# design 1

### The clock network, design 1

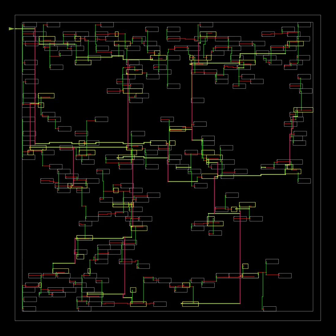

### config.mk
export PLATFORM = sky130hd
export DESIGN_NAME = mul_div_unit
export DESIGN_NICKNAME = d
export VERILOG_FILES = /design/src/rtl/mul_div_unit.sv
export SDC_FILE = /design/constraint.sdc
export NUM_CORES = 1
export LEC_CHECK = 0
export CAP_MARGIN = 10
export CORE_MARGIN = 4
export CORE_UTILIZATION = 60
export CTS_CLUSTER_DIAMETER = 50
export DETAILED_ROUTE_END_ITERATION = 16
export PLACE_DENSITY_LB_ADDON = 0.05
export SYNTH_ARGS = -nofsm -noshare
export SYNTH_HDL_FRONTEND = slang
export SYNTH_SLANG_ARGS = --single-unit
### constraint.sdc
create_clock -name Clk -period 4.2 [get_ports Clk]
set_input_delay 0.63 -clock Clk [delete_from_list [all_inputs] [get_ports Clk]]
set_output_delay 0.63 -clock Clk [all_outputs]
set_load 0.02 [all_outputs]
### src/rtl/mul_div_unit.sv
// Iterative MIPS multiply/divide unit with architectural HI/LO registers.
// One result bit per cycle: radix-2 shift-add multiply, restoring divide.
module mul_div_unit #(
    parameter int unsigned DATA_WIDTH = 32
) (
    input  logic                  Clk,
    input  logic                  Reset,
    input  logic                  Start,
    input  logic [2:0]            Op,
    input  logic [DATA_WIDTH-1:0] A,
    input  logic [DATA_WIDTH-1:0] B,
    input  logic                  Flush,
    output logic [DATA_WIDTH-1:0] Hi,
    output logic [DATA_WIDTH-1:0] Lo,
    output logic                  Busy,
    output logic                  Done,
    output logic                  DivByZero
);

    localparam int unsigned W  = DATA_WIDTH;
    localparam int unsigned CW = (W > 1) ? $clog2(W) : 1;

    typedef enum logic [1:0] {
        IDLE,
        RUN,
        FIX
    } state_t;

    typedef enum logic [2:0] {
        OP_MULT  = 3'd0,
        OP_MULTU = 3'd1,
        OP_DIV   = 3'd2,
        OP_DIVU  = 3'd3,
        OP_MTHI  = 3'd4,
        OP_MTLO  = 3'd5,
        OP_RSV6  = 3'd6,
        OP_RSV7  = 3'd7
    } op_t;

    state_t          state_q, state_d;
    logic [W-1:0]    hi_q, hi_d;
    logic [W-1:0]    lo_q, lo_d;
    logic            done_q, done_d;
    logic            dbz_q, dbz_d;
    logic [CW-1:0]   cnt_q, cnt_d;
    logic [2*W-1:0]  work_q, work_d;
    logic [W-1:0]    opnd_q, opnd_d;
    logic            is_div_q, is_div_d;
    logic            neg_q, neg_d;
    logic            rem_neg_q, rem_neg_d;
    logic            div_zero_q, div_zero_d;
    logic [W-1:0]    a_raw_q, a_raw_d;

    // Operand magnitudes for the start cycle
    logic            sgn_op;
    logic            a_neg, b_neg;
    logic [W-1:0]    mag_a, mag_b;

    always_comb begin
        sgn_op = ~Op[0];
        a_neg  = sgn_op & A[W-1];
        b_neg  = sgn_op & B[W-1];
        mag_a  = a_neg ? (~A + 1'b1) : A;
        mag_b  = b_neg ? (~B + 1'b1) : B;
    end

    // One iteration of each datapath
    logic [W:0]      mul_sum;
    logic [2*W-1:0]  mul_next;
    logic [W:0]      rem_sh;
    logic            rem_ge;
    logic [W:0]      rem_new;
    logic [2*W-1:0]  div_next;

    always_comb begin
        mul_sum  = {1'b0, work_q[2*W-1:W]} + (work_q[0] ? {1'b0, opnd_q} : '0);
        mul_next = {mul_sum, work_q[W-1:1]};
        rem_sh   = {work_q[2*W-1:W], work_q[W-1]};
        rem_ge   = (rem_sh >= {1'b0, opnd_q});
        rem_new  = rem_ge ? (rem_sh - {1'b0, opnd_q}) : rem_sh;
        div_next = {rem_new[W-1:0], work_q[W-2:0], rem_ge};
    end

    // Sign-corrected results presented in FIX
    logic [2*W-1:0]  prod_fix;
    logic [W-1:0]    quot_fix;
    logic [W-1:0]    rem_fix;

    always_comb begin
        prod_fix = neg_q     ? (~work_q + 1'b1)          : work_q;
        quot_fix = neg_q     ? (~work_q[W-1:0] + 1'b1)   : work_q[W-1:0];
        rem_fix  = rem_neg_q ? (~work_q[2*W-1:W] + 1'b1) : work_q[2*W-1:W];
    end

    always_comb begin
        state_d    = state_q;
        hi_d       = hi_q;
        lo_d       = lo_q;
        done_d     = 1'b0;
        dbz_d      = 1'b0;
        cnt_d      = cnt_q;
        work_d     = work_q;
        opnd_d     = opnd_q;
        is_div_d   = is_div_q;
        neg_d      = neg_q;
        rem_neg_d  = rem_neg_q;
        div_zero_d = div_zero_q;
        a_raw_d    = a_raw_q;

        case (state_q)
            IDLE: begin
                // A flush in IDLE swallows a coincident start, including MTHI/MTLO
                if (Start && !Flush) begin
                    case (Op)
                        OP_MULT, OP_MULTU, OP_DIV, OP_DIVU: begin
                            is_div_d   = Op[1];
                            neg_d      = a_neg ^ b_neg;
                            rem_neg_d  = a_neg;
                            div_zero_d = (B == '0);
                            a_raw_d    = A;
                            cnt_d      = '0;
                            if (Op[1]) begin
                                work_d = {{W{1'b0}}, mag_a};
                                opnd_d = mag_b;
                            end else begin
                                work_d = {{W{1'b0}}, mag_b};
                                opnd_d = mag_a;
                            end
                            state_d = RUN;
                        end
                        OP_MTHI: hi_d = A;
                        OP_MTLO: lo_d = A;
                        default: ;
                    endcase
                end
            end
            RUN: begin
                if (Flush) begin
                    state_d = IDLE;
                end else begin
                    work_d = is_div_q ? div_next : mul_next;
                    if (cnt_q == CW'(W - 1)) begin
                        state_d = FIX;
                    end else begin
                        cnt_d = cnt_q + 1'b1;
                    end
                end
            end
            FIX: begin
                state_d = IDLE;
                if (!Flush) begin
                    done_d = 1'b1;
                    if (!is_div_q) begin
                        {hi_d, lo_d} = prod_fix;
                    end else if (div_zero_q) begin
                        lo_d  = '1;
                        hi_d  = a_raw_q;
                        dbz_d = 1'b1;
                    end else begin
                        lo_d = quot_fix;
                        hi_d = rem_fix;
                    end
                end
            end
            default: state_d = IDLE;
        endcase
    end

    always_ff @(posedge Clk) begin
        if (Reset) begin
            state_q    <= IDLE;
            hi_q       <= '0;
            lo_q       <= '0;
            done_q     <= 1'b0;
            dbz_q      <= 1'b0;
            cnt_q      <= '0;
            work_q     <= '0;
            opnd_q     <= '0;
            is_div_q   <= 1'b0;
            neg_q      <= 1'b0;
            rem_neg_q  <= 1'b0;
            div_zero_q <= 1'b0;
            a_raw_q    <= '0;
        end else begin
            state_q    <= state_d;
            hi_q       <= hi_d;
            lo_q       <= lo_d;
            done_q     <= done_d;
            dbz_q      <= dbz_d;
            cnt_q      <= cnt_d;
            work_q     <= work_d;
            opnd_q     <= opnd_d;
            is_div_q   <= is_div_d;
            neg_q      <= neg_d;
            rem_neg_q  <= rem_neg_d;
            div_zero_q <= div_zero_d;
            a_raw_q    <= a_raw_d;
        end
    end

    assign Hi        = hi_q;
    assign Lo        = lo_q;
    assign Busy      = (state_q != IDLE);
    assign Done      = done_q;
    assign DivByZero = dbz_q;

endmodule

# design 2

## src/rtl/player_pkg.sv

```systemverilog
// Shared types and constants for the player kinematics slice: motion states,
// key-vector bit positions and sprite dimensions.
package player_pkg;

  typedef enum logic [1:0] {
    GROUND = 2'd0,
    RISE   = 2'd1,
    FALL   = 2'd2,
    LAND   = 2'd3
  } motion_state_t;

  localparam int KEY_LEFT  = 0;
  localparam int KEY_RIGHT = 1;
  localparam int KEY_JUMP  = 2;

  localparam int SPRITE_W = 40;
  localparam int SPRITE_H = 40;

endpackage

```

## src/rtl/player_vert_kinematics.sv

```systemverilog
// Vertical motion of the player: ballistic jump FSM (ground, rise, fall, land)
// holding Y and the vertical speed magnitude, advanced once per frame tick.
module player_vert_kinematics
  import player_pkg::*;
#(
  parameter logic [9:0] GROUND_Y = 10'd400,
  parameter logic [7:0] JUMP_VEL = 8'd12,
  parameter logic [7:0] GRAVITY  = 8'd1,
  parameter logic [7:0] MAX_FALL = 8'd12
) (
  input  logic       frame_Clk,
  input  logic       Reset,
  input  logic       tick,
  input  logic       jumpReq,
  output logic [9:0] PlayerY,
  output logic [7:0] vy,
  output logic       jumping
);

  motion_state_t state, stateNext;
  logic [9:0]  yNext;
  logic [7:0]  vyNext;
  logic [7:0]  vyRiseDec;
  logic [8:0]  vyFallSum;
  logic [7:0]  vyFall;
  logic [10:0] yFallSum;

  always_comb begin
    // NOTE: every output of this block gets a default first so no path can infer a latch.
    stateNext = state;
    yNext     = PlayerY;
    vyNext    = vy;
    vyRiseDec = (vy > GRAVITY) ? vy - GRAVITY : 8'd0;
    vyFallSum = {1'b0, vy} + {1'b0, GRAVITY};
    vyFall    = (vyFallSum > {1'b0, MAX_FALL}) ? MAX_FALL : vyFallSum[7:0];
    yFallSum  = {1'b0, PlayerY} + {3'b000, vyFall};

    unique case (state)
      GROUND: begin
        if (jumpReq) begin
          stateNext = RISE;
          vyNext    = JUMP_VEL;
        end
      end
      RISE: begin
        // Ceiling clamp: a step larger than the remaining height pins Y to 0.
        if ({2'b00, vy} > PlayerY) begin
          stateNext = FALL;
          yNext     = '0;
          vyNext    = '0;
        end else begin
          yNext  = PlayerY - {2'b00, vy};
          vyNext = vyRiseDec;
          if (vyRiseDec == 8'd0) stateNext = FALL;
        end
      end
      FALL: begin
        if (yFallSum >= {1'b0, GROUND_Y}) begin
          stateNext = LAND;
          yNext     = GROUND_Y;
          vyNext    = '0;
        end else begin
          yNext  = yFallSum[9:0];
          vyNext = vyFall;
        end
      end
      LAND:    stateNext = GROUND;
      default: stateNext = GROUND;
    endcase
  end

  always_ff @(posedge frame_Clk) begin
    // NOTE: sequential state uses non-blocking assignments so all registers update together.
    if (Reset) begin
      state   <= GROUND;
      PlayerY <= GROUND_Y;
      vy      <= '0;
      jumping <= 1'b0;
    end else if (tick) begin
      state   <= stateNext;
      PlayerY <= yNext;
      vy      <= vyNext;
      jumping <= (stateNext == RISE) || (stateNext == FALL);
    end
  end

endmodule

```

## src/rtl/player_jump_motion.sv

```systemverilog
// Per-frame player kinematics: horizontal walking with screen clamps, jump
// edge detection, and the vertical jump sub-module. Updates only on frame_tick.
module player_jump_motion
  import player_pkg::*;
#(
  parameter logic [9:0] X_START  = 10'd100,
  parameter logic [9:0] GROUND_Y = 10'd400,
  parameter logic [9:0] X_MAX    = 10'd600,
  parameter logic [9:0] X_STEP   = 10'd2,
  parameter logic [7:0] JUMP_VEL = 8'd12,
  parameter logic [7:0] GRAVITY  = 8'd1,
  parameter logic [7:0] MAX_FALL = 8'd12
) (
  input  logic       frame_Clk,
  input  logic       Reset,
  input  logic       frame_tick,
  input  logic [3:0] keycode,
  output logic [9:0] PlayerX,
  output logic [9:0] PlayerY,
  output logic       moving,
  output logic       playerDirection,
  output logic       jumping,
  output logic [7:0] vy
);

  logic        left, right;
  logic        jumpPrev, jumpReq;
  logic [10:0] xSum;
  logic [9:0]  xNext;
  logic        dirNext, movingNext;
  logic        unusedKey;

  assign left      = keycode[KEY_LEFT];
  assign right     = keycode[KEY_RIGHT];
  assign unusedKey = keycode[3];
  // Rising edge of the jump key, sampled tick to tick, so holding never re-triggers.
  assign jumpReq   = keycode[KEY_JUMP] & ~jumpPrev;

  always_comb begin
    xNext      = PlayerX;
    dirNext    = playerDirection;
    movingNext = 1'b0;
    xSum       = {1'b0, PlayerX} + {1'b0, X_STEP};
    if (left && !right) begin
      xNext      = (PlayerX > X_STEP) ? PlayerX - X_STEP : 10'd0;
      dirNext    = 1'b1;
      movingNext = 1'b1;
    end else if (right && !left) begin
      xNext      = (xSum > {1'b0, X_MAX}) ? X_MAX : xSum[9:0];
      dirNext    = 1'b0;
      movingNext = 1'b1;
    end
  end

  always_ff @(posedge frame_Clk) begin
    if (Reset) begin
      PlayerX         <= X_START;
      moving          <= 1'b0;
      playerDirection <= 1'b0;
      jumpPrev        <= 1'b0;
    end else if (frame_tick) begin
      PlayerX         <= xNext;
      moving          <= movingNext;
      playerDirection <= dirNext;
      jumpPrev        <= keycode[KEY_JUMP];
    end
  end

  player_vert_kinematics #(
    .GROUND_Y (GROUND_Y),
    .JUMP_VEL (JUMP_VEL),
    .GRAVITY  (GRAVITY),
    .MAX_FALL (MAX_FALL)
  ) u_vert (
    .frame_Clk (frame_Clk),
    .Reset     (Reset),
    .tick      (frame_tick),
    .jumpReq   (jumpReq),
    .PlayerY   (PlayerY),
    .vy        (vy),
    .jumping   (jumping)
  );

endmodule

```

## config.mk

```make
export PLATFORM = sky130hd
export DESIGN_NAME = player_jump_motion
export DESIGN_NICKNAME = d
export VERILOG_FILES = /design/src/rtl/player_pkg.sv /design/src/rtl/player_vert_kinematics.sv /design/src/rtl/player_jump_motion.sv
export SDC_FILE = /design/constraint.sdc
export NUM_CORES = 1
export LEC_CHECK = 0
export CORE_MARGIN = 5
export CORE_UTILIZATION = 57
export CTS_CLUSTER_DIAMETER = 40
export CTS_CLUSTER_SIZE = 24
export DETAILED_ROUTE_END_ITERATION = 10
export HOLD_SLACK_MARGIN = 0.02
export PLACE_DENSITY = 0.88
export SYNTH_ARGS = -nofsm -noshare
export SYNTH_HDL_FRONTEND = slang
export SYNTH_SLANG_ARGS = --single-unit
export TNS_END_PERCENT = 50
```

## constraint.sdc

```tcl
create_clock -name frame_Clk -period 5.4 [get_ports frame_Clk]
set_input_delay 0.54 -clock frame_Clk [delete_from_list [all_inputs] [get_ports frame_Clk]]
set_output_delay 0.54 -clock frame_Clk [all_outputs]
set_load 0.05 [all_outputs]
```

# design 3

--- src/rtl/conv_pkg.sv ---
// Shared constants and state encoding for the convolution datapath.
package conv_pkg;

  localparam int N_SAMPLES = 8;
  localparam int SAMPLE_W  = 8;
  localparam int CNT_W     = $clog2(2 * N_SAMPLES);
  localparam int IDX_W     = $clog2(N_SAMPLES);
  localparam int FRAME_W   = N_SAMPLES * SAMPLE_W;

  typedef enum logic [2:0] {
    IDLE,
    LOAD_A,
    LOAD_B,
    PRESENT,
    DRAIN
  } state_e;

endpackage

--- src/rtl/conv_input_loader_if.sv ---
// Sample stream in, parallel frame out, between upstream, loader and convolution core.
interface conv_input_loader_if;
  import conv_pkg::*;

  logic                s_valid;
  logic                s_ready;
  logic [SAMPLE_W-1:0] s_data;
  logic                s_last;
  logic [FRAME_W-1:0]  sig1_out;
  logic [FRAME_W-1:0]  sig2_out;
  logic                frame_valid;
  logic                frame_ready;
  logic                err_frame;
  logic [7:0]          frame_count;

  modport master (
    output s_valid, s_data, s_last, frame_ready,
    input  s_ready, sig1_out, sig2_out, frame_valid, err_frame, frame_count
  );

  modport slave (
    input  s_valid, s_data, s_last, frame_ready,
    output s_ready, sig1_out, sig2_out, frame_valid, err_frame, frame_count
  );

endinterface

--- src/rtl/conv_sample_bank.sv ---
// N_SAMPLES x SAMPLE_W register file, indexed write, whole contents read as one flat vector.
module conv_sample_bank
  import conv_pkg::*;
(
  input  logic                clk,
  input  logic                rst,
  input  logic                we_i,
  input  logic [IDX_W-1:0]    idx_i,
  input  logic [SAMPLE_W-1:0] wdata_i,
  output logic [FRAME_W-1:0]  rdata_o
);

  logic [SAMPLE_W-1:0] mem_q [N_SAMPLES];

  always_ff @(posedge clk or posedge rst) begin
    if (rst) begin
      for (int k = 0; k < N_SAMPLES; k++) mem_q[k] <= '0;
    end else if (we_i) begin
      mem_q[idx_i] <= wdata_i;
    end
  end

  for (genvar g = 0; g < N_SAMPLES; g++) begin : g_rd
    assign rdata_o[g*SAMPLE_W +: SAMPLE_W] = mem_q[g];
  end

endmodule

--- src/rtl/conv_input_loader.sv ---
// Collects two N-sample signals from a serial stream and presents them as one held frame.
//   state   | meaning
//   IDLE    | out of reset, moves to LOAD_A on the next edge
//   LOAD_A  | filling bank 1 (beats 0..N-1)
//   LOAD_B  | filling bank 2 (beats N..2N-1)
//   PRESENT | frame held on sig1/sig2 until the core takes it
//   DRAIN   | discarding beats up to s_last after a missing-s_last error
module conv_input_loader
  import conv_pkg::*;
(
  input logic               clk,
  input logic               rst,
  conv_input_loader_if.slave bus
);

  state_e             state_q, state_d;
  logic [CNT_W-1:0]   cnt_q, cnt_d;
  logic               err_q, err_d;
  logic [7:0]         fcnt_q, fcnt_d;
  logic               beat;
  logic               we_a, we_b;
  logic [IDX_W-1:0]   idx_a, idx_b;

  assign beat  = bus.s_valid && bus.s_ready;
  assign idx_a = IDX_W'(cnt_q);
  assign idx_b = IDX_W'(cnt_q - CNT_W'(N_SAMPLES));

  always_ff @(posedge clk or posedge rst) begin
    if (rst) begin
      state_q <= IDLE;
      cnt_q   <= '0;
      err_q   <= 1'b0;
      fcnt_q  <= '0;
    end else begin
      state_q <= state_d;
      cnt_q   <= cnt_d;
      err_q   <= err_d;
      fcnt_q  <= fcnt_d;
    end
  end

  always_comb begin
    state_d = state_q;
    cnt_d   = cnt_q;
    err_d   = 1'b0;
    fcnt_d  = fcnt_q;
    we_a    = 1'b0;
    we_b    = 1'b0;
    case (state_q)
      IDLE: state_d = LOAD_A;
      LOAD_A: begin
        if (beat) begin
          we_a = 1'b1;
          if (bus.s_last) begin
            err_d = 1'b1;
            cnt_d = '0;
          end else begin
            cnt_d = cnt_q + CNT_W'(1);
            if (cnt_q == CNT_W'(N_SAMPLES - 1)) state_d = LOAD_B;
          end
        end
      end
      LOAD_B: begin
        if (beat) begin
          we_b = 1'b1;
          if (cnt_q == CNT_W'(2 * N_SAMPLES - 1)) begin
            cnt_d = '0;
            if (bus.s_last) begin
              state_d = PRESENT;
            end else begin
              state_d = DRAIN;
              err_d   = 1'b1;
            end
          end else if (bus.s_last) begin
            state_d = LOAD_A;
            err_d   = 1'b1;
            cnt_d   = '0;
          end else begin
            cnt_d = cnt_q + CNT_W'(1);
          end
        end
      end
      PRESENT: begin
        if (bus.frame_ready) begin
          fcnt_d  = fcnt_q + 8'd1;
          state_d = LOAD_A;
        end
      end
      DRAIN: begin
        // leave silently; the error was already flagged on entry
        if (beat && bus.s_last) state_d = LOAD_A;
      end
      default: state_d = IDLE;
    endcase
  end

  assign bus.s_ready     = (state_q == LOAD_A) || (state_q == LOAD_B) || (state_q == DRAIN);
  assign bus.frame_valid = (state_q == PRESENT);
  assign bus.err_frame   = err_q;
  assign bus.frame_count = fcnt_q;

  conv_sample_bank u_bank_a (
    .clk     (clk),
    .rst     (rst),
    .we_i    (we_a),
    .idx_i   (idx_a),
    .wdata_i (bus.s_data),
    .rdata_o (bus.sig1_out)
  );

  conv_sample_bank u_bank_b (
    .clk     (clk),
    .rst     (rst),
    .we_i    (we_b),
    .idx_i   (idx_b),
    .wdata_i (bus.s_data),
    .rdata_o (bus.sig2_out)
  );

endmodule

--- src/flat_wrapper.sv ---
// flat-port wrapper written by rule: the top's interface ports become plain ports
module conv_input_loader_flat import conv_pkg::*;
  (clk, rst, bus_s_valid, bus_s_data, bus_s_last, bus_frame_ready, bus_s_ready, bus_sig1_out, bus_sig2_out, bus_frame_valid, bus_err_frame, bus_frame_count);
  conv_input_loader_if bus_i ();
  input logic clk;
  input logic rst;
  input wire logic [$bits(bus_i.s_valid)-1:0] bus_s_valid;
  input wire logic [$bits(bus_i.s_data)-1:0] bus_s_data;
  input wire logic [$bits(bus_i.s_last)-1:0] bus_s_last;
  input wire logic [$bits(bus_i.frame_ready)-1:0] bus_frame_ready;
  output wire logic [$bits(bus_i.s_ready)-1:0] bus_s_ready;
  output wire logic [$bits(bus_i.sig1_out)-1:0] bus_sig1_out;
  output wire logic [$bits(bus_i.sig2_out)-1:0] bus_sig2_out;
  output wire logic [$bits(bus_i.frame_valid)-1:0] bus_frame_valid;
  output wire logic [$bits(bus_i.err_frame)-1:0] bus_err_frame;
  output wire logic [$bits(bus_i.frame_count)-1:0] bus_frame_count;
  assign bus_i.s_valid = bus_s_valid;
  assign bus_i.s_data = bus_s_data;
  assign bus_i.s_last = bus_s_last;
  assign bus_i.frame_ready = bus_frame_ready;
  assign bus_s_ready = bus_i.s_ready;
  assign bus_sig1_out = bus_i.sig1_out;
  assign bus_sig2_out = bus_i.sig2_out;
  assign bus_frame_valid = bus_i.frame_valid;
  assign bus_err_frame = bus_i.err_frame;
  assign bus_frame_count = bus_i.frame_count;
  conv_input_loader u_core (.clk(clk), .rst(rst), .bus(bus_i));
endmodule
--- config.mk ---
export PLATFORM = sky130hd
export DESIGN_NAME = conv_input_loader_flat
export DESIGN_NICKNAME = d
export VERILOG_FILES = /design/src/rtl/conv_pkg.sv /design/src/rtl/conv_input_loader_if.sv /design/src/rtl/conv_sample_bank.sv /design/src/rtl/conv_input_loader.sv /design/src/flat_wrapper.sv
export SDC_FILE = /design/constraint.sdc
export NUM_CORES = 1
export LEC_CHECK = 0
export ABC_AREA = 1
export CORE_ASPECT_RATIO = 1.4
export CORE_MARGIN = 2
export CORE_UTILIZATION = 45
export DETAILED_ROUTE_END_ITERATION = 6
export PLACE_DENSITY_LB_ADDON = 0.12
export REMOVE_ABC_BUFFERS = 1
export SLEW_MARGIN = 40
export SYNTH_ARGS = -nofsm -noshare
export SYNTH_HDL_FRONTEND = slang
export SYNTH_SLANG_ARGS = --single-unit
--- constraint.sdc ---
create_clock -name clk -period 4.9 [get_ports clk]
set_input_delay 0.98 -clock clk [delete_from_list [all_inputs] [get_ports clk]]
set_output_delay 0.98 -clock clk [all_outputs]
set_load 0.02 [all_outputs]
### The clock network, design 3

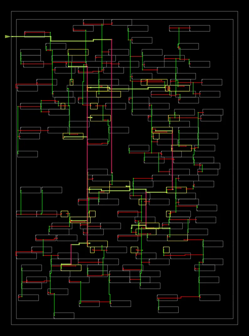
clock buffer count from CTS: 17
P_clk: 1210 uW
clock latency at the later pin of the worst-skew pair: 420 ps
clock buf count: 20

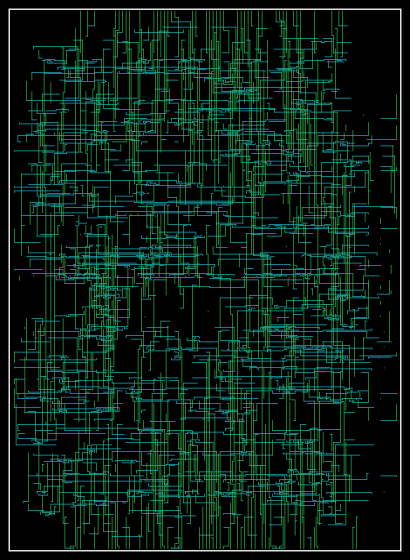
*Wiring by layer, design 3*
Two of the layers only.
cyan -> M1  # wire length 6130 um
green -> M2  # wire length 7950 um

==> Changelog: implementation, design 3 <==
### Physical design

- R2r startpoint: u_core.cnt_q[1]
- Yosys cell types: 27
- Clock share of power: 22.7%
- Setup TNS: 0 ps
- Setup CP Type: flop to primary output
- Switching pwr: 2010 uW
- Top logic family: simple AND/OR/NAND/NOR gates
- Post-CTS Hold Buffers: 0
- Detailed Route WL: 15000 um
- Post-synth ARST share: 100%
- Top power group: combinational cells
- CP max stage delay: around 600 ps
- Syn Area/Cell: 10.7 um2
- Seq_cells: roughly 140
- Cells after Synth: 577
- Fraction of area in multi-input gates: 27.1%
- Die area: 14600 um2
- Synth Area in Adders: just over 1%
- Status: complete, no violations
- Synth warnings: 0
design 3: per-stage QoR:
step / util [%] / total power, uW
after floorplan: - / 3100
after global placement: 57.7 / 4100
after detailed placement: 57.7 / 4150
after CTS: 61.8 / 5380
after global routing: 61.8 / 5630
final: 61.8 / 5330
design 3: flip-flops by register name (all words and copies together) (netlist names):
name / flops
u_core.bus.frame_count: 8
u_core.state_q: 3
u_core.bus.err_frame: 1
u_core.u_bank_a.rdata_o: 64
u_core.u_bank_b.rdata_o: 64
u_core.cnt_q: 4
design 3: tightest hold or removal path: stages (launching register included):
cell	delay, ps
dfrtp_1	340
nand2_1	60
o21ai_2	50
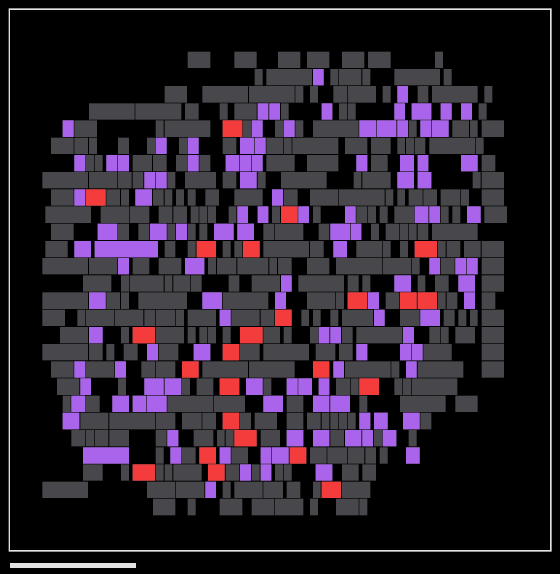
*Gate-type map, design 2*
Bar = 20 um.
purple -> aoi and oai cells  # cells 120
red -> non-inverting ao/oa cells  # cells 24
Commonest Layout Cell: nor2_1
post-route insts no fill: 543

==> Changelog: implementation, design 2 <==
### Physical design

- Status: complete, no violations
- Placed inst area: 3600 um2
- CP max stage delay: 600 ps
- WL met3: between 500 and 600 um
- Power, Total: 880 uW
- Clock buffer count from CTS: 5
- Hpwl dp: a little over 6000 um
- Post-Syn Area: 3240 um2
- Initial drt markers: 224
- # Cells Yosys: between 400 and 500
- Final core occ: 67.0%
- FF-to-FF End: u_vert.vy[0]
- Detailed Route WL: approximately 8300 um
- CTS sink cnt: 33
- Top Registers: u_vert.PlayerY (10), PlayerX (9), u_vert.vy (8)
- Hold Path Cell Cnt: 2
- Pre-CTS WS: between 1000 and 1500 ps
- Setup bufs post-CTS: 0
- Gpl congestion: 0.879
[design 2: layout make-up]
type | instances | area, um2 | share of cell area [%]
tap | 72 | 90.1 | 2.44
timing repair buffer | 38 | 373 | 10.1
multi-input combinational | 366 | 2380 | 64.5
clock inverter | 3 | 17.5 | 0.475
clock buffer | 5 | 68.8 | 1.87
inverter | 26 | 97.6 | 2.65
sequential | 33 | 661 | 17.9
[design 2: worst min-delay path, stage by stage, from the launching register on]
cell	delay, ps
dfxtp_1	320
nand2_1	50
a21oi_1	50
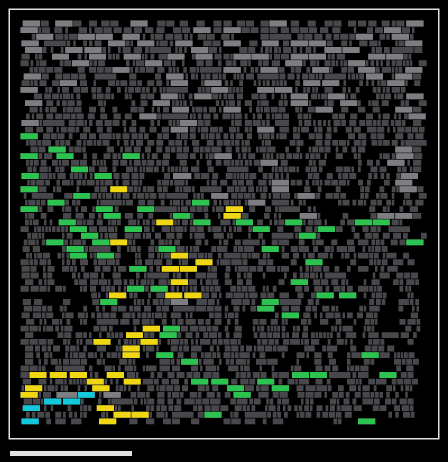
*Register map, names as in the netlist, design 1*
Bar = 50 um. Other sequential cells in the stronger gray, the rest of the logic in the fainter gray.
yellow -> opnd_q  # flops 32
cyan -> cnt_q  # flops 5, where bottom left
green -> work_q  # flops 64
not colored = 104

## Picture notes: 'The clock network' of design 1
clock latency at the later pin of the worst-skew pair: 590 ps
seq_cells: 205
clock buf count: 35

==> Changelog: implementation, design 1 <==
### Physical design

- CP max stage delay: 660 ps
- M1 GR Usage: 49.8%
- CP delay by family, top: AND-OR/OR-AND gates
- CTS tree: done
- Status: complete, no violations
- Yosys top cell by instances: nand2_1
- Worst hold start: Reset
- Top power group: the clock network
- FILL cells: about 2300
- Depth of the CTS H-tree: 1
- Crit path DAT: 4360 ps
- Cells after Synth: approximately 2300
- Buf+Inv Stages, Crit Path: 2
- Routed Antenna Nets: 0
- Hpwl dp: 48100 um
- Pre-antenna DRT Iters: 6
- DR top layer: met4
- Reg power frac: 34.8%
- Busiest metal layer after global routing: met2
- Combinational power: 1360 uW
- Die Y: about 180 um
- Sw Share: 33.3%
-- design 1: cell families after synthesis --
group	Yosys count	share of synthesized area (%)
adders and majority gates	72	5.44
buffers and inverters	273	6.16
DFF	205	24.4
and+or+nand+nor	752	20.4
xor gates and xnor gates	196	10.2
AOI/OAI and AO/OA	729	27.8
muxes	94	5.62
-- design 1: through the flow --
stage	std cells	hold WS (ps)	util (%)	setup WS (ps)	instance area, um2
finish	2776	416	70.7	260	19600
global route	2775	413	70.7	186	19600
CTS	2774	392	70.7	379	19600
detailed placement	2717	444	67.0	461	18600
global placement	2717	439	67.0	533	18600
floorplan	2321	425	-	748	16800

# design 4

### Placement by cell class, design 4

Fill, decap, tap and diode cells in gray.
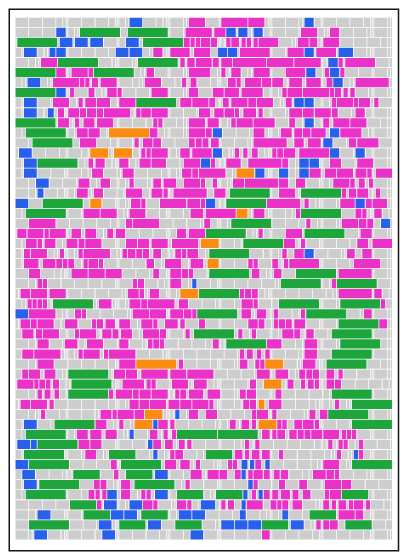

`src/rtl/ecc_pkg.sv`:
```
// ecc_pkg: shared states, default width, latency formula and mode encoding for ecc_point_unit
package ecc_pkg;
  localparam int W_DEF = 4;
  localparam logic MODE_ADD = 1'b0;
  localparam logic MODE_DBL = 1'b1;
  typedef enum logic [2:0] {S_IDLE, S_CHK, S_NUM, S_INV, S_LAM, S_RX, S_RY, S_DONE} state_t;
  function automatic int gen_latency(input int w);
    return 2 + (2 * w + 4) * (w + 1);
  endfunction
endpackage

```
`src/rtl/ecc_point_unit_if.sv`:
```
// ecc_point_unit_if: request/result bus between the scalar-multiplication core (master) and ecc_point_unit (slave)
interface ecc_point_unit_if import ecc_pkg::*; #(parameter int W = W_DEF);
  logic i_start, i_dbl, i_p_inf, i_q_inf, o_r_inf, o_busy, o_done;
  logic [W-1:0] i_a, i_prime, i_px, i_py, i_qx, i_qy, o_rx, o_ry;
  modport master(output i_start, i_dbl, i_p_inf, i_q_inf, i_a, i_prime, i_px, i_py, i_qx, i_qy,
                 input o_rx, o_ry, o_r_inf, o_busy, o_done);
  modport slave(input i_start, i_dbl, i_p_inf, i_q_inf, i_a, i_prime, i_px, i_py, i_qx, i_qy,
                output o_rx, o_ry, o_r_inf, o_busy, o_done);
endinterface

```
`src/rtl/mod_mul.sv`:
```
// mod_mul: interleaved MSB-first shift-add modular multiplier, 1 load + W iteration cycles, done/res valid in the last iteration cycle
module mod_mul #(parameter int W = 4) (
  input  logic         clk,
  input  logic         rst,
  input  logic         start,
  input  logic [W-1:0] a,
  input  logic [W-1:0] b,
  input  logic [W-1:0] p,
  output logic         busy,
  output logic         done,
  output logic [W-1:0] res
);
  localparam int CW = $clog2(W + 1);
  logic [W-1:0] a_r, b_r, acc;
  logic [CW-1:0] cnt;
  logic [W:0] d, d1, s, s1;
  always_comb begin
    d = {acc, 1'b0};
    d1 = d >= {1'b0, p} ? d - {1'b0, p} : d;
    s = d1 + (b_r[W-1] ? {1'b0, a_r} : '0);
    s1 = s >= {1'b0, p} ? s - {1'b0, p} : s;
  end
  assign res = W'(s1);
  assign busy = cnt != '0;
  assign done = cnt == CW'(1);
  always_ff @(posedge clk) begin
    if (rst) begin
      cnt <= '0;
    end else if (start) begin
      acc <= '0;
      a_r <= a;
      b_r <= b;
      cnt <= CW'(W);
    end else if (busy) begin
      acc <= res;
      b_r <= b_r << 1;
      cnt <= cnt - 1'b1;
    end
  end
endmodule

```
`src/rtl/ecc_point_unit.sv`:
```
// ecc_point_unit: iterative GF(p) short-Weierstrass point add/double; define ECC_PU_CONST_TIME_EN for constant-time special cases
module ecc_point_unit import ecc_pkg::*; #(parameter int W = W_DEF) (
  input logic i_clk,
  input logic i_rst,
  ecc_point_unit_if.slave bus
);
  localparam int BW = $clog2(W);
  state_t state, nxt;
  logic dbl, pi, qi, ph, sp, sp_inf, mul_go, mul_busy, mul_done, inf_o;
  logic [BW-1:0] bit_i;
  logic [W-1:0] pr, ar, px, py, qx, qy, num, den, inv, lam, rx, e, sp_x, sp_y, ma, mb, mr, rx_o, ry_o;
`ifdef ECC_PU_CONST_TIME_EN
  logic spr, spr_inf;
  logic [W-1:0] spr_x, spr_y;
`endif
  function automatic logic [W-1:0] fadd(input logic [W-1:0] x, input logic [W-1:0] y);
    logic [W:0] s;
    s = {1'b0, x} + {1'b0, y};
    return s >= {1'b0, pr} ? W'(s - {1'b0, pr}) : W'(s);
  endfunction
  function automatic logic [W-1:0] fsub(input logic [W-1:0] x, input logic [W-1:0] y);
    return x >= y ? x - y : x - y + pr;
  endfunction
  assign e = pr - W'(2);
  always_comb begin
    sp = 1'b0;
    sp_inf = 1'b0;
    sp_x = '0;
    sp_y = '0;
    if (dbl == MODE_ADD && pi) begin
      sp = 1'b1;
      sp_inf = qi;
      sp_x = qi ? '0 : qx;
      sp_y = qi ? '0 : qy;
    end else if (dbl == MODE_ADD && qi) begin
      sp = 1'b1;
      sp_x = px;
      sp_y = py;
    end else if (dbl == MODE_ADD && px == qx && py != qy) begin
      sp = 1'b1;
      sp_inf = 1'b1;
    end else if ((dbl == MODE_DBL || px == qx) && (pi || py == '0)) begin
      sp = 1'b1;
      sp_inf = 1'b1;
    end
  end
  assign ma = state == S_NUM ? (dbl ? px : fsub(qy, py)) : state == S_INV ? inv : state == S_LAM ? num : lam;
  assign mb = state == S_NUM ? (dbl ? px : W'(1)) : state == S_INV ? (ph ? den : inv) :
              state == S_LAM ? inv : state == S_RX ? lam : fsub(px, rx);
  assign mul_go = (state inside {S_NUM, S_INV, S_LAM, S_RX, S_RY}) && !mul_busy;
  mod_mul #(.W(W)) u_mul (
    .clk(i_clk), .rst(i_rst), .start(mul_go), .a(ma), .b(mb), .p(pr),
    .busy(mul_busy), .done(mul_done), .res(mr)
  );
  always_ff @(posedge i_clk) begin
    state <= i_rst ? S_IDLE : nxt;
  end
  always_comb begin
    nxt = state;
    case (state)
      S_IDLE: nxt = bus.i_start ? S_CHK : S_IDLE;
`ifdef ECC_PU_CONST_TIME_EN
      S_CHK: nxt = S_NUM;
`else
      S_CHK: nxt = sp ? S_DONE : S_NUM;
`endif
      S_NUM: nxt = mul_done ? S_INV : S_NUM;
      S_INV: nxt = (mul_done && ph && bit_i == '0) ? S_LAM : S_INV;
      S_LAM: nxt = mul_done ? S_RX : S_LAM;
      S_RX: nxt = mul_done ? S_RY : S_RX;
      S_RY: nxt = mul_done ? S_DONE : S_RY;
      default: nxt = S_IDLE;
    endcase
  end
  always_ff @(posedge i_clk) begin
    if (i_rst) begin
      rx_o <= '0;
      ry_o <= '0;
      inf_o <= 1'b0;
    end else begin
      case (state)
        S_IDLE: if (bus.i_start) begin
          dbl <= bus.i_dbl;
          pi <= bus.i_p_inf;
          qi <= bus.i_q_inf;
          ar <= bus.i_a;
          pr <= bus.i_prime;
          px <= bus.i_px;
          py <= bus.i_py;
          qx <= bus.i_qx;
          qy <= bus.i_qy;
        end
        S_CHK: begin
          dbl <= dbl | (px == qx);
`ifdef ECC_PU_CONST_TIME_EN
          spr <= sp;
          spr_inf <= sp_inf;
          spr_x <= sp_x;
          spr_y <= sp_y;
`else
          if (sp) begin
            rx_o <= sp_x;
            ry_o <= sp_y;
            inf_o <= sp_inf;
          end
`endif
        end
        S_NUM: if (mul_done) begin
          num <= dbl ? fadd(fadd(fadd(mr, mr), mr), ar) : mr;
          den <= dbl ? fadd(py, py) : fsub(qx, px);
          inv <= W'(1);
          bit_i <= BW'(W - 1);
          ph <= 1'b0;
        end
        S_INV: if (mul_done) begin
          if (!ph || e[bit_i]) inv <= mr;
          if (ph) bit_i <= bit_i - 1'b1;
          ph <= !ph;
        end
        S_LAM: if (mul_done) lam <= mr;
        S_RX: if (mul_done) rx <= fsub(fsub(mr, px), dbl ? px : qx);
        S_RY: if (mul_done) begin
`ifdef ECC_PU_CONST_TIME_EN
          rx_o <= spr ? spr_x : rx;
          ry_o <= spr ? spr_y : fsub(mr, py);
          inf_o <= spr_inf;
`else
          rx_o <= rx;
          ry_o <= fsub(mr, py);
          inf_o <= 1'b0;
`endif
        end
        default: ;
      endcase
    end
  end
  assign bus.o_rx = rx_o;
  assign bus.o_ry = ry_o;
  assign bus.o_r_inf = inf_o;
  assign bus.o_busy = state != S_IDLE && state != S_DONE;
  assign bus.o_done = state == S_DONE;
endmodule

```
`src/flat_wrapper.sv`:
```
// flat-port wrapper written by rule: the top's interface ports become plain ports
module ecc_point_unit_flat import ecc_pkg::*;
#(parameter int W = W_DEF)
  (i_clk, i_rst, bus_i_start, bus_i_dbl, bus_i_p_inf, bus_i_q_inf, bus_i_a, bus_i_prime, bus_i_px, bus_i_py, bus_i_qx, bus_i_qy, bus_o_rx, bus_o_ry, bus_o_r_inf, bus_o_busy, bus_o_done);
  ecc_point_unit_if #(.W(W)) bus_i ();
  input logic i_clk;
  input logic i_rst;
  input wire logic [$bits(bus_i.i_start)-1:0] bus_i_start;
  input wire logic [$bits(bus_i.i_dbl)-1:0] bus_i_dbl;
  input wire logic [$bits(bus_i.i_p_inf)-1:0] bus_i_p_inf;
  input wire logic [$bits(bus_i.i_q_inf)-1:0] bus_i_q_inf;
  input wire logic [$bits(bus_i.i_a)-1:0] bus_i_a;
  input wire logic [$bits(bus_i.i_prime)-1:0] bus_i_prime;
  input wire logic [$bits(bus_i.i_px)-1:0] bus_i_px;
  input wire logic [$bits(bus_i.i_py)-1:0] bus_i_py;
  input wire logic [$bits(bus_i.i_qx)-1:0] bus_i_qx;
  input wire logic [$bits(bus_i.i_qy)-1:0] bus_i_qy;
  output wire logic [$bits(bus_i.o_rx)-1:0] bus_o_rx;
  output wire logic [$bits(bus_i.o_ry)-1:0] bus_o_ry;
  output wire logic [$bits(bus_i.o_r_inf)-1:0] bus_o_r_inf;
  output wire logic [$bits(bus_i.o_busy)-1:0] bus_o_busy;
  output wire logic [$bits(bus_i.o_done)-1:0] bus_o_done;
  assign bus_i.i_start = bus_i_start;
  assign bus_i.i_dbl = bus_i_dbl;
  assign bus_i.i_p_inf = bus_i_p_inf;
  assign bus_i.i_q_inf = bus_i_q_inf;
  assign bus_i.i_a = bus_i_a;
  assign bus_i.i_prime = bus_i_prime;
  assign bus_i.i_px = bus_i_px;
  assign bus_i.i_py = bus_i_py;
  assign bus_i.i_qx = bus_i_qx;
  assign bus_i.i_qy = bus_i_qy;
  assign bus_o_rx = bus_i.o_rx;
  assign bus_o_ry = bus_i.o_ry;
  assign bus_o_r_inf = bus_i.o_r_inf;
  assign bus_o_busy = bus_i.o_busy;
  assign bus_o_done = bus_i.o_done;
  ecc_point_unit #(.W(W)) u_core (.i_clk(i_clk), .i_rst(i_rst), .bus(bus_i));
endmodule
```
`config.mk`:
```
export PLATFORM = sky130hd
export DESIGN_NAME = ecc_point_unit_flat
export DESIGN_NICKNAME = d
export VERILOG_FILES = /design/src/rtl/ecc_pkg.sv /design/src/rtl/ecc_point_unit_if.sv /design/src/rtl/mod_mul.sv /design/src/rtl/ecc_point_unit.sv /design/src/flat_wrapper.sv
export SDC_FILE = /design/constraint.sdc
export NUM_CORES = 1
export LEC_CHECK = 0
export ABC_CLOCK_PERIOD_IN_PS = 9500
export CAP_MARGIN = 20
export CORE_ASPECT_RATIO = 1.4
export CORE_MARGIN = 1
export CORE_UTILIZATION = 46
export CTS_BUF_LIST = sky130_fd_sc_hd__clkbuf_8
export DETAILED_ROUTE_END_ITERATION = 10
export GPL_TIMING_DRIVEN = 0
export PLACE_DENSITY_LB_ADDON = 0.05
export SLEW_MARGIN = 20
export SYNTH_ARGS = -nofsm -noshare
export SYNTH_HDL_FRONTEND = slang
export SYNTH_SLANG_ARGS = --single-unit
```
`constraint.sdc`:
```
create_clock -name i_clk -period 9.5 [get_ports i_clk]
set_input_delay 0.95 -clock i_clk [delete_from_list [all_inputs] [get_ports i_clk]]
set_output_delay 0.95 -clock i_clk [all_outputs]
set_load 0.03 [all_outputs]
```
# design 5

### src/rtl/bus_transfer_sequencer.sv
// Bus transfer sequencer: round-robin arbitration of four requesters for a
// shared register bus, sequencing tristate selects and load enables for a
// source-to-destination register copy.
module bus_transfer_sequencer #(
  parameter int unsigned DriveCycles = 1
) (
  input  logic        clk_i,
  input  logic        rst_ni,
  input  logic        tick_i,
  input  logic [3:0]  req_i,
  input  logic [11:0] src_i,
  input  logic [11:0] dst_i,
  output logic [3:0]  grant_o,
  output logic [3:0]  done_o,
  output logic [7:0]  cs_o,
  output logic [7:0]  ld_o,
  output logic        busy_o,
  output logic        err_o
);

  typedef enum logic [1:0] {
    ST_IDLE  = 2'd0,
    ST_DRIVE = 2'd1,
    ST_LATCH = 2'd2,
    ST_DONE  = 2'd3
  } state_e;

  // Last value of the drive counter before moving on to the load phase.
  localparam logic [1:0] DriveLast = 2'(DriveCycles - 1);

  state_e      state_q;
  logic [1:0]  ptr_q;
  logic [1:0]  cnt_q;
  logic [2:0]  src_q;
  logic [2:0]  dst_q;
  logic [3:0]  grant_q;
  logic [3:0]  done_q;
  logic [7:0]  cs_q;
  logic [7:0]  ld_q;
  logic        busy_q;
  logic        err_q;

  logic        win_valid_d;
  logic [1:0]  win_idx_d;
  logic [1:0]  cand_d;
  logic [2:0]  win_src_d;
  logic [2:0]  win_dst_d;

  // Round-robin search starting at the pointer, ascending modulo 4.
  always_comb begin
    win_valid_d = 1'b0;
    win_idx_d   = 2'd0;
    cand_d      = 2'd0;
    for (int k = 0; k < 4; k++) begin
      cand_d = ptr_q + 2'(k);
      if (!win_valid_d && req_i[cand_d]) begin
        win_valid_d = 1'b1;
        win_idx_d   = cand_d;
      end
    end
  end

  // Select the winning requester's source and destination indices.
  always_comb begin
    win_src_d = src_i[2:0];
    win_dst_d = dst_i[2:0];
    case (win_idx_d)
      2'd1: begin
        win_src_d = src_i[5:3];
        win_dst_d = dst_i[5:3];
      end
      2'd2: begin
        win_src_d = src_i[8:6];
        win_dst_d = dst_i[8:6];
      end
      2'd3: begin
        win_src_d = src_i[11:9];
        win_dst_d = dst_i[11:9];
      end
      default: begin
        win_src_d = src_i[2:0];
        win_dst_d = dst_i[2:0];
      end
    endcase
  end

  // Transfer FSM with registered bus controls; done/err self-clear each cycle.
  always_ff @(posedge clk_i or negedge rst_ni) begin
    if (!rst_ni) begin
      state_q <= ST_IDLE;
      ptr_q   <= 2'd0;
      cnt_q   <= 2'd0;
      src_q   <= 3'd0;
      dst_q   <= 3'd0;
      grant_q <= 4'd0;
      done_q  <= 4'd0;
      cs_q    <= 8'hFF;
      ld_q    <= 8'h00;
      busy_q  <= 1'b0;
      err_q   <= 1'b0;
    end else begin
      done_q <= 4'd0;
      err_q  <= 1'b0;
      if (tick_i) begin
        case (state_q)
          ST_IDLE: begin
            if (win_valid_d) begin
              grant_q <= 4'b0001 << win_idx_d;
              src_q   <= win_src_d;
              dst_q   <= win_dst_d;
              ptr_q   <= win_idx_d + 2'd1;
              busy_q  <= 1'b1;
              cnt_q   <= 2'd0;
              if (win_src_d == win_dst_d) begin
                // Self-copy needs no bus activity: report completion with error.
                state_q <= ST_DONE;
                done_q  <= 4'b0001 << win_idx_d;
                err_q   <= 1'b1;
              end else begin
                state_q <= ST_DRIVE;
                cs_q    <= ~(8'b0000_0001 << win_src_d);
              end
            end
          end
          ST_DRIVE: begin
            if (cnt_q == DriveLast) begin
              state_q <= ST_LATCH;
              ld_q    <= 8'b0000_0001 << dst_q;
            end else begin
              cnt_q <= cnt_q + 2'd1;
            end
          end
          ST_LATCH: begin
            state_q <= ST_DONE;
            cs_q    <= 8'hFF;
            ld_q    <= 8'h00;
            done_q  <= grant_q;
          end
          ST_DONE: begin
            state_q <= ST_IDLE;
            grant_q <= 4'd0;
            busy_q  <= 1'b0;
          end
          default: begin
            state_q <= ST_IDLE;
            grant_q <= 4'd0;
            cs_q    <= 8'hFF;
            ld_q    <= 8'h00;
            busy_q  <= 1'b0;
          end
        endcase
      end
    end
  end

  assign grant_o = grant_q;
  assign done_o  = done_q;
  assign cs_o    = cs_q;
  assign ld_o    = ld_q;
  assign busy_o  = busy_q;
  assign err_o   = err_q;

endmodule

### config.mk
export PLATFORM = sky130hd
export DESIGN_NAME = bus_transfer_sequencer
export DESIGN_NICKNAME = d
export VERILOG_FILES = /design/src/rtl/bus_transfer_sequencer.sv
export SDC_FILE = /design/constraint.sdc
export NUM_CORES = 1
export LEC_CHECK = 0
export ABC_AREA = 1
export CAP_MARGIN = 20
export CORE_UTILIZATION = 53
export DETAILED_ROUTE_END_ITERATION = 10
export GPL_TIMING_DRIVEN = 1
export PLACE_DENSITY = 0.86
export SLEW_MARGIN = 0
export SYNTH_ARGS = -nofsm -noshare
export SYNTH_HDL_FRONTEND = slang
export SYNTH_SLANG_ARGS = --single-unit
export TNS_END_PERCENT = 20
### constraint.sdc
create_clock -name clk_i -period 4.9 [get_ports clk_i]
set_input_delay 0.735 -clock clk_i [delete_from_list [all_inputs] [get_ports clk_i]]
set_output_delay 0.735 -clock clk_i [all_outputs]
set_load 0.02 [all_outputs]
### Wiring by layer, design 4

Two of the layers only.
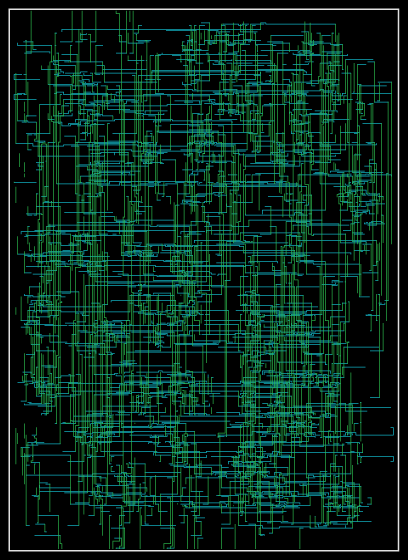
cyan -> M1  # wire length 7880 um
green -> M2  # wire length 10200 um

Notes on 'Placement by cell class' of design 4 above:
green -> sequential cells  # cells 77, share of their area 27%
blue -> remaining buffers and delay cells  # cells 97, share of their area 9.5%
magenta -> remaining logic cells  # cells 620, share of their area 61%
orange -> clock drivers and dummy loads  # cells 16, share of their area 2.9%

==> Changelog: implementation, design 4 <==
### Physical design

- Status: complete, no violations
- WL met1: 7880 um
- CTS tree: done
- Crit path DAT: 9290 ps
- CTS Buffer Depth: 2
- Depth of the CTS H-tree: 3
- Final worst path period need: ~9200 ps
- Tap Count: ~190
- M1 GR Usage: between 30% and 40%
- Crit path launch type: flop
- Core footprint: 14400 um2
- Signal buffers share of area: 9.26%
- MUX area fraction: 5.30%
- RSZ-0062 raised after global routing: true
- Commonest Layout Cell: ha_1
- Port Buffers: 40
design 4: worst min path at each step:
stage / end / depth (start not counted)
finish: u_core.bus.o_ry[1] / 2
global route: u_core.bus.o_rx[0] / 2
CTS: u_core.bus.o_rx[2] / 2
detailed placement: u_core.bus.o_r_inf / 2
global placement: u_core.bus.o_rx[3] / 2
floorplan: u_core.u_mul.cnt[2] / 1
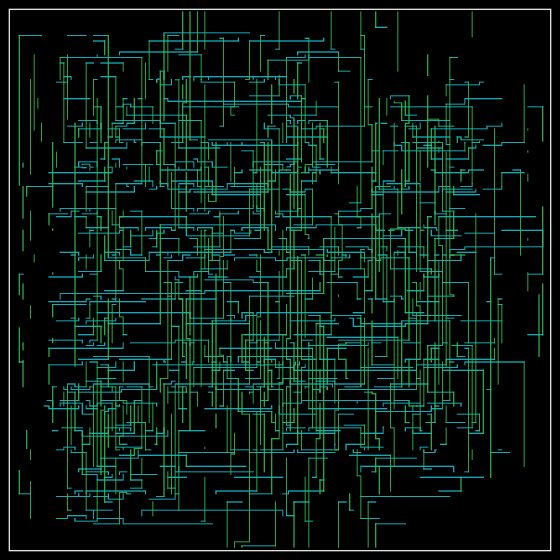
*Wiring by layer, design 5*
Two of the layers only.
green -> M2  # wire length 2620 um
cyan -> M1  # wire length 2120 um
per-cell routed wire length: 12.0 um
Detailed Route WL: 5130 um

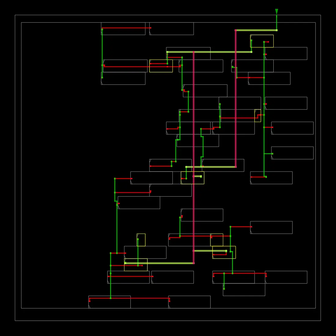
*The clock network, design 5*
clock latency at the later pin of the worst-skew pair: 290 ps
Setup Skew: 5.75 ps
seq_cells: 35
CTS sink cnt: 35

==> Changelog: implementation, design 5 <==
### Physical design

- FF-to-FF path depth: 18
- Initial drt markers: 92
- Synth Area in Adders: between 5 and 6%
- Status: complete, no violations
- Worst Setup SP: req_i[2]
- Site row count: 23
- Cells after Synth: approximately 320
- DRC Markers: 0
- Initial antenna violation count: 0
- Maximum number of pins on one net before global-route repair: 36
- DR top layer: met4
- Final worst path period need: 3530 ps
- FILL cells: 347
- CTS tree: done
- Post-CTS Resized: 0
- Clock buffer count from CTS: 5
- Setup WS post-layout: about 1400 ps
-- design 5: per-stage QoR --
stage	area [um2]	std cells	hold slack (ps)
floorplan	2230	319	439
global placement	2810	418	451
detailed placement	2810	418	455
CTS	2900	426	467
global route	2900	426	477
finish	2900	426	466
-- design 5: cell type report --
class                           instances  area [um2]  area share [%]
Clock buffer                            6        72.6            2.51
Timing Repair Buffer                   57         568            19.6
Clock inverter                          2        12.5           0.432
Sequential cell                        35         886            30.6
Inverter                               31         116            4.02
Tap cell                               50        62.6            2.16
Multi-Input combinational cell        245        1180            40.7

# design 6

### The clock network, design 6

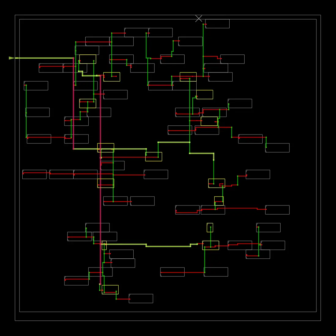

File: config.mk
export PLATFORM = sky130hd
export DESIGN_NAME = i2c_read_master
export DESIGN_NICKNAME = d
export VERILOG_FILES = /design/src/rtl/i2c_pkg.sv /design/src/rtl/i2c_phase_gen.sv /design/src/rtl/i2c_read_master.sv
export SDC_FILE = /design/constraint.sdc
export NUM_CORES = 1
export LEC_CHECK = 0
export CORE_UTILIZATION = 30
export CTS_CLUSTER_SIZE = 30
export DETAILED_ROUTE_END_ITERATION = 10
export GPL_TIMING_DRIVEN = 1
export SKIP_LAST_GASP = 1
export SLEW_MARGIN = 20
export SYNTH_ARGS = -nofsm -noshare
export SYNTH_HDL_FRONTEND = slang
export SYNTH_SLANG_ARGS = --single-unit
export TNS_END_PERCENT = 5
File: constraint.sdc
create_clock -name clk -period 4.88 [get_ports clk]
set_input_delay 0.488 -clock clk [delete_from_list [all_inputs] [get_ports clk]]
set_output_delay 0.488 -clock clk [all_outputs]
set_load 0.1 [all_outputs]
File: src/rtl/i2c_pkg.sv
// i2c_pkg: shared FSM states, SCL quarter indices and the R/W bit value for the I2C read master
package i2c_pkg;
  typedef enum logic [2:0] {IDLE, START, ADDR, ADDR_ACK, READ, MACK, STOP} state_e;
  localparam logic [1:0] Q0 = 2'd0;
  localparam logic [1:0] Q1 = 2'd1;
  localparam logic [1:0] Q2 = 2'd2;
  localparam logic [1:0] Q3 = 2'd3;
  localparam logic READ_BIT = 1'b1;
endpackage

File: src/rtl/i2c_phase_gen.sv
// i2c_phase_gen: splits each I2C bit into four quarters of CLK_DIV clocks
//   clk, reset (sync, active-low), en (run; cleared -> counter parked at Q0 start)
//   quarter: current quarter, q_start: first clock of a quarter,
//   sample: last clock of Q1, bit_end: last clock of Q3
module i2c_phase_gen
  import i2c_pkg::*;
#(
  parameter int CLK_DIV = 4
) (
  input  logic       clk,
  input  logic       reset,
  input  logic       en,
  output logic [1:0] quarter,
  output logic       q_start,
  output logic       sample,
  output logic       bit_end
);
  localparam int CW = CLK_DIV > 1 ? $clog2(CLK_DIV) : 1;
  logic [CW-1:0] cnt_q, cnt_d;
  logic [1:0] quarter_q, quarter_d;
  logic last;
  always_comb begin
    last = cnt_q == CW'(CLK_DIV - 1);
    cnt_d = (!en || last) ? '0 : cnt_q + CW'(1);
    quarter_d = !en ? Q0 : last ? quarter_q + 2'd1 : quarter_q;
  end
  always_ff @(posedge clk) begin
    if (!reset) begin
      cnt_q <= '0;
      quarter_q <= Q0;
    end else begin
      cnt_q <= cnt_d;
      quarter_q <= quarter_d;
    end
  end
  assign quarter = quarter_q;
  assign q_start = en && cnt_q == '0;
  assign sample = en && last && quarter_q == Q1;
  assign bit_end = en && last && quarter_q == Q3;
endmodule

File: src/rtl/i2c_read_master.sv
// i2c_read_master: START, 7-bit address + R, read N_BYTES (ACK all but last), STOP
//   clk, reset (sync, active-low), start/address: request, address latched on accept
//   busy, done (1-cycle pulse), nack_err (address not acked), data (byte 0 in MSBs)
//   scl (push-pull), sda_i (pin value), sda_oe (1 = pull SDA low)
module i2c_read_master
  import i2c_pkg::*;
#(
  parameter int CLK_DIV = 4,
  parameter int N_BYTES = 2
) (
  input  logic                   clk,
  input  logic                   reset,
  input  logic                   start,
  input  logic [6:0]             address,
  output logic                   busy,
  output logic                   done,
  output logic                   nack_err,
  output logic [8*N_BYTES-1:0]   data,
  output logic                   scl,
  input  logic                   sda_i,
  output logic                   sda_oe
);
  localparam int W = 8 * N_BYTES;
  state_e state_q, state_d;
  logic [7:0] addr_q, addr_d;
  logic [2:0] bit_q, bit_d, byte_q, byte_d;
  logic [W-1:0] shift_q, shift_d, data_q, data_d;
  logic nack_q, nack_d, done_q, done_d;
  logic [1:0] pin_q, pin_d, quarter;
  logic q_start, sample, bit_end, last_byte;
  i2c_phase_gen #(.CLK_DIV(CLK_DIV)) u_phase (
    .clk    (clk),
    .reset  (reset),
    .en     (state_q != IDLE),
    .quarter(quarter),
    .q_start(q_start),
    .sample (sample),
    .bit_end(bit_end)
  );
  assign last_byte = byte_q == 3'(N_BYTES - 1);
  always_comb begin
    state_d = state_q;
    addr_d = addr_q;
    bit_d = bit_q;
    byte_d = byte_q;
    shift_d = shift_q;
    data_d = data_q;
    nack_d = nack_q;
    done_d = 1'b0;
    if (state_q == IDLE && start) begin
      state_d = START;
      addr_d = {address, READ_BIT};
      nack_d = 1'b0;
    end
    if (sample && state_q == ADDR_ACK) nack_d = sda_i;
    if (sample && state_q == READ) shift_d = {shift_q[W-2:0], sda_i};
    if (bit_end) begin
      bit_d = bit_q - 3'd1;
      case (state_q)
        START: begin
          state_d = ADDR;
          bit_d = 3'd7;
        end
        ADDR: state_d = bit_q == 3'd0 ? ADDR_ACK : ADDR;
        ADDR_ACK: begin
          state_d = nack_q ? STOP : READ;
          bit_d = 3'd7;
          byte_d = 3'd0;
        end
        READ: state_d = bit_q == 3'd0 ? MACK : READ;
        MACK: begin
          state_d = last_byte ? STOP : READ;
          bit_d = 3'd7;
          byte_d = byte_q + 3'd1;
        end
        STOP: begin
          state_d = IDLE;
          done_d = 1'b1;
          data_d = nack_q ? data_q : shift_q;
        end
        default: ;
      endcase
    end
  end
  // pin_d is {scl, sda_oe} for the current quarter; START and STOP move SDA at Q2 while SCL is high
  always_comb begin
    pin_d = {quarter == Q1 || quarter == Q2, 1'b0};
    case (state_q)
      START: pin_d = {quarter != Q3, quarter[1]};
      ADDR: pin_d[0] = ~addr_q[bit_q];
      MACK: pin_d[0] = !last_byte;
      STOP: pin_d = {quarter != Q0, !quarter[1]};
      default: ;
    endcase
    {scl, sda_oe} = state_q == IDLE ? 2'b10 : q_start ? pin_d : pin_q;
  end
  // pins are captured on quarter entry and held, so nothing mid-quarter can reach the bus
  always_ff @(posedge clk) begin
    if (!reset) begin
      state_q <= IDLE;
      addr_q <= '0;
      bit_q <= '0;
      byte_q <= '0;
      shift_q <= '0;
      data_q <= '0;
      nack_q <= 1'b0;
      done_q <= 1'b0;
      pin_q <= 2'b10;
    end else begin
      state_q <= state_d;
      addr_q <= addr_d;
      bit_q <= bit_d;
      byte_q <= byte_d;
      shift_q <= shift_d;
      data_q <= data_d;
      nack_q <= nack_d;
      done_q <= done_d;
      if (q_start) pin_q <= pin_d;
    end
  end
  assign busy = state_q != IDLE;
  assign done = done_q;
  assign nack_err = nack_q;
  assign data = data_q;
endmodule

# design 7

## src/rtl/ws2812_pixel_tx_if.sv

```systemverilog
// Pixel-word handshake between a frame source and the WS2812 transmitter.
interface ws2812_pixel_tx_if #(
  parameter int BITS_PER_PIX = 24
);
  logic [BITS_PER_PIX-1:0] pix_in;
  logic                    pix_last_in;
  logic                    pix_valid_in;
  logic                    pix_ready_out;

  modport master (
    output pix_in,
    output pix_last_in,
    output pix_valid_in,
    input  pix_ready_out
  );

  modport slave (
    input  pix_in,
    input  pix_last_in,
    input  pix_valid_in,
    output pix_ready_out
  );
endinterface

```

## src/rtl/ws2812_pixel_tx.sv

```systemverilog
// WS2812 serialiser: pixel words in over valid/ready, programmable bit timing, latch gap and underrun detect.
// Optional pixel counter output enabled by defining WS2812_PIX_CNT_EN.
module ws2812_pixel_tx #(
  parameter int BITS_PER_PIX = 24,
  parameter int T0H          = 20,
  parameter int T0L          = 42,
  parameter int T1H          = 40,
  parameter int T1L          = 22,
  parameter int T_RST        = 4000,
  parameter int CNT_W        = 16
) (
  input  logic               clk_in,
  input  logic               rst_in,
  ws2812_pixel_tx_if.slave   pix_if,
  output logic               ws2812_out,
  output logic               busy_out,
  output logic               frame_done_out,
  output logic               underrun_out
`ifdef WS2812_PIX_CNT_EN
  ,
  output logic [15:0]        pix_cnt_out
`endif
);

  localparam int IDX_W = (BITS_PER_PIX > 1) ? $clog2(BITS_PER_PIX) : 1;

  localparam logic [CNT_W-1:0] T0H_M1  = CNT_W'(T0H - 1);
  localparam logic [CNT_W-1:0] T0L_M1  = CNT_W'(T0L - 1);
  localparam logic [CNT_W-1:0] T1H_M1  = CNT_W'(T1H - 1);
  localparam logic [CNT_W-1:0] T1L_M1  = CNT_W'(T1L - 1);
  localparam logic [CNT_W-1:0] TRST_M1 = CNT_W'(T_RST - 1);
  localparam logic [IDX_W-1:0] IDX_TOP = IDX_W'(BITS_PER_PIX - 1);

  typedef enum logic [1:0] {
    S_IDLE  = 2'd0,
    S_HIGH  = 2'd1,
    S_LOW   = 2'd2,
    S_LATCH = 2'd3
  } state_t;

  state_t                  state_q;
  logic [CNT_W-1:0]        cnt_q;
  logic [CNT_W-1:0]        gap_q;
  logic [BITS_PER_PIX-1:0] shift_q;
  logic [IDX_W-1:0]        bit_idx_q;
  logic                    last_q;
  logic                    mid_q;
  logic                    ws_q;
  logic                    frame_done_q;
  logic                    underrun_q;
`ifdef WS2812_PIX_CNT_EN
  logic [15:0]             pix_cnt_q;
`endif

  logic high_end_s;
  logic low_end_s;
  logic final_bit_s;
  logic ready_s;
  logic accept_s;

  // Phase-end decode for the bit currently on the wire (MSB of the shifter).
  always_comb begin
    high_end_s  = 1'b0;
    low_end_s   = 1'b0;
    final_bit_s = (bit_idx_q == {IDX_W{1'b0}});
    if (shift_q[BITS_PER_PIX-1]) begin
      high_end_s = (cnt_q == T1H_M1);
      low_end_s  = (cnt_q == T1L_M1);
    end else begin
      high_end_s = (cnt_q == T0H_M1);
      low_end_s  = (cnt_q == T0L_M1);
    end
    if (state_q == S_IDLE) begin
      ready_s = 1'b1;
    end else if ((state_q == S_LOW) && low_end_s && final_bit_s && !last_q) begin
      ready_s = 1'b1;
    end else begin
      ready_s = 1'b0;
    end
    accept_s = pix_if.pix_valid_in & ready_s;
  end

  // Transmit FSM with all outputs registered.
  always_ff @(posedge clk_in) begin
    if (rst_in) begin
      state_q      <= S_IDLE;
      cnt_q        <= {CNT_W{1'b0}};
      gap_q        <= {CNT_W{1'b0}};
      shift_q      <= {BITS_PER_PIX{1'b0}};
      bit_idx_q    <= {IDX_W{1'b0}};
      last_q       <= 1'b0;
      mid_q        <= 1'b0;
      ws_q         <= 1'b0;
      frame_done_q <= 1'b0;
      underrun_q   <= 1'b0;
`ifdef WS2812_PIX_CNT_EN
      pix_cnt_q    <= 16'd0;
`endif
    end else begin
      frame_done_q <= 1'b0;
      underrun_q   <= 1'b0;
      cnt_q        <= cnt_q + CNT_W'(1);
      case (state_q)
        S_IDLE: begin
          cnt_q <= {CNT_W{1'b0}};
          if (mid_q) begin
            if (gap_q == TRST_M1) begin
              underrun_q <= 1'b1;
              mid_q      <= 1'b0;
              gap_q      <= {CNT_W{1'b0}};
            end else begin
              gap_q <= gap_q + CNT_W'(1);
            end
          end
        end
        S_HIGH: begin
          if (high_end_s) begin
            state_q <= S_LOW;
            ws_q    <= 1'b0;
            cnt_q   <= {CNT_W{1'b0}};
          end
        end
        S_LOW: begin
          if (low_end_s) begin
            cnt_q <= {CNT_W{1'b0}};
            if (!final_bit_s) begin
              state_q   <= S_HIGH;
              ws_q      <= 1'b1;
              shift_q   <= shift_q << 1;
              bit_idx_q <= bit_idx_q - IDX_W'(1);
            end else if (last_q) begin
              state_q <= S_LATCH;
            end else begin
              // Accept (if any) overrides this below and continues without a gap.
              state_q <= S_IDLE;
              mid_q   <= 1'b1;
              gap_q   <= {CNT_W{1'b0}};
            end
          end
        end
        S_LATCH: begin
          if (cnt_q == TRST_M1) begin
            state_q      <= S_IDLE;
            frame_done_q <= 1'b1;
            cnt_q        <= {CNT_W{1'b0}};
          end
        end
        default: begin
          state_q <= S_IDLE;
          ws_q    <= 1'b0;
          cnt_q   <= {CNT_W{1'b0}};
        end
      endcase

      if (accept_s) begin
        state_q    <= S_HIGH;
        ws_q       <= 1'b1;
        cnt_q      <= {CNT_W{1'b0}};
        shift_q    <= pix_if.pix_in;
        last_q     <= pix_if.pix_last_in;
        bit_idx_q  <= IDX_TOP;
        mid_q      <= 1'b0;
        gap_q      <= {CNT_W{1'b0}};
        underrun_q <= 1'b0;
      end

`ifdef WS2812_PIX_CNT_EN
      if (accept_s) begin
        pix_cnt_q <= pix_cnt_q + 16'd1;
      end else if (((state_q == S_LATCH) && (cnt_q == TRST_M1)) ||
                   ((state_q == S_IDLE) && mid_q && (gap_q == TRST_M1))) begin
        pix_cnt_q <= 16'd0;
      end else begin
        pix_cnt_q <= pix_cnt_q;
      end
`endif
    end
  end

  assign pix_if.pix_ready_out = ready_s;
  assign ws2812_out           = ws_q;
  assign busy_out             = (state_q != S_IDLE);
  assign frame_done_out       = frame_done_q;
  assign underrun_out         = underrun_q;
`ifdef WS2812_PIX_CNT_EN
  assign pix_cnt_out          = pix_cnt_q;
`endif

endmodule
```

## src/flat_wrapper.sv

```systemverilog
// flat-port wrapper written by rule: the top's interface ports become plain ports
module ws2812_pixel_tx_flat 
#(
  parameter int BITS_PER_PIX = 24,
  parameter int T0H          = 20,
  parameter int T0L          = 42,
  parameter int T1H          = 40,
  parameter int T1L          = 22,
  parameter int T_RST        = 4000,
  parameter int CNT_W        = 16
)
  (clk_in, rst_in, ws2812_out, busy_out, frame_done_out, underrun_out, pix_if_pix_in, pix_if_pix_last_in, pix_if_pix_valid_in, pix_if_pix_ready_out);
  ws2812_pixel_tx_if #(.BITS_PER_PIX(BITS_PER_PIX)) pix_if_i ();
  input  logic clk_in;
  input  logic rst_in;
  output logic ws2812_out;
  output logic busy_out;
  output logic frame_done_out;
  output logic underrun_out;
  input wire logic [$bits(pix_if_i.pix_in)-1:0] pix_if_pix_in;
  input wire logic [$bits(pix_if_i.pix_last_in)-1:0] pix_if_pix_last_in;
  input wire logic [$bits(pix_if_i.pix_valid_in)-1:0] pix_if_pix_valid_in;
  output wire logic [$bits(pix_if_i.pix_ready_out)-1:0] pix_if_pix_ready_out;
  assign pix_if_i.pix_in = pix_if_pix_in;
  assign pix_if_i.pix_last_in = pix_if_pix_last_in;
  assign pix_if_i.pix_valid_in = pix_if_pix_valid_in;
  assign pix_if_pix_ready_out = pix_if_i.pix_ready_out;
  ws2812_pixel_tx #(.BITS_PER_PIX(BITS_PER_PIX), .T0H(T0H), .T0L(T0L), .T1H(T1H), .T1L(T1L), .T_RST(T_RST), .CNT_W(CNT_W)) u_core (.clk_in(clk_in), .rst_in(rst_in), .pix_if(pix_if_i), .ws2812_out(ws2812_out), .busy_out(busy_out), .frame_done_out(frame_done_out), .underrun_out(underrun_out));
endmodule
```

## config.mk

```make
export PLATFORM = sky130hd
export DESIGN_NAME = ws2812_pixel_tx_flat
export DESIGN_NICKNAME = d
export VERILOG_FILES = /design/src/rtl/ws2812_pixel_tx_if.sv /design/src/rtl/ws2812_pixel_tx.sv /design/src/flat_wrapper.sv
export SDC_FILE = /design/constraint.sdc
export NUM_CORES = 1
export LEC_CHECK = 0
export ABC_AREA = 1
export CAP_MARGIN = 30
export CORE_ASPECT_RATIO = 0.9
export CORE_UTILIZATION = 59
export DETAILED_ROUTE_END_ITERATION = 10
export PLACE_DENSITY = 0.84
export SLEW_MARGIN = 20
export SYNTH_ARGS = -nofsm -noshare
export SYNTH_HDL_FRONTEND = slang
export SYNTH_SLANG_ARGS = --single-unit
```

## constraint.sdc

```tcl
create_clock -name clk_in -period 2.4 [get_ports clk_in]
set_input_delay 0.48 -clock clk_in [delete_from_list [all_inputs] [get_ports clk_in]]
set_output_delay 0.48 -clock clk_in [all_outputs]
set_load 0.02 [all_outputs]
```

# design 8

## src/rtl/display_ctrl_if.sv

```systemverilog
// display_ctrl_if
//   Handshake and result bus between the datapath (master) and the
//   display controller (slave).
//   load    : request to convert value (master -> slave)
//   sign_en : 1 = value is two's complement, 0 = unsigned
//   value   : WIDTH-bit binary operand
//   ready   : slave idle and able to accept load
//   done    : one-cycle pulse, codes just updated
//   codes   : 4 bits per position, position 0 least significant
interface display_ctrl_if #(
    parameter int WIDTH  = 8,
    parameter int DIGITS = 3
);
    logic                      load;
    logic                      sign_en;
    logic [WIDTH-1:0]          value;
    logic                      ready;
    logic                      done;
    logic [4*(DIGITS+1)-1:0]   codes;

    modport master (output load, sign_en, value, input  ready, done, codes);
    modport slave  (input  load, sign_en, value, output ready, done, codes);
endinterface

```

## src/rtl/display_controller.sv

```systemverilog
// display_controller
//   Converts a binary value into per-position digit codes for active-low
//   7-segment decoders using a shift-and-add-3 (double-dabble) sequence,
//   then applies sign placement and publishes all codes in one edge.
//   Codes: 0-9 digit, 11 minus sign, 15 blank.
// Ports
//   clk_i : clock, all state on rising edge
//   rst_i : synchronous active-high reset
//   bus   : display_ctrl_if.slave (load/sign_en/value in; ready/done/codes out)
// Build option
//   DISPLAY_CTRL_LZB_EN : when defined, leading zeros are blanked and the
//   minus sign sits directly above the most significant nonzero digit.
//   When undefined, all digits are shown and the sign sits in the top position.
module display_controller #(
    parameter int WIDTH  = 8,
    parameter int DIGITS = 3
) (
    input  logic           clk_i,
    input  logic           rst_i,
    display_ctrl_if.slave  bus
);
    localparam int CW  = $clog2(WIDTH + 1);
    localparam int BW  = 4 * DIGITS;
    localparam int POS = DIGITS + 1;

    typedef enum logic [1:0] {S_IDLE, S_CONVERT, S_FORMAT} state_e;

    state_e            state_q;
    logic [CW-1:0]     cnt_q;
    logic [WIDTH-1:0]  mag_q;
    logic [BW-1:0]     bcd_q;
    logic              neg_q;
    logic              done_q;
    logic [4*POS-1:0]  codes_q;

    logic [BW-1:0]     bcd_adj;
    logic [4*POS-1:0]  codes_d;
    logic              neg_in;

    assign neg_in = bus.sign_en & bus.value[WIDTH-1];

    // Add-3 correction on every nibble that would overflow past 9 after the shift.
    always_comb begin
        bcd_adj = bcd_q;
        for (int i = 0; i < DIGITS; i++) begin
            if (bcd_q[4*i +: 4] >= 4'd5)
                bcd_adj[4*i +: 4] = bcd_q[4*i +: 4] + 4'd3;
        end
    end

`ifdef DISPLAY_CTRL_LZB_EN
    int msd;
    // msd = highest nonzero digit; zero value keeps msd at 0 so a single 0 shows.
    always_comb begin
        msd     = 0;
        codes_d = '1;
        for (int i = 0; i < DIGITS; i++) begin
            if (bcd_q[4*i +: 4] != 4'd0) msd = i;
        end
        for (int i = 0; i < DIGITS; i++) begin
            if (i <= msd) codes_d[4*i +: 4] = bcd_q[4*i +: 4];
        end
        for (int i = 0; i < POS; i++) begin
            if (neg_q && (i == msd + 1)) codes_d[4*i +: 4] = 4'hB;
        end
    end
`else
    always_comb begin
        codes_d = '1;
        for (int i = 0; i < DIGITS; i++)
            codes_d[4*i +: 4] = bcd_q[4*i +: 4];
        codes_d[4*DIGITS +: 4] = neg_q ? 4'hB : 4'hF;
    end
`endif

    always_ff @(posedge clk_i) begin
        if (rst_i) begin
            state_q <= S_IDLE;
            cnt_q   <= '0;
            mag_q   <= '0;
            bcd_q   <= '0;
            neg_q   <= 1'b0;
            done_q  <= 1'b0;
            codes_q <= '1;
        end else begin
            done_q <= 1'b0;
            case (state_q)
                S_IDLE: begin
                    if (bus.load) begin
                        neg_q   <= neg_in;
                        // -2^(WIDTH-1) wraps to itself, which is the correct magnitude.
                        mag_q   <= neg_in ? (~bus.value + 1'b1) : bus.value;
                        bcd_q   <= '0;
                        cnt_q   <= CW'(WIDTH);
                        state_q <= S_CONVERT;
                    end
                end
                S_CONVERT: begin
                    bcd_q <= {bcd_adj[BW-2:0], mag_q[WIDTH-1]};
                    mag_q <= {mag_q[WIDTH-2:0], 1'b0};
                    cnt_q <= cnt_q - 1'b1;
                    if (cnt_q == CW'(1)) state_q <= S_FORMAT;
                end
                S_FORMAT: begin
                    codes_q <= codes_d;
                    done_q  <= 1'b1;
                    state_q <= S_IDLE;
                end
                default: state_q <= S_IDLE;
            endcase
        end
    end

    // ready is combinational so load can be re-accepted in the done cycle.
    assign bus.ready = (state_q == S_IDLE) && !rst_i;
    assign bus.done  = done_q;
    assign bus.codes = codes_q;
endmodule

```

## src/flat_wrapper.sv

```systemverilog
// flat-port wrapper written by rule: the top's interface ports become plain ports
module display_controller_flat 
#(
    parameter int WIDTH  = 8,
    parameter int DIGITS = 3
)
  (clk_i, rst_i, bus_load, bus_sign_en, bus_value, bus_ready, bus_done, bus_codes);
  display_ctrl_if #(.WIDTH(WIDTH), .DIGITS(DIGITS)) bus_i ();
  input  logic clk_i;
  input  logic rst_i;
  input wire logic [$bits(bus_i.load)-1:0] bus_load;
  input wire logic [$bits(bus_i.sign_en)-1:0] bus_sign_en;
  input wire logic [$bits(bus_i.value)-1:0] bus_value;
  output wire logic [$bits(bus_i.ready)-1:0] bus_ready;
  output wire logic [$bits(bus_i.done)-1:0] bus_done;
  output wire logic [$bits(bus_i.codes)-1:0] bus_codes;
  assign bus_i.load = bus_load;
  assign bus_i.sign_en = bus_sign_en;
  assign bus_i.value = bus_value;
  assign bus_ready = bus_i.ready;
  assign bus_done = bus_i.done;
  assign bus_codes = bus_i.codes;
  display_controller #(.WIDTH(WIDTH), .DIGITS(DIGITS)) u_core (.clk_i(clk_i), .rst_i(rst_i), .bus(bus_i));
endmodule
```

## config.mk

```make
export PLATFORM = sky130hd
export DESIGN_NAME = display_controller_flat
export DESIGN_NICKNAME = d
export VERILOG_FILES = /design/src/rtl/display_ctrl_if.sv /design/src/rtl/display_controller.sv /design/src/flat_wrapper.sv
export SDC_FILE = /design/constraint.sdc
export NUM_CORES = 1
export LEC_CHECK = 0
export ABC_AREA = 1
export CAP_MARGIN = 5
export CORE_UTILIZATION = 25
export CTS_CLUSTER_DIAMETER = 40
export DETAILED_ROUTE_END_ITERATION = 8
export MAX_ROUTING_LAYER = met4
export PLACE_DENSITY = 0.5
export RECOVER_POWER = 25
export SETUP_SLACK_MARGIN = 0.15
export SLEW_MARGIN = 5
export SYNTH_ARGS = -nofsm -noshare
export SYNTH_HDL_FRONTEND = slang
export SYNTH_SLANG_ARGS = --single-unit
```

## constraint.sdc

```tcl
create_clock -name clk_i -period 1.2 [get_ports clk_i]
set_input_delay 0.12 -clock clk_i [delete_from_list [all_inputs] [get_ports clk_i]]
set_output_delay 0.12 -clock clk_i [all_outputs]
set_load 0.05 [all_outputs]
```

# design 9

**src/rtl/playback_controller.sv**
```systemverilog
// Pushbutton-driven DAC playback sequencer: synchronises and debounces the start
// button, then walks IDLE -> INIT -> RUN (or FAULT) and decodes DAC enables/chip selects.
module playback_controller #(
    parameter int NUM_CH       = 4,
    parameter int DEB_CYCLES   = 50000,
    parameter int INIT_TIMEOUT = 1000000
) (
    input  logic              Clk,
    input  logic              Reset,
    input  logic              start,
    input  logic              init_finish,
    input  logic [NUM_CH-1:0] ch_mask,
    output logic              init,
    output logic [NUM_CH-1:0] CS,
    output logic              running,
    output logic              fault
);
    localparam int DEB_W = $clog2(DEB_CYCLES);
    localparam int TMO_W = $clog2(INIT_TIMEOUT);
    localparam logic [DEB_W-1:0] DEB_LAST = DEB_W'(DEB_CYCLES - 1);
    localparam logic [TMO_W-1:0] TMO_LAST = TMO_W'(INIT_TIMEOUT - 1);

    typedef enum logic [1:0] {
        S_IDLE  = 2'd0,
        S_INIT  = 2'd1,
        S_RUN   = 2'd2,
        S_FAULT = 2'd3
    } state_t;

    logic              sync1_q, sync2_q;
    logic              deb_q, deb_d;
    logic              deb_dly_q;
    logic [DEB_W-1:0]  deb_cnt_q, deb_cnt_d;
    logic              toggle;
    state_t            state_q, state_d;
    logic [NUM_CH-1:0] mask_q, mask_d;
    logic [TMO_W-1:0]  tmo_q, tmo_d;

    always_ff @(posedge Clk or negedge Reset) begin
        if (!Reset) begin
            sync1_q   <= 1'b0;
            sync2_q   <= 1'b0;
            deb_q     <= 1'b0;
            deb_dly_q <= 1'b0;
            deb_cnt_q <= '0;
        end else begin
            sync1_q   <= start;
            sync2_q   <= sync1_q;
            deb_q     <= deb_d;
            deb_dly_q <= deb_q;
            deb_cnt_q <= deb_cnt_d;
        end
    end

    // The level must disagree for DEB_CYCLES consecutive cycles before it is accepted.
    always_comb begin
        deb_cnt_d = '0;
        deb_d     = deb_q;
        if (sync2_q != deb_q) begin
            if (deb_cnt_q == DEB_LAST) begin
                deb_d = ~deb_q;
            end else begin
                deb_cnt_d = deb_cnt_q + DEB_W'(1);
            end
        end
    end

    // Release edge only: a press alone never produces an event.
    assign toggle = deb_dly_q & ~deb_q;

    always_ff @(posedge Clk or negedge Reset) begin
        if (!Reset) begin
            state_q <= S_IDLE;
            mask_q  <= '0;
            tmo_q   <= '0;
        end else begin
            state_q <= state_d;
            mask_q  <= mask_d;
            tmo_q   <= tmo_d;
        end
    end

    // Timeout counter is held at zero outside INIT, so every entry starts from 0.
    always_comb begin
        state_d = state_q;
        mask_d  = mask_q;
        tmo_d   = '0;
        case (state_q)
            S_IDLE: begin
                if (toggle) begin
                    mask_d  = ch_mask;
                    state_d = (ch_mask == '0) ? S_FAULT : S_INIT;
                end
            end
            S_INIT: begin
                if (toggle) begin
                    state_d = S_IDLE;
                end else if (init_finish) begin
                    state_d = S_RUN;
                end else if (tmo_q == TMO_LAST) begin
                    state_d = S_FAULT;
                end else begin
                    tmo_d = tmo_q + TMO_W'(1);
                end
            end
            S_RUN: begin
                if (toggle) begin
                    state_d = S_IDLE;
                end
            end
            S_FAULT: begin
                if (toggle) begin
                    state_d = S_IDLE;
                end
            end
            default: state_d = S_IDLE;
        endcase
    end

    always_comb begin
        init    = 1'b0;
        CS      = '0;
        running = 1'b0;
        fault   = 1'b0;
        case (state_q)
            S_INIT: init = 1'b1;
            S_RUN: begin
                init    = 1'b1;
                CS      = mask_q;
                running = 1'b1;
            end
            S_FAULT: fault = 1'b1;
            default: ;
        endcase
    end
endmodule

```
**config.mk**
```make
export PLATFORM = sky130hd
export DESIGN_NAME = playback_controller
export DESIGN_NICKNAME = d
export VERILOG_FILES = /design/src/rtl/playback_controller.sv
export SDC_FILE = /design/constraint.sdc
export NUM_CORES = 1
export LEC_CHECK = 0
export ABC_AREA = 1
export CAP_MARGIN = 20
export CORE_MARGIN = 2
export CORE_UTILIZATION = 59
export DETAILED_ROUTE_END_ITERATION = 10
export GPL_TIMING_DRIVEN = 1
export MAX_ROUTING_LAYER = met4
export PLACE_DENSITY_LB_ADDON = 0.25
export RECOVER_POWER = 25
export SETUP_SLACK_MARGIN = 0.05
export SYNTH_ARGS = -nofsm -noshare
export SYNTH_HDL_FRONTEND = slang
export SYNTH_SLANG_ARGS = --single-unit
```
**constraint.sdc**
```tcl
create_clock -name Clk -period 2 [get_ports Clk]
set_input_delay 0.3 -clock Clk [delete_from_list [all_inputs] [get_ports Clk]]
set_output_delay 0.3 -clock Clk [all_outputs]
set_load 0.05 [all_outputs]
```
### Gate-type map, design 8

Bar = 20 um.
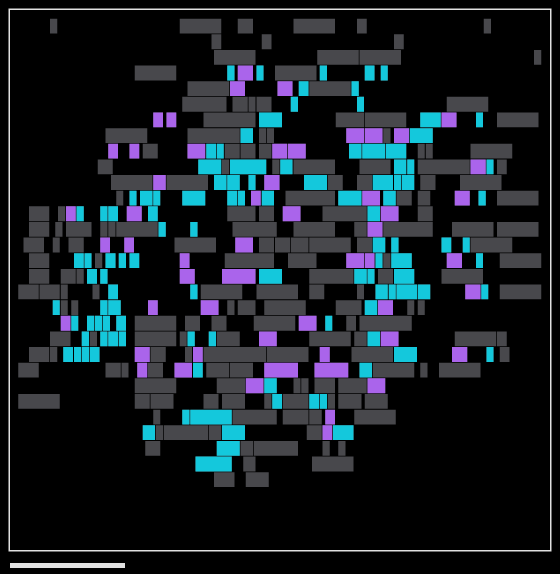
purple -> aoi and oai cells  # cells 54
cyan -> nand cells  # cells 110

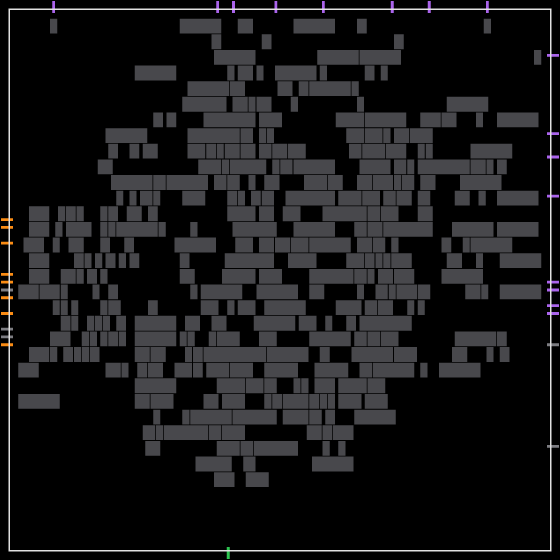
*I/O pins on the die edge, design 8*
Pins as bars across the die edge, other pins in gray.
orange -> bus_value  # pins 8, direction input, edge left
green -> bus_load  # pins 1, direction input, edge bottom
purple -> bus_codes  # pins 16, direction output, edge 8 top, 8 right
Die Y: 93.9 um
Port Buffers: 26
die width: 93.9 um

==> Changelog: implementation, design 8 <==
### Physical design

- Final worst path period need: 1200 ps
- Clock share of power: 31.5%
- Top cells excl fill/tap: nand2_1, dfxtp_1, buf_4
- Final core occ: 40.1%
- Reg power frac: 41.8%
- Detailed Route WL: about 5100 um
- Count of final setup violators: 0
- Worst hold start: u_core.neg_q
- Sequential Power: 1480 uW
- Critical Path End: bus_ready
- Post-route insts no fill: approximately 450
- Chip Area, Yosys: 2110 um2
- Clock buffer count from CTS: 5
- CP delay by family, top: flip-flops
- Depth of the CTS H-tree: 2
- Pre-antenna DRT Iters: 4
- Switching pwr: 1090 uW
- Power, Total: 3550 uW
- Logic gate share of total power: around a quarter
- Root buffer cell: clkbuf_8
- Commonest Layout Cell: nand2_1
- Total track usage: between 10% and 20%
- Num ports: 30
- Static Leak: 0.00150 uW
- Pwr per Cell Area: 1080 nW/um2
- Hold Path Sink: u_core.bus.codes[14]
- Routed Antenna Nets: 0
- Status: complete, no violations
- Crit path DAT: 1080 ps
==> design 8: final cells by class <==
| class | count | area, um2 |
|---|---|---|
| clock buffers | 6 | 72.6 |
| clock inverters | 2 | 35.0 |
| fillers | 818 | 4900 |
| inverters | 36 | 165 |
| multi-input cells | 192 | 1330 |
| flip-flops and latches | 41 | 841 |
| well taps | 105 | 131 |
| repair buffers | 64 | 676 |
| repair inverters | 2 | 28.8 |
==> design 8: what timing repair did <==
item / in CTS / in global routing
gates cloned: 2 / 0
hold buffers: 0 / 0
buffers inserted: 16 / 3
pin swaps: 21 / 11
setup endpoints to repair: 33 / 41
resized: 49 / 29
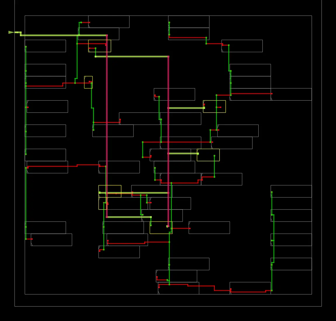
*The clock network, design 9*
seq_cells: 46
P_clk: 529 uW
Setup Skew: 11.3 ps
clock latency at the later pin of the worst-skew pair: 300 ps

==> Changelog: implementation, design 9 <==
### Physical design

- CP dominant cell by count: nand2_1
- Seq/total area: 40.9%
- Clk slew on worst S/H paths: 90 ps
- Switching pwr: ~330 uW
- Clock-cell share: about 2.8%
- CP delay by family, top: simple AND/OR/NAND/NOR gates
- FF-to-FF End: state_q[1]
- Maximum Capacitance Violations: 0
- Pre-placement core utilization: 61.7%
- CTS sink cnt: 46
- Top logic family: simple AND/OR/NAND/NOR gates
- Hold Vio Cnt, Final: 0
- Slew Limit Headroom: 38.4%
- CP Capture Type: flop
- Worst-path cell chain: inv_1, ha_1, or2_1, o21ai_0, nand2_1, nand2_1, nand2_1
- Initial drt markers: 102
- Worst hold path class: flop to flop
- Vias in the first global route: 1944
- Status: complete, no violations
- Setup bufs post-CTS: 0
- Top class by area: registers
- Fraction of area in multi-input gates: between 40% and 50%
- Depth of the CTS H-tree: 2
- Post-synth EDFFs: 0
- Top Registers: tmo_q (20), deb_cnt_q (16), mask_q (4)
- Crit path launch type: flop
- Setup TNS: 0 ps
- Combinational gate area: 1150 um2
- Reg area: between 1000 and 1500 um2
## design 9: metal layers
layer / share of wire, % / up-vias
met5: 0 / -
li1: - / 1026
met2: 47 / 38
met3: 4.4 / 7
met4: 1.7 / 0
met1: 47 / 929
## design 9: synthesized netlist by cell type (4+ instances only)
cell,number
a21oi_1,6
dfrtp_1,46
ha_1,7
inv_1,44
nand2_1,65
nand2_2,6
nand3_1,17
nand4_1,6
nor2_1,63
nor2_2,6
nor3_1,9
nor3_2,5
o21ai_0,9
xnor2_1,4
xor2_1,8
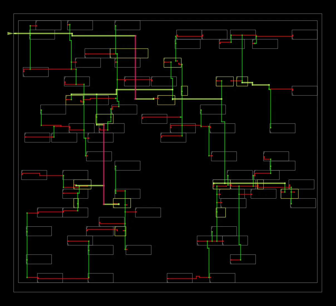
*The clock network, design 7*
seq_cells: 68
Setup Skew: 10.9 ps
CTS sink cnt: 68
P_clk: 924 uW

==> Changelog: implementation, design 7 <==
### Physical design

- Status: complete, no violations
- Top power group: sequential cells
- Synth warnings: 0
- Clock latency at the later pin of the worst-skew pair: around 340 ps
- Hpwl dp: 6180 um
- Crit path launch type: flop
- Synth Area in Adders: 2.76%
- Nets@finish: 694
- Static Leak: 0.00199 uW
- Seq share, synth: 33.4%
- CP Data Required Time: 1920 ps
- Worst hold path class: flop to flop
- Post-Synth XOR/XNOR Area: between 1.5 and 2%
- # Cells Yosys: roughly 620
- Metal2 WL: 4180 um
- Core footprint: 6620 um2
- Vias post-DR: about 4000
- Main flop type: dfxtp_1
- R2R Setup Slk: 300 ps
- Num ports: 33
- Commonest Layout Cell: nand2_1
- Pre-placement core utilization: 61.6%
- DR top layer: met4
- Combinational power: about 1200 uW
- M1 GR Usage: between 30% and 40%
-- design 7: layout make-up --
class / count / area, um2
multi-input combinational: 475 / 2320
fill: 589 / 1990
sequential: 68 / 1360
timing repair buffer: 46 / 425
inverter: 57 / 215
clock buffer: 10 / 128
tap: 90 / 113
clock inverter: 6 / 65.1
-- design 7: worst max-delay path, stage by stage (launching register included) --
cell and delay (ps):
dfxtp_1 320, inv_1 110, ha_1 170, nand3_2 140, nor2_1 230, nand3_2 120
nand2_4 100, clkdlybuf4s15_2 260
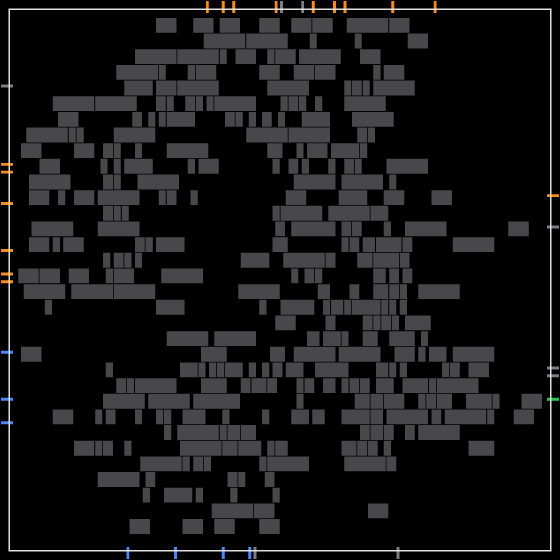
*I/O pins on the die edge, design 6*
Pins as bars across the die edge, other pins in gray.
blue -> address  # pins 7, direction input, edge 4 bottom, 3 left
orange -> data  # pins 16, direction output, edge 9 top, 6 left, 1 right
green -> busy  # pins 1, direction output, edge right
die width: 93.8 um
Die Y: 93.8 um
Port Buffers: 31

About 'The clock network' of design 6:
Setup Skew: 3.96 ps
P_clk: 401 uW
clock buffer count from CTS: 9
clock latency at the later pin of the worst-skew pair: 340 ps
CTS sink cnt: 57

==> Changelog: implementation, design 6 <==
### Physical design

- Status: complete, but fails checks
- Failing checks: DRC
- Worst hold start: u_phase.cnt_q[0]
- Hold Path Cell Cnt: 1
- DRC Markers: 2
- Critical Path End: scl
- Max Freq: 285 MHz
- Num ports: 32
- Detailed Route WL: 5200 um
- Initial drt markers: 70
- Main flop type: dfxtp_1
- Routed Antenna Nets: 0
- Top logic family: simple AND/OR/NAND/NOR gates
- Post-route insts no fill: 428
- Total track usage: 13.1%
- Vias/cell: 4.66
- Bufs w/o clock: 32
- Reg area: roughly 1100 um2
- Worst slew pin tran: 1050 ps
- Vias in the first global route: 1952
- Placed inst area: 2880 um2
design 6: cells in the mapped netlist (2+ instances only):
cell       count
nand2_1       59
dfxtp_1       57
a21oi_1       36
nor2_1        30
mux2i_1       18
inv_1         10
ha_1           9
clkbuf_1       6
nor3_1         6
o21ai_0        5
buf_2          4
buf_4          4
nand3_1        4
a211oi_1       3
nand2b_1       3
nor2b_1        3
a311oi_1       2
and2_1         2
mux2_2         2
nand3b_1       2
nor3_4         2
o2bb2ai_1      2
o31ai_1        2
design 6: report_power, final:
group	switching (uW)	internal [uW]
clock network	179	222
registers	7.52	473
logic	35.4	23.1


## Gallery

The clock network.
shot_01.png
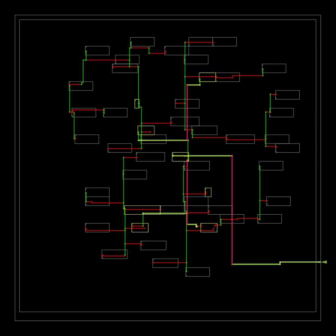
shot_02.png
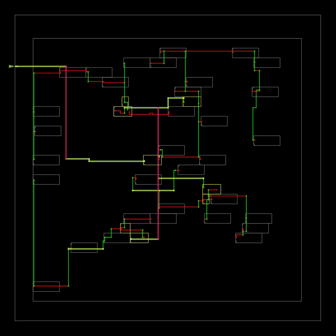
shot_03.png
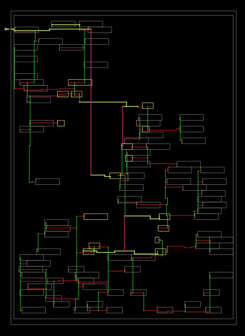
- design 2 = shot_02.png
- design 4 = shot_03.png
- design 8 = shot_01.png
Of these, fewest sequential cells: shot_02.png


==> gallery <==
I/O pins on the die edge.
Pins as bars across the die edge, other pins in gray.
picture 1
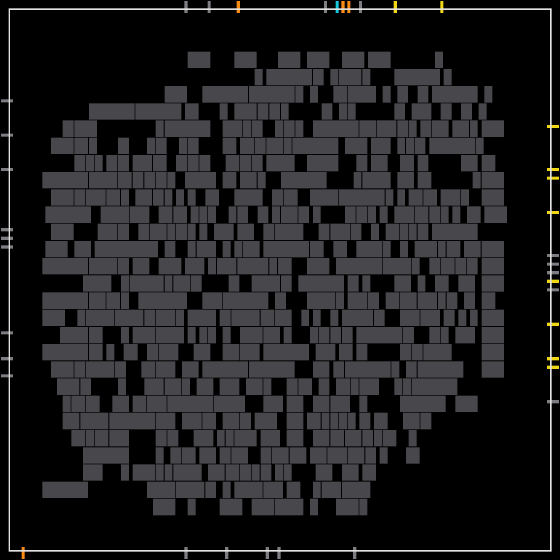
picture 2
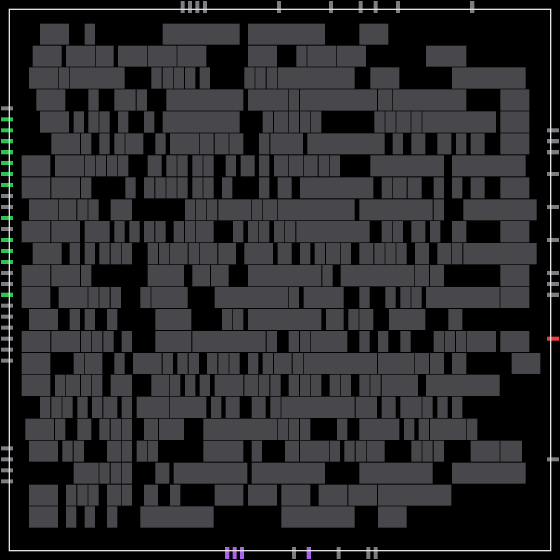
picture 3
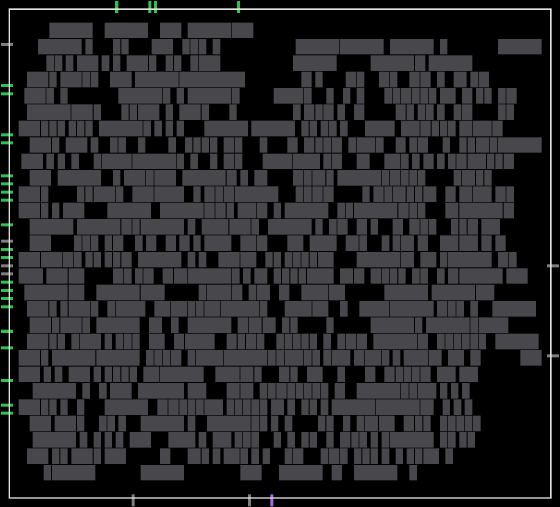
picture 4
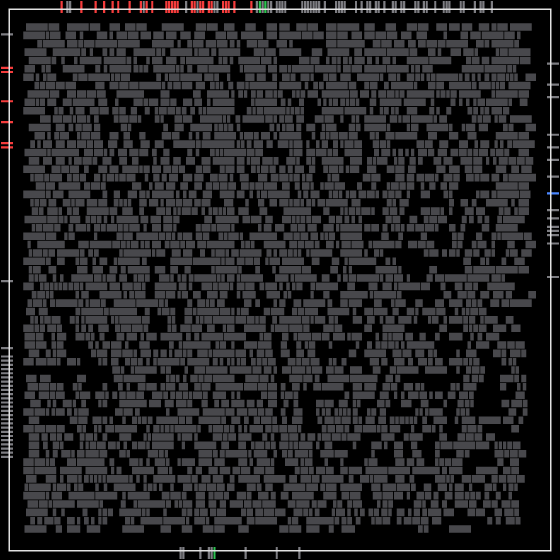
picture 5
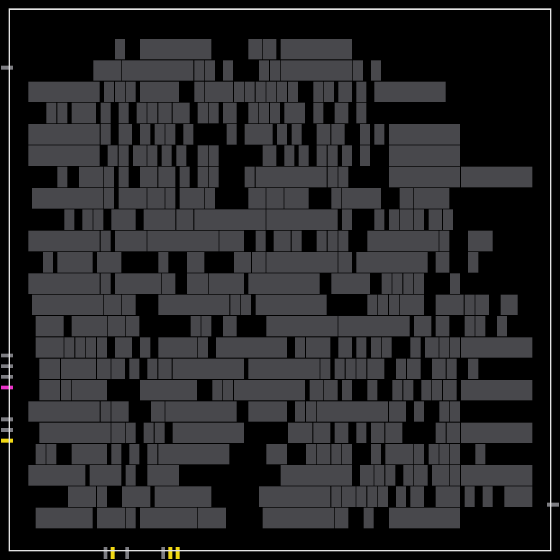
picture 6
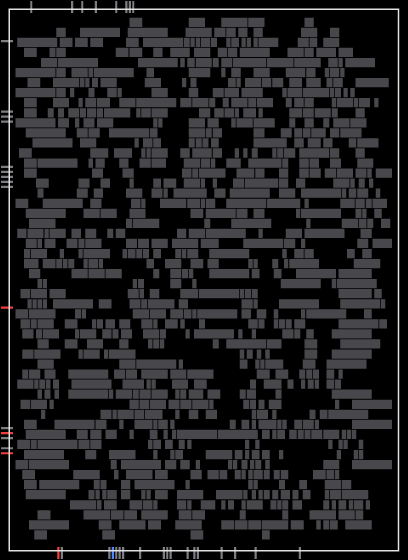
| picture | from |
|---|---|
| picture 4 | design 1 |
| picture 2 | design 5 |
| picture 3 | design 7 |
| picture 5 | design 9 |
| picture 1 | design 2 |
| picture 6 | design 4 |
The one with the fewest pins is picture 5.

Key to picture 6:
blue -> bus_i_p_inf  # pins 1, direction input, edge bottom
red -> bus_i_qx  # pins 4, direction input, edge 3 left, 1 bottom
all pins by edge = 18 bottom, 15 left, 8 top

Power and IR drop assume default switching activity.
